######## branch_predictor_flat ########
branch_predictor_flat/pdn.png
Scale: 1 px per um. Pins as bars on the die edge.
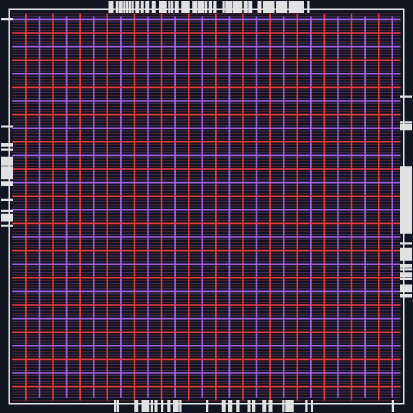

--- src/rtl/branch_predictor_if.sv ---
// Fetch/execute-side bundle between the pipeline and the branch predictor.
// The pipeline is the master; the predictor is the slave.
interface branch_predictor_if;
  logic [31:0] if_pc_i;
  logic        pred_taken_o;
  logic [31:0] pred_target_o;
  logic        ex_valid_i;
  logic [31:0] ex_pc_i;
  logic        ex_taken_i;
  logic [31:0] ex_target_i;
  logic        ex_pred_taken_i;
  logic [31:0] ex_pred_target_i;
  logic        mispredict_o;
  logic [31:0] redirect_pc_o;
  logic [31:0] br_cnt_o;
  logic [31:0] miss_cnt_o;

  modport master (
    output if_pc_i, ex_valid_i, ex_pc_i, ex_taken_i, ex_target_i,
           ex_pred_taken_i, ex_pred_target_i,
    input  pred_taken_o, pred_target_o, mispredict_o, redirect_pc_o,
           br_cnt_o, miss_cnt_o
  );

  modport slave (
    input  if_pc_i, ex_valid_i, ex_pc_i, ex_taken_i, ex_target_i,
           ex_pred_taken_i, ex_pred_target_i,
    output pred_taken_o, pred_target_o, mispredict_o, redirect_pc_o,
           br_cnt_o, miss_cnt_o
  );
endinterface

--- src/rtl/branch_predictor.sv ---
// Direct-mapped tagged BTB with 2-bit saturating counters: predicts in IF,
// detects mispredictions in EX and keeps branch/miss statistics.
module branch_predictor #(
  parameter int IDX_W = 4,
  parameter int TAG_W = 8
) (
  input  logic               clk_i,
  input  logic               rst_i,
  branch_predictor_if.slave  bp
);
  localparam int DEPTH = 1 << IDX_W;

  function automatic logic [1:0] ctr_inc(input logic [1:0] c);
    return (c == 2'b11) ? c : c + 2'd1;
  endfunction

  function automatic logic [1:0] ctr_dec(input logic [1:0] c);
    return (c == 2'b00) ? c : c - 2'd1;
  endfunction

  function automatic logic [31:0] cnt_sat_inc(input logic [31:0] c);
    return (c == 32'hFFFF_FFFF) ? c : c + 32'd1;
  endfunction

  logic             valid_q  [DEPTH];
  logic [TAG_W-1:0] tag_q    [DEPTH];
  logic [31:0]      target_q [DEPTH];
  logic [1:0]       ctr_q    [DEPTH];
  logic             valid_d  [DEPTH];
  logic [TAG_W-1:0] tag_d    [DEPTH];
  logic [31:0]      target_d [DEPTH];
  logic [1:0]       ctr_d    [DEPTH];
  logic [31:0]      br_cnt_q, br_cnt_d;
  logic [31:0]      miss_cnt_q, miss_cnt_d;

  logic [IDX_W-1:0] if_idx, ex_idx;
  logic [TAG_W-1:0] if_tag, ex_tag;
  logic             if_hit, ex_hit, pred_taken, mispredict;

  assign if_idx = bp.if_pc_i[IDX_W+1:2];
  assign if_tag = bp.if_pc_i[IDX_W+TAG_W+1:IDX_W+2];
  assign ex_idx = bp.ex_pc_i[IDX_W+1:2];
  assign ex_tag = bp.ex_pc_i[IDX_W+TAG_W+1:IDX_W+2];

  // Byte-offset and above-tag PC bits never take part in indexing or tagging.
  logic unused_pc_bits;
  assign unused_pc_bits = ^{bp.if_pc_i[1:0], bp.if_pc_i[31:IDX_W+TAG_W+2],
                            bp.ex_pc_i[1:0], bp.ex_pc_i[31:IDX_W+TAG_W+2]};

  assign if_hit     = valid_q[if_idx] && (tag_q[if_idx] == if_tag);
  assign ex_hit     = valid_q[ex_idx] && (tag_q[ex_idx] == ex_tag);
  assign pred_taken = !rst_i && if_hit && ctr_q[if_idx][1];

  assign mispredict = bp.ex_valid_i &&
                      ((bp.ex_taken_i != bp.ex_pred_taken_i) ||
                       (bp.ex_taken_i && bp.ex_pred_taken_i &&
                        (bp.ex_target_i != bp.ex_pred_target_i)));

  assign bp.pred_taken_o  = pred_taken;
  assign bp.pred_target_o = pred_taken ? target_q[if_idx] : bp.if_pc_i + 32'd4;
  assign bp.mispredict_o  = mispredict;
  assign bp.redirect_pc_o = bp.ex_taken_i ? bp.ex_target_i : bp.ex_pc_i + 32'd4;
  assign bp.br_cnt_o      = br_cnt_q;
  assign bp.miss_cnt_o    = miss_cnt_q;

  always_comb begin
    valid_d    = valid_q;
    tag_d      = tag_q;
    target_d   = target_q;
    ctr_d      = ctr_q;
    br_cnt_d   = br_cnt_q;
    miss_cnt_d = miss_cnt_q;
    if (bp.ex_valid_i) begin
      br_cnt_d = cnt_sat_inc(br_cnt_q);
      if (mispredict) miss_cnt_d = cnt_sat_inc(miss_cnt_q);
      if (ex_hit) begin
        if (bp.ex_taken_i) begin
          ctr_d[ex_idx]    = ctr_inc(ctr_q[ex_idx]);
          target_d[ex_idx] = bp.ex_target_i;
        end else begin
          ctr_d[ex_idx]    = ctr_dec(ctr_q[ex_idx]);
        end
      end else if (bp.ex_taken_i) begin
        // Taken miss allocates, evicting whatever alias held this index.
        valid_d[ex_idx]  = 1'b1;
        tag_d[ex_idx]    = ex_tag;
        target_d[ex_idx] = bp.ex_target_i;
        ctr_d[ex_idx]    = 2'b10;
      end
    end
  end

  always_ff @(posedge clk_i or posedge rst_i) begin
    if (rst_i) begin
      for (int i = 0; i < DEPTH; i++) begin
        valid_q[i]  <= 1'b0;
        tag_q[i]    <= '0;
        target_q[i] <= '0;
        ctr_q[i]    <= 2'b01;
      end
      br_cnt_q   <= '0;
      miss_cnt_q <= '0;
    end else begin
      valid_q    <= valid_d;
      tag_q      <= tag_d;
      target_q   <= target_d;
      ctr_q      <= ctr_d;
      br_cnt_q   <= br_cnt_d;
      miss_cnt_q <= miss_cnt_d;
    end
  end
endmodule

--- src/flat_wrapper.sv ---
// flat-port wrapper written by rule: the top's interface ports become plain ports
module branch_predictor_flat 
#(
  parameter int IDX_W = 4,
  parameter int TAG_W = 8
)
  (clk_i, rst_i, bp_if_pc_i, bp_ex_valid_i, bp_ex_pc_i, bp_ex_taken_i, bp_ex_target_i, bp_ex_pred_taken_i, bp_ex_pred_target_i, bp_pred_taken_o, bp_pred_target_o, bp_mispredict_o, bp_redirect_pc_o, bp_br_cnt_o, bp_miss_cnt_o);
  branch_predictor_if bp_i ();
  input  logic clk_i;
  input  logic rst_i;
  input wire logic [$bits(bp_i.if_pc_i)-1:0] bp_if_pc_i;
  input wire logic [$bits(bp_i.ex_valid_i)-1:0] bp_ex_valid_i;
  input wire logic [$bits(bp_i.ex_pc_i)-1:0] bp_ex_pc_i;
  input wire logic [$bits(bp_i.ex_taken_i)-1:0] bp_ex_taken_i;
  input wire logic [$bits(bp_i.ex_target_i)-1:0] bp_ex_target_i;
  input wire logic [$bits(bp_i.ex_pred_taken_i)-1:0] bp_ex_pred_taken_i;
  input wire logic [$bits(bp_i.ex_pred_target_i)-1:0] bp_ex_pred_target_i;
  output wire logic [$bits(bp_i.pred_taken_o)-1:0] bp_pred_taken_o;
  output wire logic [$bits(bp_i.pred_target_o)-1:0] bp_pred_target_o;
  output wire logic [$bits(bp_i.mispredict_o)-1:0] bp_mispredict_o;
  output wire logic [$bits(bp_i.redirect_pc_o)-1:0] bp_redirect_pc_o;
  output wire logic [$bits(bp_i.br_cnt_o)-1:0] bp_br_cnt_o;
  output wire logic [$bits(bp_i.miss_cnt_o)-1:0] bp_miss_cnt_o;
  assign bp_i.if_pc_i = bp_if_pc_i;
  assign bp_i.ex_valid_i = bp_ex_valid_i;
  assign bp_i.ex_pc_i = bp_ex_pc_i;
  assign bp_i.ex_taken_i = bp_ex_taken_i;
  assign bp_i.ex_target_i = bp_ex_target_i;
  assign bp_i.ex_pred_taken_i = bp_ex_pred_taken_i;
  assign bp_i.ex_pred_target_i = bp_ex_pred_target_i;
  assign bp_pred_taken_o = bp_i.pred_taken_o;
  assign bp_pred_target_o = bp_i.pred_target_o;
  assign bp_mispredict_o = bp_i.mispredict_o;
  assign bp_redirect_pc_o = bp_i.redirect_pc_o;
  assign bp_br_cnt_o = bp_i.br_cnt_o;
  assign bp_miss_cnt_o = bp_i.miss_cnt_o;
  branch_predictor #(.IDX_W(IDX_W), .TAG_W(TAG_W)) u_core (.clk_i(clk_i), .rst_i(rst_i), .bp(bp_i));
endmodule
--- config.mk ---
export PLATFORM = sky130hd
export DESIGN_NAME = branch_predictor_flat
export DESIGN_NICKNAME = d
export VERILOG_FILES = /design/src/rtl/branch_predictor_if.sv /design/src/rtl/branch_predictor.sv /design/src/flat_wrapper.sv
export SDC_FILE = /design/constraint.sdc
export NUM_CORES = 2
export LEC_CHECK = 0
export CAP_MARGIN = 20
export CORE_MARGIN = 2
export CORE_UTILIZATION = 25
export DETAILED_ROUTE_END_ITERATION = 10
export PLACE_DENSITY = 0.37
export SLEW_MARGIN = 20
export SYNTH_ARGS = -nofsm -noshare
export SYNTH_HDL_FRONTEND = slang
export SYNTH_SLANG_ARGS = --single-unit
--- constraint.sdc ---
create_clock -name clk_i -period 27.6 [get_ports clk_i]
set_input_delay 2.76 -clock clk_i [delete_from_list [all_inputs] [get_ports clk_i]]
set_output_delay 2.76 -clock clk_i [all_outputs]
set_load 0.05 [all_outputs]
######## defuzz_div_seq ########
## src/rtl/defuzz_div_seq.sv

```systemverilog
`default_nettype none
// ============================================================================
//  Module      : defuzz_div_seq
//  Description : Centroid defuzzifier. Computes g = round(s_wg / s_w * OUT_MAX)
//                exactly with a bit-serial restoring divider. Zero-weight and
//                saturating inputs take a one-cycle fast path.
//  Revision    : 1.0 - initial release
// ============================================================================
module defuzz_div_seq #(
    parameter int W        = 16,
    parameter int OUT_W    = 8,
    parameter int OUT_MAX  = 100,
    parameter int EPS      = 1,
    parameter int DFLT_OUT = 0
) (
    input  logic             clk,
    input  logic             rst,
    input  logic             in_valid,
    output logic             in_ready,
    input  logic [W-1:0]     s_w,
    input  logic [W-1:0]     s_wg,
    output logic             out_valid,
    input  logic             out_ready,
    output logic [OUT_W-1:0] g_out,
    output logic             zero_w,
    output logic             sat
);

    // Numerator 2*s_wg*OUT_MAX + s_w needs W + clog2(OUT_MAX) + 2 bits;
    // the partial remainder never exceeds twice the divisor (W+1 bits) plus one.
    localparam int               c_NW     = W + $clog2(OUT_MAX) + 2;
    localparam int               c_RW     = W + 2;
    localparam int               c_CW     = $clog2(OUT_W + 1);
    localparam logic [c_NW-1:0]  c_OMAX_N = c_NW'(OUT_MAX);
    localparam logic [OUT_W-1:0] c_OMAX   = OUT_W'(OUT_MAX);
    localparam logic [OUT_W-1:0] c_DFLT   = OUT_W'(DFLT_OUT);
    localparam logic [W-1:0]     c_EPS    = W'(EPS);
    localparam logic [c_CW-1:0]  c_LAST   = c_CW'(OUT_W - 1);

    typedef enum logic [1:0] {
        S_IDLE = 2'd0,
        S_DIV  = 2'd1,
        S_HOLD = 2'd2
    } state_t;

    state_t            r_state;
    state_t            w_state_nxt;
    logic              w_accept;
    logic              w_zero_in;
    logic              w_sat_in;
    logic              w_fast;

    logic [W-1:0]      r_sw;
    logic [c_RW-1:0]   r_rem;
    logic [OUT_W-1:0]  r_qn;
    logic [c_CW-1:0]   r_cnt;
    logic [OUT_W-1:0]  r_g;
    logic              r_zero;
    logic              r_sat;

    logic [c_NW-1:0]   w_num;
    logic [c_RW-1:0]   w_dx;
    logic [c_RW-1:0]   w_trial;
    logic [c_RW-1:0]   w_diff;
    logic [c_RW-1:0]   w_rem_nxt;
    logic              w_ge;
    logic [OUT_W-1:0]  w_qn_nxt;
    logic [OUT_W-1:0]  w_q_clip;

    // Operand classification and one restoring-division step.
    // r_qn starts as the low numerator bits and is shifted out MSB first while
    // quotient bits shift in from the bottom, so it ends holding the quotient.
    always_comb begin
        w_zero_in = (s_w < c_EPS);
        w_sat_in  = (s_wg >= s_w);
        w_fast    = w_zero_in | w_sat_in;
        w_num     = ((c_NW'(s_wg) * c_OMAX_N) << 1) + c_NW'(s_w);
        w_dx      = {1'b0, r_sw, 1'b0};
        w_trial   = (r_rem << 1) | c_RW'(r_qn[OUT_W-1]);
        w_ge      = (w_trial >= w_dx);
        w_diff    = w_trial - w_dx;
        w_rem_nxt = w_ge ? w_diff : w_trial;
        w_qn_nxt  = (r_qn << 1) | OUT_W'(w_ge);
        w_q_clip  = (w_qn_nxt > c_OMAX) ? c_OMAX : w_qn_nxt;
    end

    // State register.
    always_ff @(posedge clk or posedge rst) begin
        if (rst) begin
            r_state <= S_IDLE;
        end else begin
            r_state <= w_state_nxt;
        end
    end

    // Handshake outputs and next-state decode; a HOLD result retires in the
    // same cycle a new operand pair is accepted.
    always_comb begin
        out_valid   = (r_state == S_HOLD);
        in_ready    = (r_state == S_IDLE) || ((r_state == S_HOLD) && out_ready);
        w_accept    = in_valid && in_ready;
        w_state_nxt = r_state;
        case (r_state)
            S_IDLE: begin
                if (w_accept) begin
                    w_state_nxt = w_fast ? S_HOLD : S_DIV;
                end
            end
            S_DIV: begin
                if (r_cnt == c_LAST) begin
                    w_state_nxt = S_HOLD;
                end
            end
            S_HOLD: begin
                if (w_accept) begin
                    w_state_nxt = w_fast ? S_HOLD : S_DIV;
                end else if (out_ready) begin
                    w_state_nxt = S_IDLE;
                end
            end
            default: begin
                w_state_nxt = S_IDLE;
            end
        endcase
    end

    // Operand capture, iterative division and result registers.
    always_ff @(posedge clk or posedge rst) begin
        if (rst) begin
            r_sw   <= '0;
            r_rem  <= '0;
            r_qn   <= '0;
            r_cnt  <= '0;
            r_g    <= '0;
            r_zero <= 1'b0;
            r_sat  <= 1'b0;
        end else if (w_accept) begin
            r_sw  <= s_w;
            r_rem <= c_RW'(w_num >> OUT_W);
            r_qn  <= w_num[OUT_W-1:0];
            r_cnt <= '0;
            if (w_zero_in) begin
                r_g    <= c_DFLT;
                r_zero <= 1'b1;
                r_sat  <= 1'b0;
            end else if (w_sat_in) begin
                r_g    <= c_OMAX;
                r_zero <= 1'b0;
                r_sat  <= 1'b1;
            end
        end else if (r_state == S_DIV) begin
            r_rem <= w_rem_nxt;
            r_qn  <= w_qn_nxt;
            r_cnt <= r_cnt + c_CW'(1);
            if (r_cnt == c_LAST) begin
                r_g    <= w_q_clip;
                r_zero <= 1'b0;
                r_sat  <= 1'b0;
            end
        end
    end

    assign g_out  = r_g;
    assign zero_w = r_zero;
    assign sat    = r_sat;

endmodule
`default_nettype wire
```

## config.mk

```make
export PLATFORM = sky130hd
export DESIGN_NAME = defuzz_div_seq
export DESIGN_NICKNAME = d
export VERILOG_FILES = /design/src/rtl/defuzz_div_seq.sv
export SDC_FILE = /design/constraint.sdc
export NUM_CORES = 1
export LEC_CHECK = 0
export CAP_MARGIN = 40
export CORE_MARGIN = 5
export CORE_UTILIZATION = 30
export DETAILED_ROUTE_END_ITERATION = 8
export GPL_ROUTABILITY_DRIVEN = 0
export MAX_ROUTING_LAYER = met4
export SKIP_CTS_REPAIR_TIMING = 1
export SLEW_MARGIN = 15
export SYNTH_ARGS = -nofsm -noshare
export SYNTH_HDL_FRONTEND = slang
export SYNTH_SLANG_ARGS = --single-unit
```

## constraint.sdc

```tcl
create_clock -name clk -period 3.95 [get_ports clk]
set_clock_uncertainty 0.1 [all_clocks]
set_input_delay 0.79 -clock clk [delete_from_list [all_inputs] [get_ports clk]]
set_output_delay 0.79 -clock clk [all_outputs]
set_load 0.05 [all_outputs]
```

######## pio_poll_master ########
File: config.mk
export PLATFORM = sky130hd
export DESIGN_NAME = pio_poll_master
export DESIGN_NICKNAME = d
export VERILOG_FILES = /design/src/rtl/pio_poll_master.sv
export SDC_FILE = /design/constraint.sdc
export NUM_CORES = 1
export LEC_CHECK = 0
export CORE_ASPECT_RATIO = 1.2
export CORE_UTILIZATION = 47
export DETAILED_ROUTE_END_ITERATION = 16
export PLACE_DENSITY = 0.82
export REMOVE_ABC_BUFFERS = 1
export SETUP_SLACK_MARGIN = 0.2
export SLEW_MARGIN = 20
export SYNTH_ARGS = -nofsm -noshare
export SYNTH_HDL_FRONTEND = slang
export SYNTH_SLANG_ARGS = --single-unit
File: constraint.sdc
create_clock -name clk -period 3.1 [get_ports clk]
set_input_delay 0.62 -clock clk [delete_from_list [all_inputs] [get_ports clk]]
set_output_delay 0.62 -clock clk [all_outputs]
set_load 0.01 [all_outputs]
File: src/rtl/pio_poll_master.sv
// Avalon-MM initiator that services a switch PIO: it reads the data register on irq or poll
// timeout, re-arms the irq mask, and reports per-bit rise/fall events downstream.
module pio_poll_master #(
  parameter int DATA_W      = 10,
  parameter int POLL_CYCLES = 50000
) (
  input  logic              clk,
  input  logic              reset_n,
  input  logic [DATA_W-1:0] cfg_mask,
  output logic [1:0]        avm_address,
  output logic              avm_chipselect,
  output logic              avm_write_n,
  output logic [31:0]       avm_writedata,
  input  logic [31:0]       avm_readdata,
  input  logic              irq_in,
  output logic [DATA_W-1:0] sw_value,
  output logic              sw_changed,
  output logic [DATA_W-1:0] sw_rise,
  output logic [DATA_W-1:0] sw_fall,
  output logic              busy
);

  localparam int CNT_W = $clog2(POLL_CYCLES) + 1;
  localparam logic [CNT_W-1:0] CNT_RELOAD = CNT_W'(POLL_CYCLES - 1);
  localparam logic [CNT_W-1:0] CNT_ONE    = {{(CNT_W-1){1'b0}}, 1'b1};
  localparam logic [CNT_W-1:0] CNT_ZERO   = {CNT_W{1'b0}};

  typedef enum logic [1:0] {
    ST_READ    = 2'd0,
    ST_CAPTURE = 2'd1,
    ST_WMASK   = 2'd2,
    ST_IDLE    = 2'd3
  } state_t;

  state_t            state, state_next;
  logic [CNT_W-1:0]  poll_cnt, poll_cnt_next;
  logic              first_flag;
  logic [DATA_W-1:0] mask_shadow;
  logic [DATA_W-1:0] rd_data;
  logic              unused_readdata;

  assign rd_data         = avm_readdata[DATA_W-1:0];
  assign unused_readdata = ^avm_readdata[31:DATA_W];

  // Next-state and poll counter logic
  always_comb begin
    state_next    = state;
    poll_cnt_next = poll_cnt;
    case (state)
      ST_READ: begin
        state_next    = ST_CAPTURE;
        poll_cnt_next = CNT_RELOAD;
      end
      ST_CAPTURE: state_next = ST_WMASK;
      ST_WMASK:   state_next = ST_IDLE;
      ST_IDLE: begin
        if (irq_in || (poll_cnt == CNT_ZERO) || (cfg_mask != mask_shadow)) begin
          state_next = ST_READ;
        end else begin
          poll_cnt_next = poll_cnt - CNT_ONE;
        end
      end
      default: state_next = ST_READ;
    endcase
  end

  // State register and bus outputs, registered from the state being entered
  always_ff @(posedge clk or negedge reset_n) begin
    if (!reset_n) begin
      state          <= ST_READ;
      poll_cnt       <= CNT_RELOAD;
      avm_chipselect <= 1'b0;
      avm_write_n    <= 1'b1;
      avm_address    <= 2'd0;
      avm_writedata  <= 32'd0;
      busy           <= 1'b1;
    end else begin
      state          <= state_next;
      poll_cnt       <= poll_cnt_next;
      avm_chipselect <= (state_next == ST_READ) || (state_next == ST_WMASK);
      avm_write_n    <= (state_next != ST_WMASK);
      avm_address    <= (state_next == ST_WMASK) ? 2'd2 : 2'd0;
      busy           <= (state_next != ST_IDLE);
      // WMASK is only entered from CAPTURE, so the freshly read value is the new sw_value
      if (state == ST_CAPTURE) begin
        avm_writedata <= {{(32-DATA_W){1'b0}}, cfg_mask & ~rd_data};
      end else begin
        avm_writedata <= 32'd0;
      end
    end
  end

  // Switch capture and single-cycle event pulses
  always_ff @(posedge clk or negedge reset_n) begin
    if (!reset_n) begin
      sw_value    <= {DATA_W{1'b0}};
      sw_changed  <= 1'b0;
      sw_rise     <= {DATA_W{1'b0}};
      sw_fall     <= {DATA_W{1'b0}};
      first_flag  <= 1'b1;
      mask_shadow <= {DATA_W{1'b0}};
    end else begin
      sw_changed <= 1'b0;
      sw_rise    <= {DATA_W{1'b0}};
      sw_fall    <= {DATA_W{1'b0}};
      if (state == ST_CAPTURE) begin
        sw_value    <= rd_data;
        // Shadow tracks exactly the cfg_mask that went into this mask write
        mask_shadow <= cfg_mask;
        if (first_flag) begin
          first_flag <= 1'b0;
        end else if (rd_data != sw_value) begin
          sw_changed <= 1'b1;
          sw_rise    <= rd_data & ~sw_value;
          sw_fall    <= ~rd_data & sw_value;
        end
      end
    end
  end

endmodule
######## usart_tx_gen ########
### src/rtl/usart_tx_gen.sv
// USART transmit serializer: start, LSB-first data, optional inline CRC, optional parity, stop bits.
// A clocks-per-bit divider sets the bit rate; done pulses in the idle cycle that follows a frame.
module usart_tx_gen #(
  parameter int unsigned           DATA_WIDTH   = 8,
  parameter int unsigned           CRC_EN       = 1,
  parameter int unsigned           CRC_WIDTH    = 8,
  parameter logic [CRC_WIDTH-1:0]  CRC_POLY     = 'h07,
  parameter int unsigned           PARITY_MODE  = 1,
  parameter int unsigned           STOP_BITS    = 1,
  parameter int unsigned           CLKS_PER_BIT = 1
) (
  input  logic                  clk,
  input  logic                  rsnt,
  input  logic [DATA_WIDTH-1:0] data,
  input  logic                  valid,
  output logic                  ready,
  output logic                  sig,
  output logic                  busy,
  output logic                  done
);

  localparam int unsigned SW = (DATA_WIDTH > CRC_WIDTH) ? DATA_WIDTH : CRC_WIDTH;
  localparam int unsigned BW = (CLKS_PER_BIT > 1) ? $clog2(CLKS_PER_BIT) : 1;
  localparam int unsigned IW = 6;

  localparam logic [BW-1:0] BAUD_LAST = BW'(CLKS_PER_BIT - 1);
  localparam logic [IW-1:0] DATA_LAST = IW'(DATA_WIDTH - 1);
  localparam logic [IW-1:0] CRC_LAST  = IW'(CRC_WIDTH - 1);
  localparam logic [IW-1:0] STOP_LAST = IW'(STOP_BITS - 1);

  typedef enum logic [2:0] {StIdle, StStart, StData, StCrc, StParity, StStop} state_e;

  state_e                 state_q, state_d;
  logic [BW-1:0]          baud_q, baud_d;
  logic [IW-1:0]          idx_q, idx_d;
  logic [SW-1:0]          shift_q, shift_d;
  logic [CRC_WIDTH-1:0]   crc_q, crc_d;
  logic                   par_q, par_d;
  logic                   done_q, done_d;

  logic                   bit_end;
  logic                   crc_fb;
  logic [CRC_WIDTH-1:0]   crc_upd;
  state_e                 after_data, after_crc;

  assign bit_end    = (baud_q == BAUD_LAST);
  assign crc_fb     = crc_q[CRC_WIDTH-1] ^ shift_q[0];
  assign crc_upd    = (crc_q << 1) ^ (crc_fb ? CRC_POLY : '0);
  assign after_crc  = (PARITY_MODE != 0) ? StParity : StStop;
  assign after_data = (CRC_EN != 0) ? StCrc : after_crc;

  always_ff @(posedge clk or negedge rsnt) begin
    if (!rsnt) begin
      state_q <= StIdle;
      baud_q  <= '0;
      idx_q   <= '0;
      shift_q <= '0;
      crc_q   <= '0;
      par_q   <= 1'b0;
      done_q  <= 1'b0;
    end else begin
      state_q <= state_d;
      baud_q  <= baud_d;
      idx_q   <= idx_d;
      shift_q <= shift_d;
      crc_q   <= crc_d;
      par_q   <= par_d;
      done_q  <= done_d;
    end
  end

  always_comb begin
    state_d = state_q;
    unique case (state_q)
      StIdle:   if (valid) state_d = StStart;
      StStart:  if (bit_end) state_d = StData;
      StData:   if (bit_end && idx_q == DATA_LAST) state_d = after_data;
      StCrc:    if (bit_end && idx_q == CRC_LAST) state_d = after_crc;
      StParity: if (bit_end) state_d = StStop;
      StStop:   if (bit_end && idx_q == STOP_LAST) state_d = StIdle;
      default:  state_d = StIdle;
    endcase
  end

  // Datapath: baud/bit counters, shift register, CRC and parity accumulators.
  always_comb begin
    baud_d  = (state_q == StIdle || bit_end) ? '0 : baud_q + BW'(1);
    idx_d   = idx_q;
    shift_d = shift_q;
    crc_d   = crc_q;
    par_d   = par_q;
    done_d  = (state_q == StStop) && bit_end && (idx_q == STOP_LAST);

    if (state_q != StIdle && bit_end) begin
      idx_d = (state_d != state_q) ? '0 : idx_q + IW'(1);
    end

    if (state_q == StIdle && valid) begin
      shift_d = SW'(data);
      crc_d   = '0;
      par_d   = (PARITY_MODE == 2);
    end else if (state_q == StData && bit_end) begin
      crc_d   = crc_upd;
      par_d   = par_q ^ shift_q[0];
      // The finished CRC replaces the spent data so both fields shift out of bit 0.
      if (idx_q == DATA_LAST && CRC_EN != 0) shift_d = SW'(crc_upd);
      else                                   shift_d = shift_q >> 1;
    end else if (state_q == StCrc && bit_end) begin
      par_d   = par_q ^ shift_q[0];
      shift_d = shift_q >> 1;
    end
  end

  always_comb begin
    sig   = 1'b1;
    ready = (state_q == StIdle);
    busy  = (state_q != StIdle);
    done  = done_q;
    unique case (state_q)
      StStart:       sig = 1'b0;
      StData, StCrc: sig = shift_q[0];
      StParity:      sig = par_q;
      default:       sig = 1'b1;
    endcase
  end

endmodule
### config.mk
export PLATFORM = sky130hd
export DESIGN_NAME = usart_tx_gen
export DESIGN_NICKNAME = d
export VERILOG_FILES = /design/src/rtl/usart_tx_gen.sv
export SDC_FILE = /design/constraint.sdc
export NUM_CORES = 1
export LEC_CHECK = 0
export ABC_AREA = 0
export CELL_PAD_IN_SITES_DETAIL_PLACEMENT = 0
export CELL_PAD_IN_SITES_GLOBAL_PLACEMENT = 1
export CORE_MARGIN = 1.5
export CORE_UTILIZATION = 40
export DETAILED_ROUTE_END_ITERATION = 12
export PLACE_DENSITY = 0.71
export RECOVER_POWER = 100
export SLEW_MARGIN = 30
export SYNTH_ARGS = -nofsm -noshare
export SYNTH_HDL_FRONTEND = slang
export SYNTH_SLANG_ARGS = --single-unit
### constraint.sdc
create_clock -name clk -period 2.3 [get_ports clk]
set_input_delay 0.69 -clock clk [delete_from_list [all_inputs] [get_ports clk]]
set_output_delay 0.69 -clock clk [all_outputs]
set_load 0.005 [all_outputs]
defuzz_div_seq/density.png
Scale: 2 px per um. The die is cut into 15 by 15 equal tiles; black is low, pale yellow is high, 0 to 100% covered.
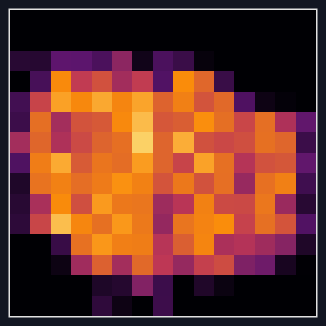
7.1% of the tiles are over 75% full. The fullest tile reaches 90%. The densest ninth of the die: middle. The mean over all tiles is 35%. 30% of the tiles are nearly empty.
Core Util at FP: 0.304
Layout Utilization: 0.423
core area: 20200 um^2

==> run_results.csv, defuzz_div_seq <==
group,metric,value,unit
setup_path,r2r_slack,800,ps
cells_and_area,registers_with_the_most_flip_flops,"r_rem (17), r_sw (16)",
timing,worst_slack,-452,ps
route,dr.max_layer_used,"met4",
setup_path,timing.reg2reg.worst_path_depth,12,
setup_path,crit_path_start_kind,"primary input",
timing,setup_violations,10,
clocking,clock-sinks,57,
hold_path,kind_of_path_behind_the_tightest_hold_check,"register to register",
global_routing,globalRouteMet3Util,0.0170,
synthesis,post_synthesis_mux_area_share,0.0267,
run_status,status,"finished with violations",
synthesis,synth.logic.top_family,"adder cells",
synthesis,yosysSeqAreaShare,0.233,
timing,timing_max_transition_violations_final,0,
pwr,power.density_cell_area,787,nW/um^2
cells_and_area,mostFrequentLayoutCells,"113 x buf_4, 92 x inv_1, 82 x ha_1, 58 x nand2_1, 57 x dfrtp_1",
timing,timing.setup.tns,-3640,ps
job,maxcap_viol_count,0,
global_routing,grt_pass1_wl,26600,um
floorplanning,boundaryPins,48,
run_status,failed_checks,"negative setup slack",
placement,placed_cell_area,7790,um^2
synthesis,most_frequently_used_flop_master_after_synthesis,"dfrtp_1",
clocking,tritoncts,"done",
setup_path,worstSetupEndpointType,"register",
timing,final_worst_hold_slack,402,ps
floorplanning,tap-cell-count,270,
setup_path,r2r-start,"r_sw[1]",
clocking,clock_latency,330,ps
pwr,seq_power_share,0.154,
floorplanning,die_width,153,um
synthesis,top_cell,"ha_1",
setup_path,last_element_of_the_critical_path,"r_rem[12]",
placement,numPlacedInstances,1117,
pwr,pwr-share-comb,0.731,
cells_and_area,area_of_all_placed_cells_without_fillers,8540,um^2
global_routing,global_route.peak_usage_layer,"met2",
hold_path,startpoint_of_the_most_critical_hold_path,"g_out[3]",
setup_path,crit_top_cell,"ha_4",
timing,maxSlewHeadroom,0.659,
clocking,cts.root.buffer_cell,"clkbuf_16",
synthesis,yosys.area_share.simple,0.148,
synthesis,yosys_warnings,0,
cells_and_area,area_share_clock_buf_inv,0.0347,
pwr,power_clock,0.775,mW
pwr,pint,3.66,mW
setup_path,cp_max_fo,4,
pwr,seq_cell_power,1.03,mW
global_routing,number_of_antenna_violations_at_the_first_check_in_global_routing,0,
cells_and_area,fin_nets,1022,
timing,timing_hold_violations_final,0,
placement,dp_hpwl,12900,um
timing,final_period_minus_worst_setup_slack,4400,ps
clocking,path_clk_slew,50,ps
hold_path,worst_hold_path.num_cells,1,
route,met3_length,644,um
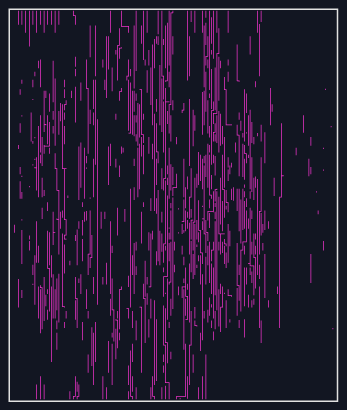
pio_poll_master/met2.png
Scale: 4 px per um.
The wires run mostly vertical. The longest straight run is 46.2 um.

pio_poll_master/final_clocks.png
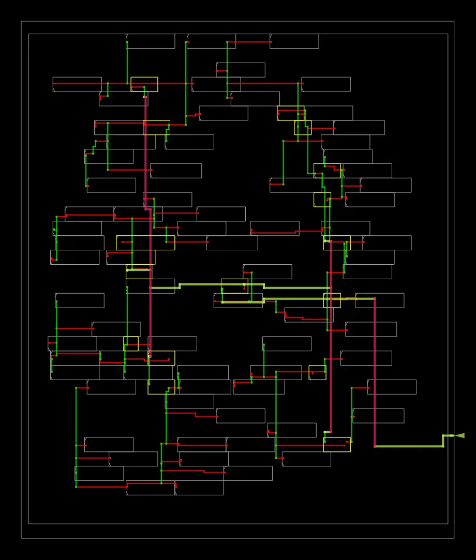
count of clock tree sinks: 75
number of flip-flops and latches: 75
clock latency on the worst-skew pair: 350 ps
clkbuf count: 10
number of buffers created by CTS: 9

==> run_results.csv, pio_poll_master <==
group,metric,value,unit
run_status,status,"completed",
placement,placement.io_buffers,67,
cells_and_area,signal_buffer_area_fraction,0.155,
clocking,cts.root.buffer_cell,"clkbuf_8",
clocking,post_cts.repair.setup_buffers,0,
setup_path,cp_max_fo,22,
job,tool_warnings,58,
cells_and_area,mostFrequentLayoutCells,"66 x clkdlybuf4s50_1, 63 x dfrtp_1, 27 x inv_1, 23 x conb_1",
floorplanning,core-area,7320,um^2
cells_and_area,fillers,632,
setup_path,r2r-start,"poll_cnt[0]",
setup_path,crit_start,"cfg_mask[3]",
synthesis,synth.logic.top_family,"simple AND/OR/NAND/NOR gates",
synthesis,synth_stat.cells,324,
clocking,h-tree-depth,3,
setup_path,timing.critical_path.max_delay_family,"simple AND/OR/NAND/NOR gates",
floorplanning,chipArea,7970,um^2
setup_path,worstSetupEndpointType,"register",
synthesis,count_of_distinct_cell_types_in_the_synthesized_netlist,40,
cells_and_area,lay_top_count,"clkdlybuf4s50_1",
pwr,power_leakage,2.06,nW
global_routing,grt_pass1_wl,11500,um
setup_path,path_depth,7,
cells_and_area,fin_nets,461,
pwr,power_leader,"registers",
pwr,power_clock,0.777,mW
synthesis,synth-edff-count,0,
global_routing,global_route.peak_usage_layer,"met2",
route,route.final.wire_length,6910,um
synthesis,synth.cellmix.xorXnorShare,0.0245,
synthesis,yosysSeqAreaShare,0.528,
timing,final_period_minus_worst_setup_slack,2420,ps
floorplanning,std_cell_rows,34,
synthesis,yosys.area_share.simple,0.176,
timing,fin_skew,10.1,ps
placement,numPlacedInstances,473,
setup_path,crit_arrival,2700,ps
timing,worstMarginPinSlew,901,ps
cells_and_area,layout.area.top_class,"sequential cells",
timing,timing.setup.tns,0,ps
route,wl_per_cell,14.1,um
floorplanning,initial_utilization,0.489,
timing,worst_slack,675,ps
clocking,path_clk_slew,90,ps
timing,timing_hold_violations_final,0,
cells_and_area,area_of_all_placed_cells_without_fillers,4470,um^2
cells_and_area,utilization,0.610,
synthesis,ys_ff,75,
route,first_pass_iters,4,
setup_path,worst_r2r_endpoint,"poll_cnt[6]",
timing,rsz0062_at_grt,"false",
global_routing,number_of_antenna_violations_at_the_first_check_in_global_routing,0,
timing,timing_max_transition_violations_final,0,
pwr,vdd.ir_drop.worst,0.392,mV
synthesis,netlist_top_cells_count,"63 x dfrtp_1, 27 x inv_1, 23 x buf_4, 22 x and2_1, 22 x ha_1",
timing,final.period_utilization,0.782,
cells_and_area,final-seq-area,1890,um^2
setup_path,crit_chain,"clkdlybuf4s50_1 > xor2_1 > nor4_1 > nand3_1 > buf_4 > o31ai_1 > or3b_2",
synthesis,largest_area_contributor_in_the_synthesized_netlist,"dfrtp_1",
pwr,pwr-share-comb,0.256,
timing,fmax,412,MHz
route,drtAntennaViolNets,0,
hold_path,kind_of_path_behind_the_tightest_hold_check,"primary input to async pin",
pwr,seq_power_share,0.466,
pwr,seq_cell_power,1.30,mW
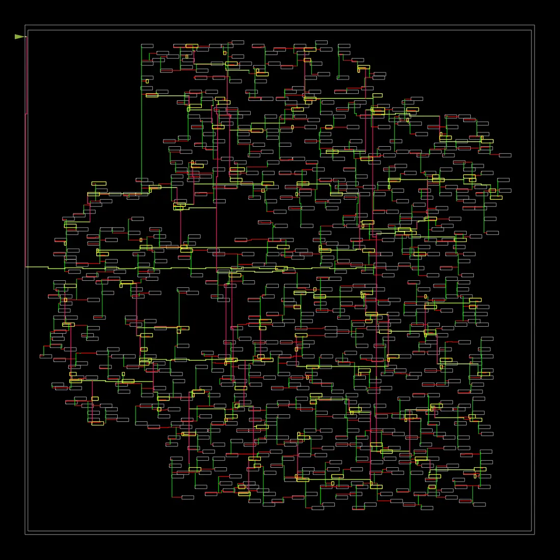
branch_predictor_flat/final_clocks.png
clkbuf count: 141
worst setup skew after layout: 22.7 ps
clock latency on the worst-skew pair: 710 ps
number of flip-flops and latches: 752

branch_predictor_flat/met2.png
Scale: 1 px per um.
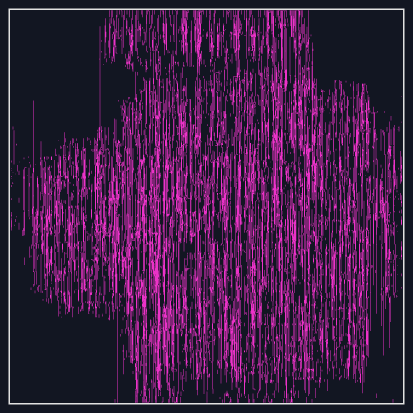
The longest straight run is 213 um. The wires run mostly vertical.

Notes on branch_predictor_flat/pdn.png above:
VDD: shown in purple. VSS: shown in red.
28 straps on met5. 28 straps on met4. The core has 142 rows. 263 signal pins sit on the boundary. 143 met1 rails follow the rows.
worst voltage drop across the vdd grid: 0.0420 mV
Chip Height: 393 um
core area: 150000 um^2

==> run_results.csv, branch_predictor_flat <==
group,metric,value,unit
run_status,status,"completed",
setup_path,critical_path.n_buffers_inverters,4,
hold_path,min_delay_worst_endpoint,"u_core.ctr_q[24]",
synthesis,netlist_top_cells_count,"893 x nand2_1, 736 x dfrtp_1, 419 x mux2_2, 223 x mux4_2, 191 x clkbuf_1",
timing,maxSlewHeadroom,0.262,
timing,timing_max_transition_violations_final,0,
floorplanning,initial_utilization,0.252,
global_routing,first_global_vias,27376,
placement,numPlacedInstances,5350,
route,drtIter0Drc,1962,
timing,timing_hold_violations_final,0,
cells_and_area,area_delta_synth_final,21.1,%
synthesis,yosys-stat-area,37800,um^2
pwr,seq_power_share,0.435,
setup_path,last_element_of_the_critical_path,"bp_pred_target_o[2]",
global_routing,grt_use_met1,0.256,
setup_path,critical_path.max_stage_delay,840,ps
route,routed-wl-met2,69600,um
floorplanning,chipArea,154000,um^2
cells_and_area,fillers,15349,
placement,placed_cell_area,42800,um^2
setup_path,crit_start,"bp_if_pc_i[2]",
setup_path,critical-path-slowest-cell,"clkdlybuf4s50_1",
pwr,pint,2.32,mW
synthesis,post-synth-top-area-fraction,0.487,
floorplanning,std_cell_rows,142,
global_routing,grt_start_max_net_pins,122,
cells_and_area,lay_top_count,"nand2_1",
job,maxcap_viol_count,0,
route,wl_per_cell,26.6,um
setup_path,crit_chain,"buf_8 > buf_4 > mux4_2 > mux2i_1 > xnor2_1 > and2_1 > a2111oi_0 > nand4_1 > nor4b_4 > buf_4 > mux2i_1 > clkdlybuf4s50_1",
pwr,power_leader,"registers",
route,first_pass_iters,5,
global_routing,gr-usage-met2,0.311,
cells_and_area,nMultiInputCombCells,2200,
setup_path,timing.reg2reg.worst_path_depth,10,
setup_path,worstSetupEndpointType,"primary output",
synthesis,synth_async_sr_flop_share,1.00,
floorplanning,boundaryPins,263,
pwr,netSwitchingPower,0.951,mW
pwr,seq_cell_power,1.42,mW
cells_and_area,seqAreaFraction,0.411,
clocking,tritoncts,"done",
synthesis,synth.cellmix.xorXnorShare,0.0375,
clocking,cts.root.buffer_cell,"clkbuf_16",
setup_path,path_class,"primary input to primary output",
timing,fmax,94.4,MHz
synthesis,yosys.area_share.simple,0.131,
synthesis,syn_area,37800,um^2
placement,placement.io_buffers,262,
setup_path,r2r-start,"u_core.tag_q[3]",
synthesis,postSynthCellCount,3238,
pwr,power_leakage,20.2,nW
clocking,post_cts.repair.setup_buffers,0,
global_routing,global_route.peak_usage_layer,"met2",
global_routing,grt_pass1_wl,210000,um
route,met3_length,7220,um
synthesis,synth.cellmix.adderShare,0.00291,
usart_tx_gen/final_clocks.png
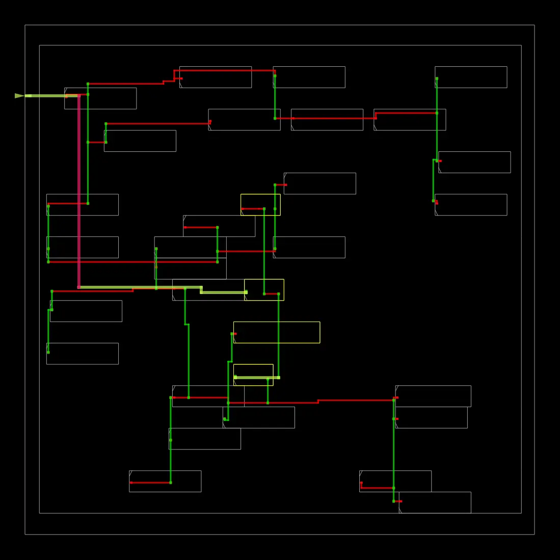
clock latency on the worst-skew pair: 280 ps
clock group power: 0.396 mW
worst setup skew after layout: 11.4 ps
clkbuf count: 3
number of buffers created by CTS: 3

usart_tx_gen/registers.png
Scale: 6 px per um. Other sequential cells in the stronger grey, the rest of the logic in the fainter grey.
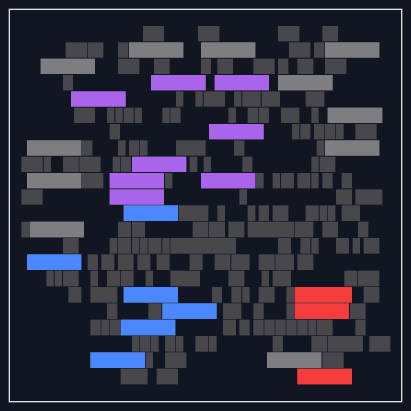
idx_q: shown in blue, placed flops 6. state_q: shown in red, placed flops 3. crc_q: shown in purple, placed flops 8.
Another 11 sequential cells are not coloured.

==> run_results.csv, usart_tx_gen <==
group,metric,value,unit
setup_path,crit_arrival,1520,ps
placement,dp_hpwl,2510,um
hold_path,startpoint_of_the_most_critical_hold_path,"shift_q[7]",
cells_and_area,nFlopsAndLatches,28,
floorplanning,die_height,65.2,um
pwr,power.density_cell_area,1180,nW/um^2
timing,timing_hold_violations_final,0,
synthesis,synth.cellmix.compoundShare,0.164,
clocking,clock-sinks,28,
placement,placement.io_buffers,14,
pwr,vdd.ir_drop.worst,0.503,mV
pwr,seq_power_share,0.384,
global_routing,globalRouteOverflowTotal,0,
placement,gpl_wtd_cong,0.817,
route,wl_per_cell,14.2,um
cells_and_area,signal_buffer_area_fraction,0.133,
cells_and_area,fin_nets,217,
setup_path,critical_path.n_buffers_inverters,1,
clocking,post_cts.resized_instances,1,
clocking,h-tree-depth,1,
run_status,status,"completed",
setup_path,worstSetupEndpointType,"primary output",
synthesis,synth_stat.cells,175,
cells_and_area,seqAreaFraction,0.369,
clocking,post_cts.repair.setup_buffers,1,
global_routing,grt_pass1_wl,6200,um
clocking,cts.root.buffer_cell,"clkbuf_8",
synthesis,yosys_warnings,0,
setup_path,last_element_of_the_critical_path,"ready",
timing,timing.setup.tns,0,ps
global_routing,globalRouteMet3Util,0.0291,
timing,worst_slack,85.7,ps
setup_path,path_class,"register to primary output",
setup_path,timing.critical_path.required,1610,ps

######## arc4_encrypt ########
## config.mk

```make
export PLATFORM = sky130hd
export DESIGN_NAME = arc4_encrypt
export DESIGN_NICKNAME = d
export VERILOG_FILES = /design/src/rtl/arc4_pkg.sv /design/src/rtl/arc4_encrypt.sv
export SDC_FILE = /design/constraint.sdc
export NUM_CORES = 1
export LEC_CHECK = 0
export ABC_AREA = 1
export CORE_ASPECT_RATIO = 2
export CORE_MARGIN = 3
export CORE_UTILIZATION = 50
export CTS_BUF_LIST = sky130_fd_sc_hd__clkbuf_4 sky130_fd_sc_hd__clkbuf_8
export DETAILED_ROUTE_END_ITERATION = 10
export PLACE_DENSITY = 0.74
export SLEW_MARGIN = 5
export SYNTH_ARGS = -nofsm -noshare
export SYNTH_HDL_FRONTEND = slang
export SYNTH_SLANG_ARGS = --single-unit
```

## constraint.sdc

```tcl
create_clock -name clk -period 2.7 [get_ports clk]
set_clock_uncertainty 0.1 [all_clocks]
set_input_delay 0.54 -clock clk [delete_from_list [all_inputs] [get_ports clk]]
set_output_delay 0.54 -clock clk [all_outputs]
set_load 0.005 [all_outputs]
```

## src/rtl/arc4_pkg.sv

```systemverilog
`default_nettype none
// ============================================================================
//  Module   : arc4_pkg
//  Purpose  : Shared types and constants for the ARC4 encryptor.
//  Revision : 1.0  initial release
// ============================================================================
package arc4_pkg;

  localparam int         BYTE_W    = 8;
  localparam int         MEM_DEPTH = 256;
  localparam logic [7:0] LEN_ADDR  = 8'h00;

  // Every read state is followed by its WAIT state because the memories
  // register the address; read data shows up one cycle later.
  typedef enum logic [3:0] {
    ST_IDLE   = 4'd0,
    ST_RD_LEN = 4'd1,
    ST_WT_LEN = 4'd2,
    ST_WR_LEN = 4'd3,
    ST_RD_SI  = 4'd4,
    ST_WT_SI  = 4'd5,
    ST_RD_SJ  = 4'd6,
    ST_WT_SJ  = 4'd7,
    ST_WR_SI  = 4'd8,
    ST_WR_SJ  = 4'd9,
    ST_RD_PAD = 4'd10,
    ST_WT_PAD = 4'd11,
    ST_WR_CT  = 4'd12,
    ST_DONE   = 4'd13
  } state_t;

endpackage
`default_nettype wire

```

## src/rtl/arc4_encrypt.sv

```systemverilog
`default_nettype none
// ============================================================================
//  Module   : arc4_encrypt
//  Purpose  : ARC4 PRGA encryptor. Reads a length-prefixed plaintext from PT
//             memory, combines it with the keystream taken from the
//             key-scheduled S memory and writes a length-prefixed ciphertext
//             to CT memory.
//  Options  : ARC4_DROP_EN - when defined, DROP_N keystream bytes are
//             generated and discarded before the first ciphertext byte.
//  Revision : 1.0  initial release
// ============================================================================
module arc4_encrypt
  import arc4_pkg::*;
#(
  parameter int DROP_N = 0
) (
  input  logic              clk,
  input  logic              rst_n,
  input  logic              en,
  output logic              rdy,
  output logic [BYTE_W-1:0] s_addr,
  input  logic [BYTE_W-1:0] s_rddata,
  output logic [BYTE_W-1:0] s_wrdata,
  output logic              s_wren,
  output logic [BYTE_W-1:0] pt_addr,
  input  logic [BYTE_W-1:0] pt_rddata,
  output logic [BYTE_W-1:0] ct_addr,
  output logic [BYTE_W-1:0] ct_wrdata,
  output logic              ct_wren
);

  // The drop counter is 8 bits wide, so larger values cannot be honoured.
  if (DROP_N < 0 || DROP_N >= MEM_DEPTH) begin : g_drop_n_check
    $error("arc4_encrypt: DROP_N out of range");
  end

  state_t            r_state;
  state_t            w_state_nxt;
  logic [BYTE_W-1:0] r_i, r_j, r_k, r_len;
  logic [BYTE_W-1:0] r_si, r_sj, r_pad, r_pt;
  logic              w_drop_pending;

`ifdef ARC4_DROP_EN
  logic [BYTE_W-1:0] r_drop;

  // Remaining discarded PRGA steps; loaded once the length is known.
  always_ff @(posedge clk or negedge rst_n) begin
    if (!rst_n) begin
      r_drop <= '0;
    end else if (r_state == ST_WR_LEN) begin
      r_drop <= BYTE_W'(DROP_N);
    end else if (r_state == ST_WR_SJ && w_drop_pending) begin
      r_drop <= r_drop - 8'd1;
    end
  end

  assign w_drop_pending = (r_drop != '0);
`else
  assign w_drop_pending = 1'b0;
`endif

  // State register.
  always_ff @(posedge clk or negedge rst_n) begin
    if (!rst_n) r_state <= ST_IDLE;
    else        r_state <= w_state_nxt;
  end

  // Index and latched-data registers; each is updated in the state that owns it.
  always_ff @(posedge clk or negedge rst_n) begin
    if (!rst_n) begin
      r_i   <= '0;
      r_j   <= '0;
      r_k   <= '0;
      r_len <= '0;
      r_si  <= '0;
      r_sj  <= '0;
      r_pad <= '0;
      r_pt  <= '0;
    end else begin
      case (r_state)
        ST_IDLE, ST_DONE: begin
          if (en) begin
            r_i <= '0;
            r_j <= '0;
            r_k <= '0;
          end
        end
        ST_WT_LEN: r_len <= pt_rddata;
        ST_WR_LEN: r_k   <= 8'd1;       // ciphertext bytes live at 1..len
        ST_RD_SI:  r_i   <= r_i + 8'd1;
        ST_WT_SI:  r_si  <= s_rddata;
        ST_RD_SJ:  r_j   <= r_j + r_si;
        ST_WT_SJ:  r_sj  <= s_rddata;
        ST_WT_PAD: begin
          r_pad <= s_rddata;
          r_pt  <= pt_rddata;
        end
        // Hold k at len on the last byte so len=255 never wraps.
        ST_WR_CT: if (r_k != r_len) r_k <= r_k + 8'd1;
        default: ;
      endcase
    end
  end

  // Next-state and memory-port decode; ports idle at zero by default.
  always_comb begin
    w_state_nxt = r_state;
    rdy         = 1'b0;
    s_addr      = '0;
    s_wrdata    = '0;
    s_wren      = 1'b0;
    pt_addr     = '0;
    ct_addr     = '0;
    ct_wrdata   = '0;
    ct_wren     = 1'b0;
    case (r_state)
      ST_IDLE, ST_DONE: begin
        rdy         = 1'b1;
        w_state_nxt = en ? ST_RD_LEN : ST_IDLE;
      end
      ST_RD_LEN: begin
        pt_addr     = LEN_ADDR;
        w_state_nxt = ST_WT_LEN;
      end
      ST_WT_LEN: begin
        pt_addr     = LEN_ADDR;
        w_state_nxt = ST_WR_LEN;
      end
      ST_WR_LEN: begin
        ct_addr     = LEN_ADDR;
        ct_wrdata   = r_len;
        ct_wren     = 1'b1;
        w_state_nxt = (r_len == '0) ? ST_DONE : ST_RD_SI;
      end
      ST_RD_SI: begin
        s_addr      = r_i + 8'd1;
        w_state_nxt = ST_WT_SI;
      end
      ST_WT_SI: begin
        s_addr      = r_i;
        w_state_nxt = ST_RD_SJ;
      end
      ST_RD_SJ: begin
        s_addr      = r_j + r_si;
        w_state_nxt = ST_WT_SJ;
      end
      ST_WT_SJ: begin
        s_addr      = r_j;
        w_state_nxt = ST_WR_SI;
      end
      ST_WR_SI: begin
        s_addr      = r_i;
        s_wrdata    = r_sj;
        s_wren      = 1'b1;
        w_state_nxt = ST_WR_SJ;
      end
      ST_WR_SJ: begin
        s_addr      = r_j;
        s_wrdata    = r_si;
        s_wren      = 1'b1;
        w_state_nxt = w_drop_pending ? ST_RD_SI : ST_RD_PAD;
      end
      ST_RD_PAD, ST_WT_PAD: begin
        s_addr      = r_si + r_sj;
        pt_addr     = r_k;
        w_state_nxt = (r_state == ST_RD_PAD) ? ST_WT_PAD : ST_WR_CT;
      end
      ST_WR_CT: begin
        ct_addr     = r_k;
        ct_wrdata   = r_pad ^ r_pt;
        ct_wren     = 1'b1;
        w_state_nxt = (r_k == r_len) ? ST_DONE : ST_RD_SI;
      end
      default: w_state_nxt = ST_IDLE;
    endcase
  end

endmodule
`default_nettype wire

```

######## calc_rr_scheduler ########
--- config.mk ---
export PLATFORM = sky130hd
export DESIGN_NAME = calc_rr_scheduler
export DESIGN_NICKNAME = d
export VERILOG_FILES = /design/src/rtl/calc_rr_scheduler_pkg.sv /design/src/rtl/calc_rr_scheduler_rr_arbiter.sv /design/src/rtl/calc_rr_scheduler.sv
export SDC_FILE = /design/constraint.sdc
export NUM_CORES = 1
export LEC_CHECK = 0
export CORE_UTILIZATION = 43
export CTS_BUF_LIST = sky130_fd_sc_hd__clkbuf_8
export DETAILED_ROUTE_END_ITERATION = 12
export PLACE_DENSITY_LB_ADDON = 0.25
export SETUP_SLACK_MARGIN = 0.3
export SLEW_MARGIN = 20
export SYNTH_ARGS = -nofsm -noshare
export SYNTH_HDL_FRONTEND = slang
export SYNTH_HIERARCHICAL = 1
export SYNTH_SLANG_ARGS = --single-unit
--- constraint.sdc ---
create_clock -name clk -period 3.5 [get_ports clk]
set_input_delay 0.7 -clock clk [delete_from_list [all_inputs] [get_ports clk]]
set_output_delay 0.7 -clock clk [all_outputs]
set_load 0.03 [all_outputs]
--- src/rtl/calc_rr_scheduler_pkg.sv ---
// Shared types and constants for the round-robin calculator scheduler.
// Holds FSM state encoding, default widths and calculator opcodes.
package calc_rr_scheduler_pkg;

    localparam int unsigned DataWDef = 8;
    localparam int unsigned OpWDef   = 3;

    typedef enum logic [1:0] {
        StIdle  = 2'd0,
        StIssue = 2'd1,
        StWait  = 2'd2,
        StResp  = 2'd3
    } state_e;

    localparam logic [2:0] OpPush = 3'd0;
    localparam logic [2:0] OpPop  = 3'd1;
    localparam logic [2:0] OpAdd  = 3'd2;
    localparam logic [2:0] OpSub  = 3'd3;
    localparam logic [2:0] OpMul  = 3'd4;
    localparam logic [2:0] OpDiv  = 3'd5;

endpackage

--- src/rtl/calc_rr_scheduler_rr_arbiter.sv ---
// Combinational round-robin arbiter: grants the first request at or after ptr,
// wrapping modulo N. Produces a one-hot grant and its index.
module rr_arbiter
    import calc_rr_scheduler_pkg::*;
#(
    parameter int unsigned N = 4,
    localparam int unsigned IW = (N > 1) ? $clog2(N) : 1
) (
    input  logic [N-1:0]  req,
    input  logic [IW-1:0] ptr,
    output logic [N-1:0]  gnt,
    output logic [IW-1:0] gidx
);

    logic        found;
    int unsigned idx;

    always_comb begin
        gnt   = '0;
        gidx  = '0;
        found = 1'b0;
        idx   = 0;
        for (int unsigned i = 0; i < N; i++) begin
            idx = (32'(ptr) + i) % N;
            if (!found && req[idx]) begin
                found    = 1'b1;
                gnt[idx] = 1'b1;
                gidx     = IW'(idx);
            end
        end
    end

endmodule

--- src/rtl/calc_rr_scheduler.sv ---
// Round-robin scheduler sharing one calculator among N requesters.
// One request in flight: accept, apply, wait RESP_LAT, sample, respond.
module calc_rr_scheduler
    import calc_rr_scheduler_pkg::*;
#(
    parameter int unsigned N        = 4,
    parameter int unsigned DATA_W   = DataWDef,
    parameter int unsigned OP_W     = OpWDef,
    parameter int unsigned RESP_LAT = 2
) (
    input  logic                clk,
    input  logic                rst,
    input  logic [N-1:0]        req_valid,
    input  logic [N*OP_W-1:0]   req_op,
    input  logic [N*DATA_W-1:0] req_data,
    output logic [N-1:0]        req_ready,
    output logic [N-1:0]        rsp_valid,
    output logic [DATA_W-1:0]   rsp_data,
    output logic                rsp_empty,
    output logic                rsp_err,
    output logic [DATA_W-1:0]   calc_in,
    output logic [OP_W-1:0]     calc_op,
    output logic                calc_apply,
    input  logic [DATA_W-1:0]   calc_tail,
    input  logic                calc_empty,
    input  logic                calc_valid,
    output logic                busy
);

    localparam int unsigned IW = (N > 1) ? $clog2(N) : 1;
    localparam int unsigned CW = $clog2(RESP_LAT + 1);

    state_e              state_q, state_d;
    logic [IW-1:0]       ptr_q, ptr_d;
    logic [IW-1:0]       gidx_q, gidx_d;
    logic [CW-1:0]       cnt_q, cnt_d;
    logic [DATA_W-1:0]   in_q, in_d;
    logic [OP_W-1:0]     op_q, op_d;
    logic [DATA_W-1:0]   rdata_q, rdata_d;
    logic                empty_q, empty_d;
    logic                err_q, err_d;

    logic [N-1:0]        arb_gnt;
    logic [IW-1:0]       arb_idx;
    logic [OP_W-1:0]     sel_op;
    logic [DATA_W-1:0]   sel_data;

    rr_arbiter #(
        .N (N)
    ) u_arb (
        .req  (req_valid),
        .ptr  (ptr_q),
        .gnt  (arb_gnt),
        .gidx (arb_idx)
    );

    // One-hot AND-OR mux of the granted requester's operand
    always_comb begin
        sel_op   = '0;
        sel_data = '0;
        for (int i = 0; i < N; i++) begin
            if (arb_gnt[i]) begin
                sel_op   = sel_op   | req_op[i*OP_W +: OP_W];
                sel_data = sel_data | req_data[i*DATA_W +: DATA_W];
            end
        end
    end

    always_comb begin
        state_d   = state_q;
        ptr_d     = ptr_q;
        gidx_d    = gidx_q;
        cnt_d     = cnt_q;
        in_d      = in_q;
        op_d      = op_q;
        rdata_d   = rdata_q;
        empty_d   = empty_q;
        err_d     = err_q;
        req_ready = '0;
        unique case (state_q)
            StIdle: begin
                // Ready is combinational; held low while reset is asserted
                req_ready = rst ? arb_gnt : '0;
                if (|req_valid) begin
                    gidx_d  = arb_idx;
                    in_d    = sel_data;
                    op_d    = sel_op;
                    state_d = StIssue;
                end
            end
            StIssue: begin
                cnt_d   = CW'(RESP_LAT);
                state_d = StWait;
            end
            StWait: begin
                cnt_d = cnt_q - 1'b1;
                if (cnt_q == CW'(1)) begin
                    rdata_d = calc_tail;
                    empty_d = calc_empty;
                    err_d   = ~calc_valid;
                    state_d = StResp;
                end
            end
            StResp: begin
                ptr_d   = (gidx_q == IW'(N - 1)) ? '0 : gidx_q + 1'b1;
                state_d = StIdle;
            end
            default: state_d = StIdle;
        endcase
    end

    always_ff @(posedge clk or negedge rst) begin
        if (!rst) begin
            state_q <= StIdle;
            ptr_q   <= '0;
            gidx_q  <= '0;
            cnt_q   <= '0;
            in_q    <= '0;
            op_q    <= '0;
            rdata_q <= '0;
            empty_q <= 1'b0;
            err_q   <= 1'b0;
        end else begin
            state_q <= state_d;
            ptr_q   <= ptr_d;
            gidx_q  <= gidx_d;
            cnt_q   <= cnt_d;
            in_q    <= in_d;
            op_q    <= op_d;
            rdata_q <= rdata_d;
            empty_q <= empty_d;
            err_q   <= err_d;
        end
    end

    assign calc_in    = in_q;
    assign calc_op    = op_q;
    assign calc_apply = (state_q == StIssue);
    assign busy       = (state_q != StIdle);
    assign rsp_valid  = (state_q == StResp) ? (N'(1) << gidx_q) : '0;
    assign rsp_data   = rdata_q;
    assign rsp_empty  = empty_q;
    assign rsp_err    = err_q;

endmodule

######## id_ex_skid_reg ########
### src/rtl/pipe_pkg.sv
// Shared ID/EX payload layout, control-bit indices and NOP constant.
package pipe_pkg;

    localparam int ID_D_SIZE  = 32;
    localparam int ID_AD_SIZE = 32;
    localparam int ID_REG_AW  = 5;
    localparam int ID_FUNCT_W = 6;
    localparam int CTRL_W     = 5;

    localparam int CTRL_REGWRITE = 0;
    localparam int CTRL_MEMTOREG = 1;
    localparam int CTRL_MEMWRITE = 2;
    localparam int CTRL_MEMREAD  = 3;
    localparam int CTRL_BRANCH   = 4;

    typedef struct packed {
        logic [ID_D_SIZE-1:0]  in1;
        logic [ID_D_SIZE-1:0]  in2;
        logic [ID_D_SIZE-1:0]  store;
        logic [ID_REG_AW-1:0]  rs;
        logic [ID_REG_AW-1:0]  rt;
        logic [ID_REG_AW-1:0]  rd;
        logic [ID_REG_AW-1:0]  shamt;
        logic [ID_FUNCT_W-1:0] funct;
        logic [ID_AD_SIZE-1:0] addr;
        logic [CTRL_W-1:0]     ctrl;
    } id_ex_beat_t;

    localparam int BEAT_W = $bits(id_ex_beat_t);

    localparam logic [CTRL_W-1:0] CTRL_NOP = '0;

endpackage

### src/rtl/pipe_skid_buf.sv
// Generic two-slot skid buffer: main slot drives the output, skid slot
// absorbs one beat under backpressure. Ready is a pure register output.
module pipe_skid_buf #(
    parameter int W = 8
) (
    input  logic         clk_i,
    input  logic         rst_ni,
    input  logic         flush_i,
    input  logic         valid_i,
    output logic         ready_o,
    input  logic [W-1:0] data_i,
    output logic         valid_o,
    input  logic         ready_i,
    output logic [W-1:0] data_o
);

    logic         m_valid_q, m_valid_d;
    logic         s_valid_q, s_valid_d;
    logic [W-1:0] m_data_q, m_data_d;
    logic [W-1:0] s_data_q, s_data_d;
    logic         accept;
    logic         drain;

    assign ready_o = !s_valid_q;
    assign valid_o = m_valid_q;
    assign data_o  = m_data_q;

    assign accept = valid_i && !s_valid_q;
    assign drain  = m_valid_q && ready_i;

    always_comb begin
        m_valid_d = m_valid_q;
        s_valid_d = s_valid_q;
        m_data_d  = m_data_q;
        s_data_d  = s_data_q;
        if (flush_i) begin
            m_valid_d = 1'b0;
            s_valid_d = 1'b0;
        end else if (drain && s_valid_q) begin
            m_data_d  = s_data_q;
            m_valid_d = 1'b1;
            s_valid_d = 1'b0;
        end else if (drain || !m_valid_q) begin
            m_valid_d = accept;
            if (accept) m_data_d = data_i;
        end else if (accept) begin
            // Main slot is stalled: park the newer beat behind it.
            s_data_d  = data_i;
            s_valid_d = 1'b1;
        end
    end

    always_ff @(posedge clk_i or negedge rst_ni) begin
        if (!rst_ni) begin
            m_valid_q <= 1'b0;
            s_valid_q <= 1'b0;
            m_data_q  <= '0;
            s_data_q  <= '0;
        end else begin
            m_valid_q <= m_valid_d;
            s_valid_q <= s_valid_d;
            m_data_q  <= m_data_d;
            s_data_q  <= s_data_d;
        end
    end

endmodule

### src/rtl/id_ex_skid_reg.sv
// Elastic ID/EX pipeline register with skid buffer, flush and bubble gating.
// Define ID_EX_PERF_EN to add stall_cnt / flush_cnt performance counters.
module id_ex_skid_reg #(
    parameter int D_SIZE  = pipe_pkg::ID_D_SIZE,
    parameter int AD_SIZE = pipe_pkg::ID_AD_SIZE,
    parameter int REG_AW  = pipe_pkg::ID_REG_AW,
    parameter int CTRL_W  = pipe_pkg::CTRL_W,
    parameter int FUNCT_W = pipe_pkg::ID_FUNCT_W
) (
    input  logic               clk,
    input  logic               rst,
    input  logic               in_valid,
    output logic               in_ready,
    input  logic               flush,
    input  logic [D_SIZE-1:0]  rf_in1,
    input  logic [D_SIZE-1:0]  rf_in2,
    input  logic [D_SIZE-1:0]  rf_store,
    input  logic [REG_AW-1:0]  rf_rs,
    input  logic [REG_AW-1:0]  rf_rt,
    input  logic [REG_AW-1:0]  rf_rd,
    input  logic [REG_AW-1:0]  rf_shamt,
    input  logic [FUNCT_W-1:0] rf_funct,
    input  logic [AD_SIZE-1:0] se_address,
    input  logic [CTRL_W-1:0]  rf_ctrl,
    output logic               out_valid,
    input  logic               out_ready,
    output logic [D_SIZE-1:0]  alu_in1,
    output logic [D_SIZE-1:0]  alu_in2,
    output logic [D_SIZE-1:0]  alu_store,
    output logic [REG_AW-1:0]  alu_rs,
    output logic [REG_AW-1:0]  alu_rt,
    output logic [REG_AW-1:0]  alu_rd,
    output logic [REG_AW-1:0]  alu_shamt,
    output logic [FUNCT_W-1:0] alu_funct,
    output logic [AD_SIZE-1:0] br_address,
    output logic [CTRL_W-1:0]  alu_ctrl
`ifdef ID_EX_PERF_EN
    ,
    output logic [31:0]        stall_cnt,
    output logic [15:0]        flush_cnt
`endif
);

    import pipe_pkg::*;

    localparam int PAYLOAD_W = 3*D_SIZE + 4*REG_AW + FUNCT_W + AD_SIZE + CTRL_W;

    logic [PAYLOAD_W-1:0] beat_in;
    logic [PAYLOAD_W-1:0] beat_out;
    logic [CTRL_W-1:0]    ctrl_raw;

    // Field order matches id_ex_beat_t so default builds share one layout.
    assign beat_in = {rf_in1, rf_in2, rf_store,
                      rf_rs, rf_rt, rf_rd, rf_shamt,
                      rf_funct, se_address, rf_ctrl};

    pipe_skid_buf #(
        .W(PAYLOAD_W)
    ) u_skid (
        .clk_i   (clk),
        .rst_ni  (rst),
        .flush_i (flush),
        .valid_i (in_valid),
        .ready_o (in_ready),
        .data_i  (beat_in),
        .valid_o (out_valid),
        .ready_i (out_ready),
        .data_o  (beat_out)
    );

    assign {alu_in1, alu_in2, alu_store,
            alu_rs, alu_rt, alu_rd, alu_shamt,
            alu_funct, br_address, ctrl_raw} = beat_out;

    // Empty stage presents a NOP so stale control never reaches EX.
    assign alu_ctrl = out_valid ? ctrl_raw : CTRL_W'(CTRL_NOP);

`ifdef ID_EX_PERF_EN
    logic [31:0] stall_cnt_q;
    logic [15:0] flush_cnt_q;

    always_ff @(posedge clk or negedge rst) begin
        if (!rst) begin
            stall_cnt_q <= '0;
            flush_cnt_q <= '0;
        end else begin
            if (in_valid && !in_ready) stall_cnt_q <= stall_cnt_q + 32'd1;
            if (flush && (out_valid || !in_ready)) flush_cnt_q <= flush_cnt_q + 16'd1;
        end
    end

    assign stall_cnt = stall_cnt_q;
    assign flush_cnt = flush_cnt_q;
`endif

endmodule

### config.mk
export PLATFORM = sky130hd
export DESIGN_NAME = id_ex_skid_reg
export DESIGN_NICKNAME = d
export VERILOG_FILES = /design/src/rtl/pipe_pkg.sv /design/src/rtl/pipe_skid_buf.sv /design/src/rtl/id_ex_skid_reg.sv
export SDC_FILE = /design/constraint.sdc
export NUM_CORES = 1
export LEC_CHECK = 0
export CAP_MARGIN = 40
export CORE_ASPECT_RATIO = 2
export CORE_MARGIN = 2
export CORE_UTILIZATION = 25
export CTS_BUF_LIST = sky130_fd_sc_hd__clkbuf_4 sky130_fd_sc_hd__clkbuf_8
export DETAILED_ROUTE_END_ITERATION = 8
export SLEW_MARGIN = 40
export SYNTH_ARGS = -nofsm -noshare
export SYNTH_HDL_FRONTEND = slang
export SYNTH_SLANG_ARGS = --single-unit
### constraint.sdc
create_clock -name clk -period 5.7 [get_ports clk]
set_input_delay 1.14 -clock clk [delete_from_list [all_inputs] [get_ports clk]]
set_output_delay 1.14 -clock clk [all_outputs]
set_load 0.03 [all_outputs]
######## control_setare ########
$ cat config.mk
export PLATFORM = sky130hd
export DESIGN_NAME = control_setare
export DESIGN_NICKNAME = d
export VERILOG_FILES = /design/src/rtl/control_setare.sv
export SDC_FILE = /design/constraint.sdc
export NUM_CORES = 1
export LEC_CHECK = 0
export CAP_MARGIN = 20
export CORE_MARGIN = 2
export CORE_UTILIZATION = 55
export CTS_CLUSTER_DIAMETER = 30
export DETAILED_ROUTE_END_ITERATION = 8
export GPL_ROUTABILITY_DRIVEN = 0
export GPL_TIMING_DRIVEN = 0
export PLACE_DENSITY = 0.81
export SLEW_MARGIN = 15
export SYNTH_ARGS = -nofsm -noshare
export SYNTH_HDL_FRONTEND = slang
export SYNTH_SLANG_ARGS = --single-unit
$ cat constraint.sdc
create_clock -name clock -period 8.5 [get_ports clock]
set_input_delay 2.55 -clock clock [delete_from_list [all_inputs] [get_ports clock]]
set_output_delay 2.55 -clock clock [all_outputs]
set_load 0.01 [all_outputs]
$ cat src/rtl/control_setare.sv
// Time/alarm setting sequencer for the alarm clock: turns debounced mode/increment buttons
// into edit values, setting flags and one-cycle load strobes for the time counter and alarm.
//
// state   | meaning
// --------+-----------------------------------------------
// NORMAL  | not editing, buttons only watched for mode
// T_ORE   | editing clock hours
// T_MIN   | editing clock minutes
// SCRIE_T | one-cycle commit of the edited time
// A_ORE   | editing alarm hours
// A_MIN   | editing alarm minutes
// SCRIE_A | one-cycle commit of the edited alarm
module control_setare #(
   parameter int unsigned REPEAT_DELAY = 50_000_000,
   parameter int unsigned REPEAT_RATE  = 12_500_000,
   parameter int unsigned TIMEOUT      = 500_000_000
) (
   input  logic       clock,
   input  logic       reset,
   input  logic       btn_mod,
   input  logic       btn_inc,
   input  logic [5:0] minute,
   input  logic [4:0] ore,
   input  logic [5:0] minute_alarma,
   input  logic [4:0] ore_alarma,
   output logic [5:0] minute_setare,
   output logic [4:0] ore_setare,
   output logic       semnal_setare,
   output logic       semnal_setare_a,
   output logic       camp_ore,
   output logic       incarca_timp,
   output logic       incarca_alarma
);

   typedef enum logic [2:0] {
      NORMAL, T_ORE, T_MIN, SCRIE_T, A_ORE, A_MIN, SCRIE_A
   } state_t;

   localparam logic [31:0] DELAY_C   = 32'(REPEAT_DELAY);
   localparam logic [31:0] RATE_C    = 32'(REPEAT_RATE);
   localparam logic [31:0] TIMEOUT_C = 32'(TIMEOUT);

   state_t      state, state_nxt;
   logic        btn_mod_q, btn_inc_q;
   logic        mod_edge, inc_edge;
   logic        rep_armed, rep_fire, incr;
   logic        in_edit, idle_expire;
   logic [31:0] rep_cnt, rep_cnt_inc, rep_target;
   logic [31:0] idle_cnt, idle_cnt_inc;

   always_comb begin
      mod_edge     = btn_mod & ~btn_mod_q;
      inc_edge     = btn_inc & ~btn_inc_q;
      rep_cnt_inc  = rep_cnt + 32'd1;
      // first repeat waits the long delay, later ones use the shorter rate
      rep_target   = rep_armed ? RATE_C : DELAY_C;
      rep_fire     = btn_inc & ~inc_edge & (rep_cnt_inc == rep_target);
      incr         = inc_edge | rep_fire;
      in_edit      = (state == T_ORE) || (state == T_MIN) ||
                     (state == A_ORE) || (state == A_MIN);
      idle_cnt_inc = idle_cnt + 32'd1;
      idle_expire  = in_edit & ~mod_edge & ~incr & (idle_cnt_inc == TIMEOUT_C);

      state_nxt = state;
      case (state)
         NORMAL:  if (mod_edge) state_nxt = T_ORE;
         T_ORE:   if (mod_edge) state_nxt = T_MIN;
                  else if (idle_expire) state_nxt = NORMAL;
         T_MIN:   if (mod_edge) state_nxt = SCRIE_T;
                  else if (idle_expire) state_nxt = NORMAL;
         SCRIE_T: state_nxt = A_ORE;
         A_ORE:   if (mod_edge) state_nxt = A_MIN;
                  else if (idle_expire) state_nxt = NORMAL;
         A_MIN:   if (mod_edge) state_nxt = SCRIE_A;
                  else if (idle_expire) state_nxt = NORMAL;
         SCRIE_A: state_nxt = NORMAL;
         default: state_nxt = NORMAL;
      endcase
   end

   always_ff @(posedge clock) begin
      if (reset) begin
         state           <= NORMAL;
         btn_mod_q       <= 1'b1;
         btn_inc_q       <= 1'b1;
         rep_cnt         <= '0;
         rep_armed       <= 1'b0;
         idle_cnt        <= '0;
         ore_setare      <= '0;
         minute_setare   <= '0;
         semnal_setare   <= 1'b0;
         semnal_setare_a <= 1'b0;
         camp_ore        <= 1'b0;
         incarca_timp    <= 1'b0;
         incarca_alarma  <= 1'b0;
      end else begin
         btn_mod_q <= btn_mod;
         btn_inc_q <= btn_inc;

         if (!btn_inc || inc_edge) begin
            rep_cnt   <= '0;
            rep_armed <= 1'b0;
         end else if (rep_fire) begin
            rep_cnt   <= '0;
            rep_armed <= 1'b1;
         end else begin
            rep_cnt   <= rep_cnt_inc;
         end

         if (!in_edit || mod_edge || incr || idle_expire)
            idle_cnt <= '0;
         else
            idle_cnt <= idle_cnt_inc;

         // mode edge takes priority; a coincident increment is dropped
         if (state == NORMAL && mod_edge) begin
            ore_setare    <= ore;
            minute_setare <= minute;
         end else if (state == SCRIE_T) begin
            ore_setare    <= ore_alarma;
            minute_setare <= minute_alarma;
         end else if (!mod_edge && incr) begin
            if (state == T_ORE || state == A_ORE)
               ore_setare <= (ore_setare >= 5'd23) ? 5'd0 : ore_setare + 5'd1;
            else if (state == T_MIN || state == A_MIN)
               minute_setare <= (minute_setare >= 6'd59) ? 6'd0 : minute_setare + 6'd1;
         end

         state           <= state_nxt;
         semnal_setare   <= (state_nxt == T_ORE) || (state_nxt == T_MIN) || (state_nxt == SCRIE_T);
         semnal_setare_a <= (state_nxt == A_ORE) || (state_nxt == A_MIN) || (state_nxt == SCRIE_A);
         camp_ore        <= (state_nxt == T_ORE) || (state_nxt == A_ORE);
         incarca_timp    <= (state_nxt == SCRIE_T);
         incarca_alarma  <= (state_nxt == SCRIE_A);
      end
   end

endmodule

calc_rr_scheduler/final_clocks.png
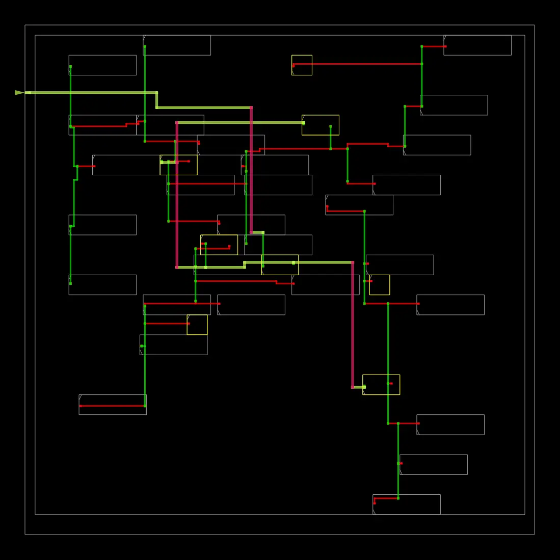
clock group power: 0.284 mW
count of clock tree sinks: 29
number of buffers created by CTS: 5
clock latency on the worst-skew pair: 290 ps
number of flip-flops and latches: 29

==> run_results.csv, calc_rr_scheduler <==
group,metric,value,unit
pwr,seq_cell_power,0.609,mW
pwr,power.density_cell_area,1010,nW/um^2
global_routing,first_global_vias,1815,
route,dr.max_layer_used,"met4",
floorplanning,die_width,69.4,um
floorplanning,boundaryPins,91,
synthesis,ys_ff,29,
clocking,post_cts.repair.setup_buffers,3,
global_routing,globalRouteMet3Util,0.0567,
floorplanning,tap-cell-count,52,
cells_and_area,area_delta_synth_final,59.7,%
cells_and_area,mostFrequentLayoutCells,"82 x clkdlybuf4s50_1, 29 x dfrtp_1, 20 x nand2_1, 19 x buf_4",
timing,setup_violations,0,
route,met3_length,343,um
run_status,status,"completed",
synthesis,post_synthesis_mux_area_share,0.143,
id_ex_skid_reg/met2.png
Scale: 1.5 px per um.
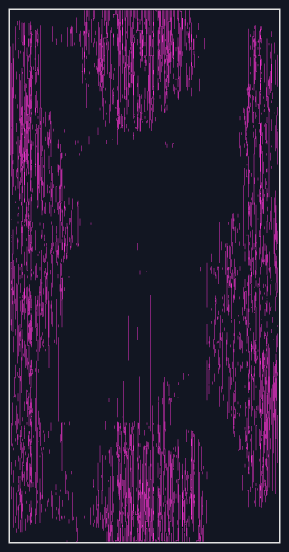
The layer carries 19000 um of wire. The layer holds 52% of the routed length.

id_ex_skid_reg/pdn.png
Scale: 1.5 px per um. Pins as bars on the die edge.
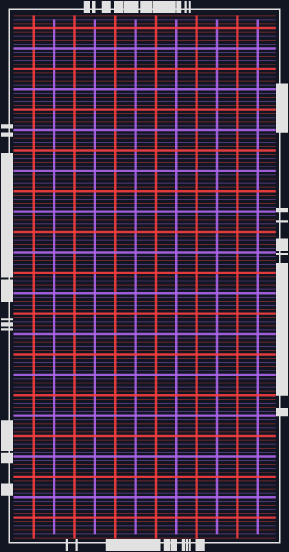
VDD: shown in purple. VSS: shown in red.
25 straps on met5. 325 signal pins sit on the boundary.
core area: 60900 um^2
die boundary width: 179 um

==> run_results.csv, id_ex_skid_reg <==
group,metric,value,unit
placement,placement.io_buffers,324,
synthesis,syn_area,15400,um^2
global_routing,global_route.peak_usage_layer,"met2",
global_routing,globalRouteMet3Util,0.0312,
synthesis,net_count_synth,1186,
cells_and_area,mi_comb_area,5870,um^2
clocking,post_cts.resized_instances,0,
setup_path,crit_path_start_kind,"register",
global_routing,grt_use_met1,0.115,
run_status,status,"completed",
cells_and_area,layout.area.top_class,"sequential cells",
placement,dp_hpwl,24100,um
setup_path,timing.critical_path.required,4560,ps
floorplanning,boundaryPins,325,
cells_and_area,inv_count,2,
timing,worstMarginPinSlew,907,ps
timing,fin_skew,24.3,ps
control_setare/final_clocks.png
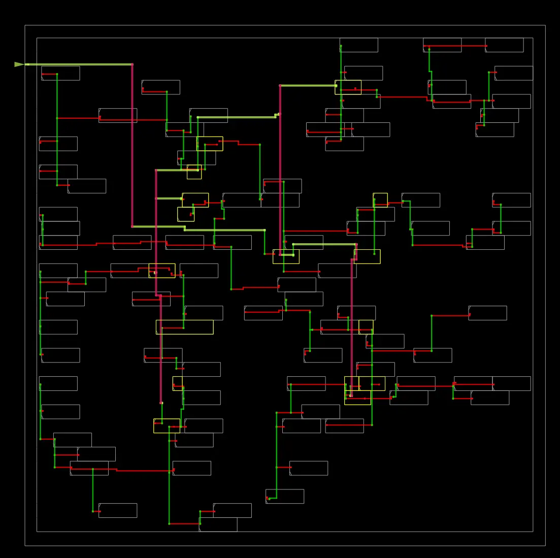
clock group power: 0.292 mW
clkbuf count: 9
count of clock tree sinks: 86

==> run_results.csv, control_setare <==
group,metric,value,unit
cells_and_area,buffers_excl_clock,74,
hold_path,worst_hold_path.num_cells,1,
run_status,status,"completed",
cells_and_area,area_delta_synth_final,14.6,%
cells_and_area,area_of_all_placed_cells_without_fillers,5860,um^2
pwr,seq_cell_power,0.410,mW
route,drtAntennaViolNets,0,
setup_path,cp_max_fo,10,
route,routed-wl-met2,5780,um
pwr,total_power,0.763,mW
cells_and_area,nFlopsAndLatches,86,
hold_path,kind_of_path_behind_the_tightest_hold_check,"register to register",
timing,timing.setup.tns,0,ps
pwr,seq_power_share,0.538,
synthesis,netlist_top_cells_area,"dfxtp_1 34%, xnor2_1 6.7%, nor3_1 6.1%",
hold_path,min_delay_worst_endpoint,"rep_cnt[0]",
pwr,vdd.ir_drop.worst,0.0987,mV
synthesis,top_cell,"dfxtp_1",
job,maxcap_viol_count,0,
placement,placement.io_buffers,41,
timing,maxSlewHeadroom,0.537,
pwr,pwr-share-comb,0.080,
cells_and_area,signal_buffer_area_fraction,0.100,
global_routing,number_of_antenna_violations_at_the_first_check_in_global_routing,0,
synthesis,post_synthesis_mux_area_share,0.0289,
pwr,netSwitchingFraction,0.251,
route,first_pass_iters,5,
floorplanning,chipArea,10100,um^2
cells_and_area,drive_above_1_share,0.107,
synthesis,synth.cellmix.compoundShare,0.144,
pwr,power_leakage,1.97,nW
setup_path,r2r_slack,4860,ps
floorplanning,boundaryPins,42,
synthesis,yosys.area_share.simple,0.322,
global_routing,grt_start_max_net_pins,16,
route,dr.max_layer_used,"met4",
cells_and_area,mostFrequentLayoutCells,"86 x dfxtp_1, 64 x nor2_1, 62 x nor3_1, 41 x clkdlybuf4s50_1, 39 x xnor2_1",
setup_path,critical-path-slowest-cell,"clkdlybuf4s50_1",
arc4_encrypt/final_clocks.png
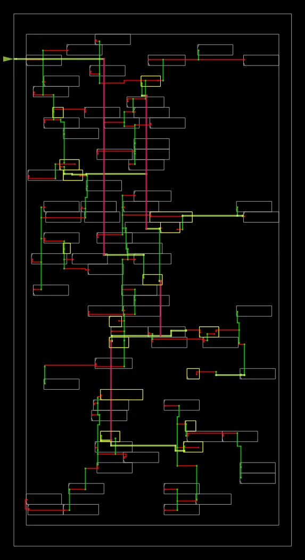
clkbuf count: 9
number of buffers created by CTS: 9

arc4_encrypt/met2.png
Scale: 4 px per um.
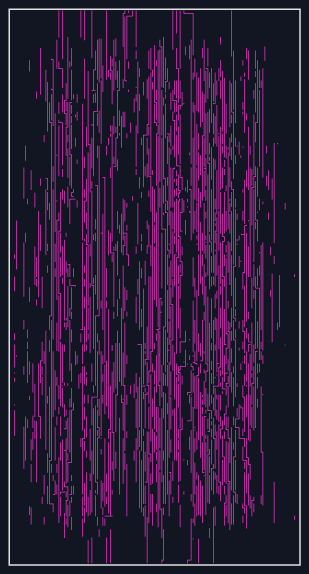
642 nets have wire on it. The layer carries 7540 um of wire. The layer holds 54% of the routed length. The wires run mostly vertical. The longest straight run is 48.4 um.
Via Count: 4724
routed wire length: 13900 um

==> run_results.csv, arc4_encrypt <==
group,metric,value,unit
setup_path,path_class,"register to primary output",
synthesis,count_of_distinct_cell_types_in_the_synthesized_netlist,33,
cells_and_area,nFlopsAndLatches,68,
global_routing,grt_start_max_net_pins,67,
clocking,cts.root.buffer_cell,"clkbuf_8",
run_status,failed_checks,"negative setup slack",
timing,worst_slack,-107,ps
setup_path,r2r_slack,810,ps
global_routing,grt_pass1_wl,21400,um
route,drtAntennaViolNets,0,
synthesis,most_frequently_used_flop_master_after_synthesis,"dfrtp_1",
synthesis,yosysSeqAreaShare,0.387,
synthesis,synth.logic.top_family,"simple AND/OR/NAND/NOR gates",
synthesis,netlist_top_cells_area,"dfrtp_1 39%, nand2_1 17%, nand3_1 7.9%",
cells_and_area,comb-cell-share,0.434,
setup_path,crit_path_start_kind,"register",
clocking,h-tree-depth,3,
global_routing,first_global_vias,4598,
pwr,seq_cell_power,1.94,mW
timing,worstMarginPinSlew,519,ps
floorplanning,chipArea,10000,um^2
job,maxcap_viol_count,0,
pwr,pwr-share-comb,0.575,
pwr,seq_power_share,0.285,
synthesis,synth_stat.cells,625,
setup_path,crit_arrival,2170,ps
timing,setup_violations,3,
cells_and_area,fin_nets,770,
cells_and_area,nMultiInputCombCells,460,
synthesis,avgSynthCellArea,7.03,um^2
synthesis,yosys.area_share.simple,0.359,
global_routing,globalRouteOverflowTotal,0,
run_status,status,"finished with violations",
timing,final_worst_hold_slack,408,ps
global_routing,global_route.peak_usage_layer,"met2",
synthesis,synth.cellmix.compoundShare,0.0962,
global_routing,number_of_antenna_violations_at_the_first_check_in_global_routing,0,
cells_and_area,buffers_excl_clock,111,
setup_path,timing.critical_path.max_delay_family,"adder cells",
setup_path,critical-path-slowest-cell,"dfrtp_1",
route,vias_per_cell,5.65,
cells_and_area,area_delta_synth_final,38.5,%
clocking,clock_latency,360,ps
cells_and_area,final-seq-area,1710,um^2
floorplanning,std_cell_rows,47,
synthesis,synth-edff-count,0,
clocking,post_cts.resized_instances,59,


## Gallery

PDN straps and rails.
picture 1
Scale: 4 px per um. Pins as bars on the die edge.
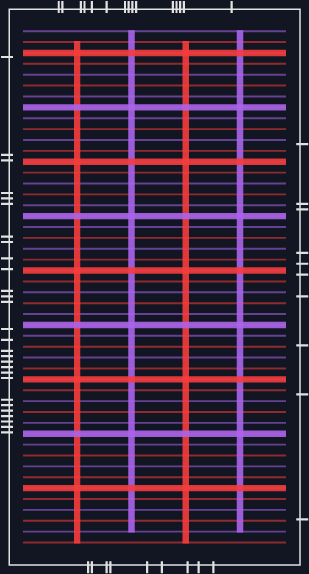
picture 2
Scale: 2 px per um. Pins as bars on the die edge.
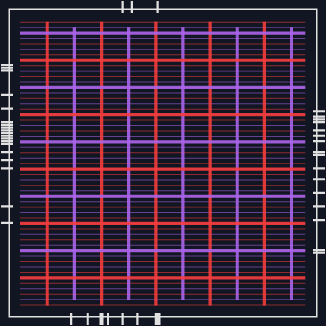
picture 3
Scale: 6 px per um. Pins as bars on the die edge.
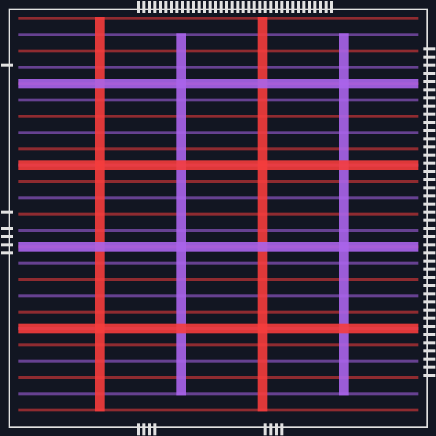
picture 4
Scale: 4 px per um. Pins as bars on the die edge.
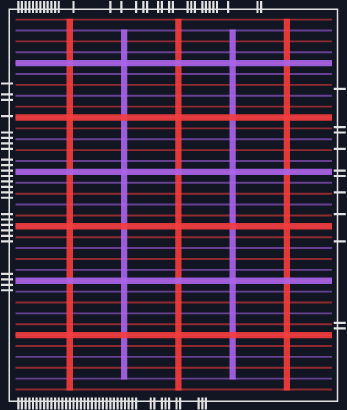
picture 5
Scale: 6 px per um. Pins as bars on the die edge.
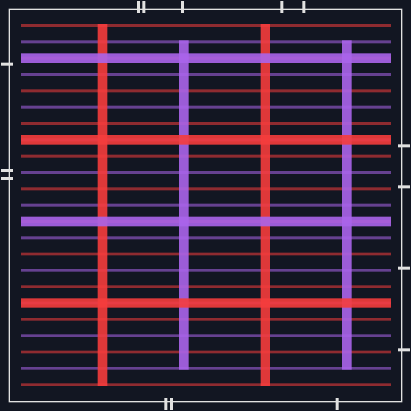
picture 6
Scale: 4 px per um. Pins as bars on the die edge.
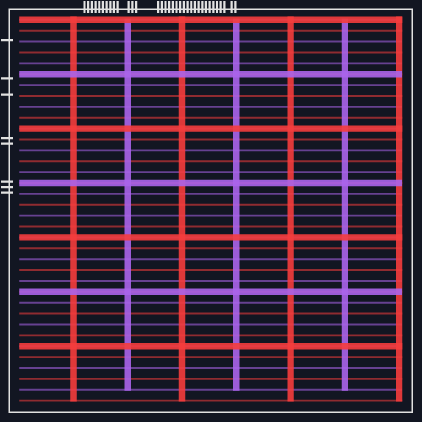
picture 5 -> usart_tx_gen
picture 4 -> pio_poll_master
picture 1 -> arc4_encrypt
picture 2 -> defuzz_div_seq
picture 3 -> calc_rr_scheduler
picture 6 -> control_setare

Key to picture 6:
VDD: shown in purple. VSS: shown in red.
36 met1 rails follow the rows. 7 straps on met5. The core has 35 rows. 42 signal pins sit on the boundary. 7 straps on met4.


==> layout pictures side by side <==
Placement density heat map.
panel A
Scale: 4 px per um. The die is cut into 8 by 10 equal tiles; black is low, pale yellow is high, 0 to 100% covered.
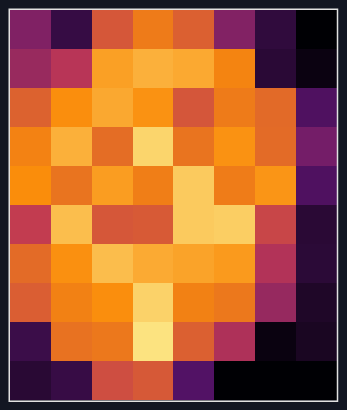
panel B
Scale: 4 px per um. The die is cut into 7 by 14 equal tiles; black is low, pale yellow is high, 0 to 100% covered.
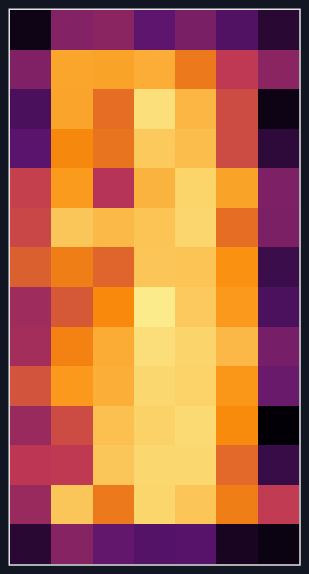
panel C
Scale: 1 px per um. The die is cut into 39 by 39 equal tiles; black is low, pale yellow is high, 0 to 100% covered.
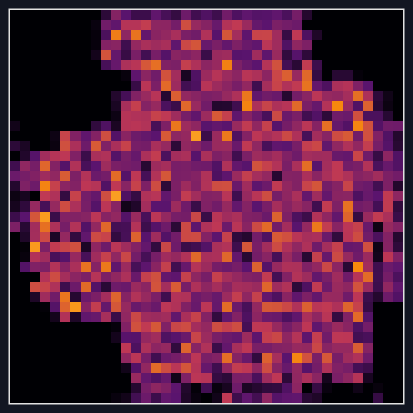
panel D
Scale: 1.5 px per um. The die is cut into 18 by 35 equal tiles; black is low, pale yellow is high, 0 to 100% covered.
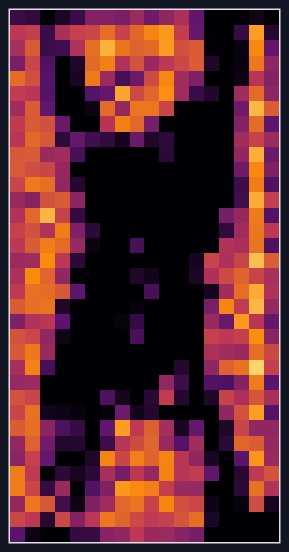
panel E
Scale: 4 px per um. The die is cut into 10 by 10 equal tiles; black is low, pale yellow is high, 0 to 100% covered.
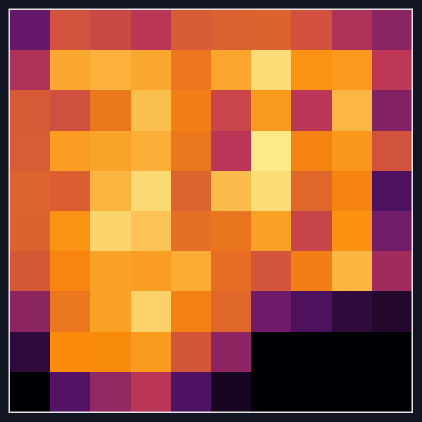
panel F
Scale: 6 px per um. The die is cut into 7 by 7 equal tiles; black is low, pale yellow is high, 0 to 100% covered.
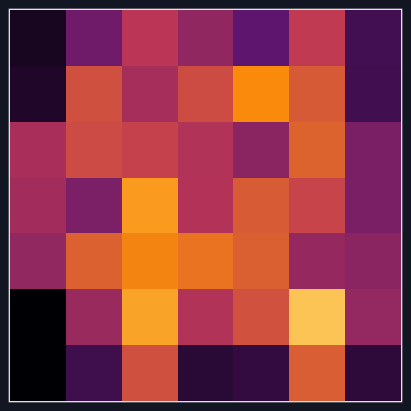
usart_tx_gen: panel F
control_setare: panel E
id_ex_skid_reg: panel D
arc4_encrypt: panel B
branch_predictor_flat: panel C
pio_poll_master: panel A

Power figures rest on the tool's default switching activity, not on a simulated workload.
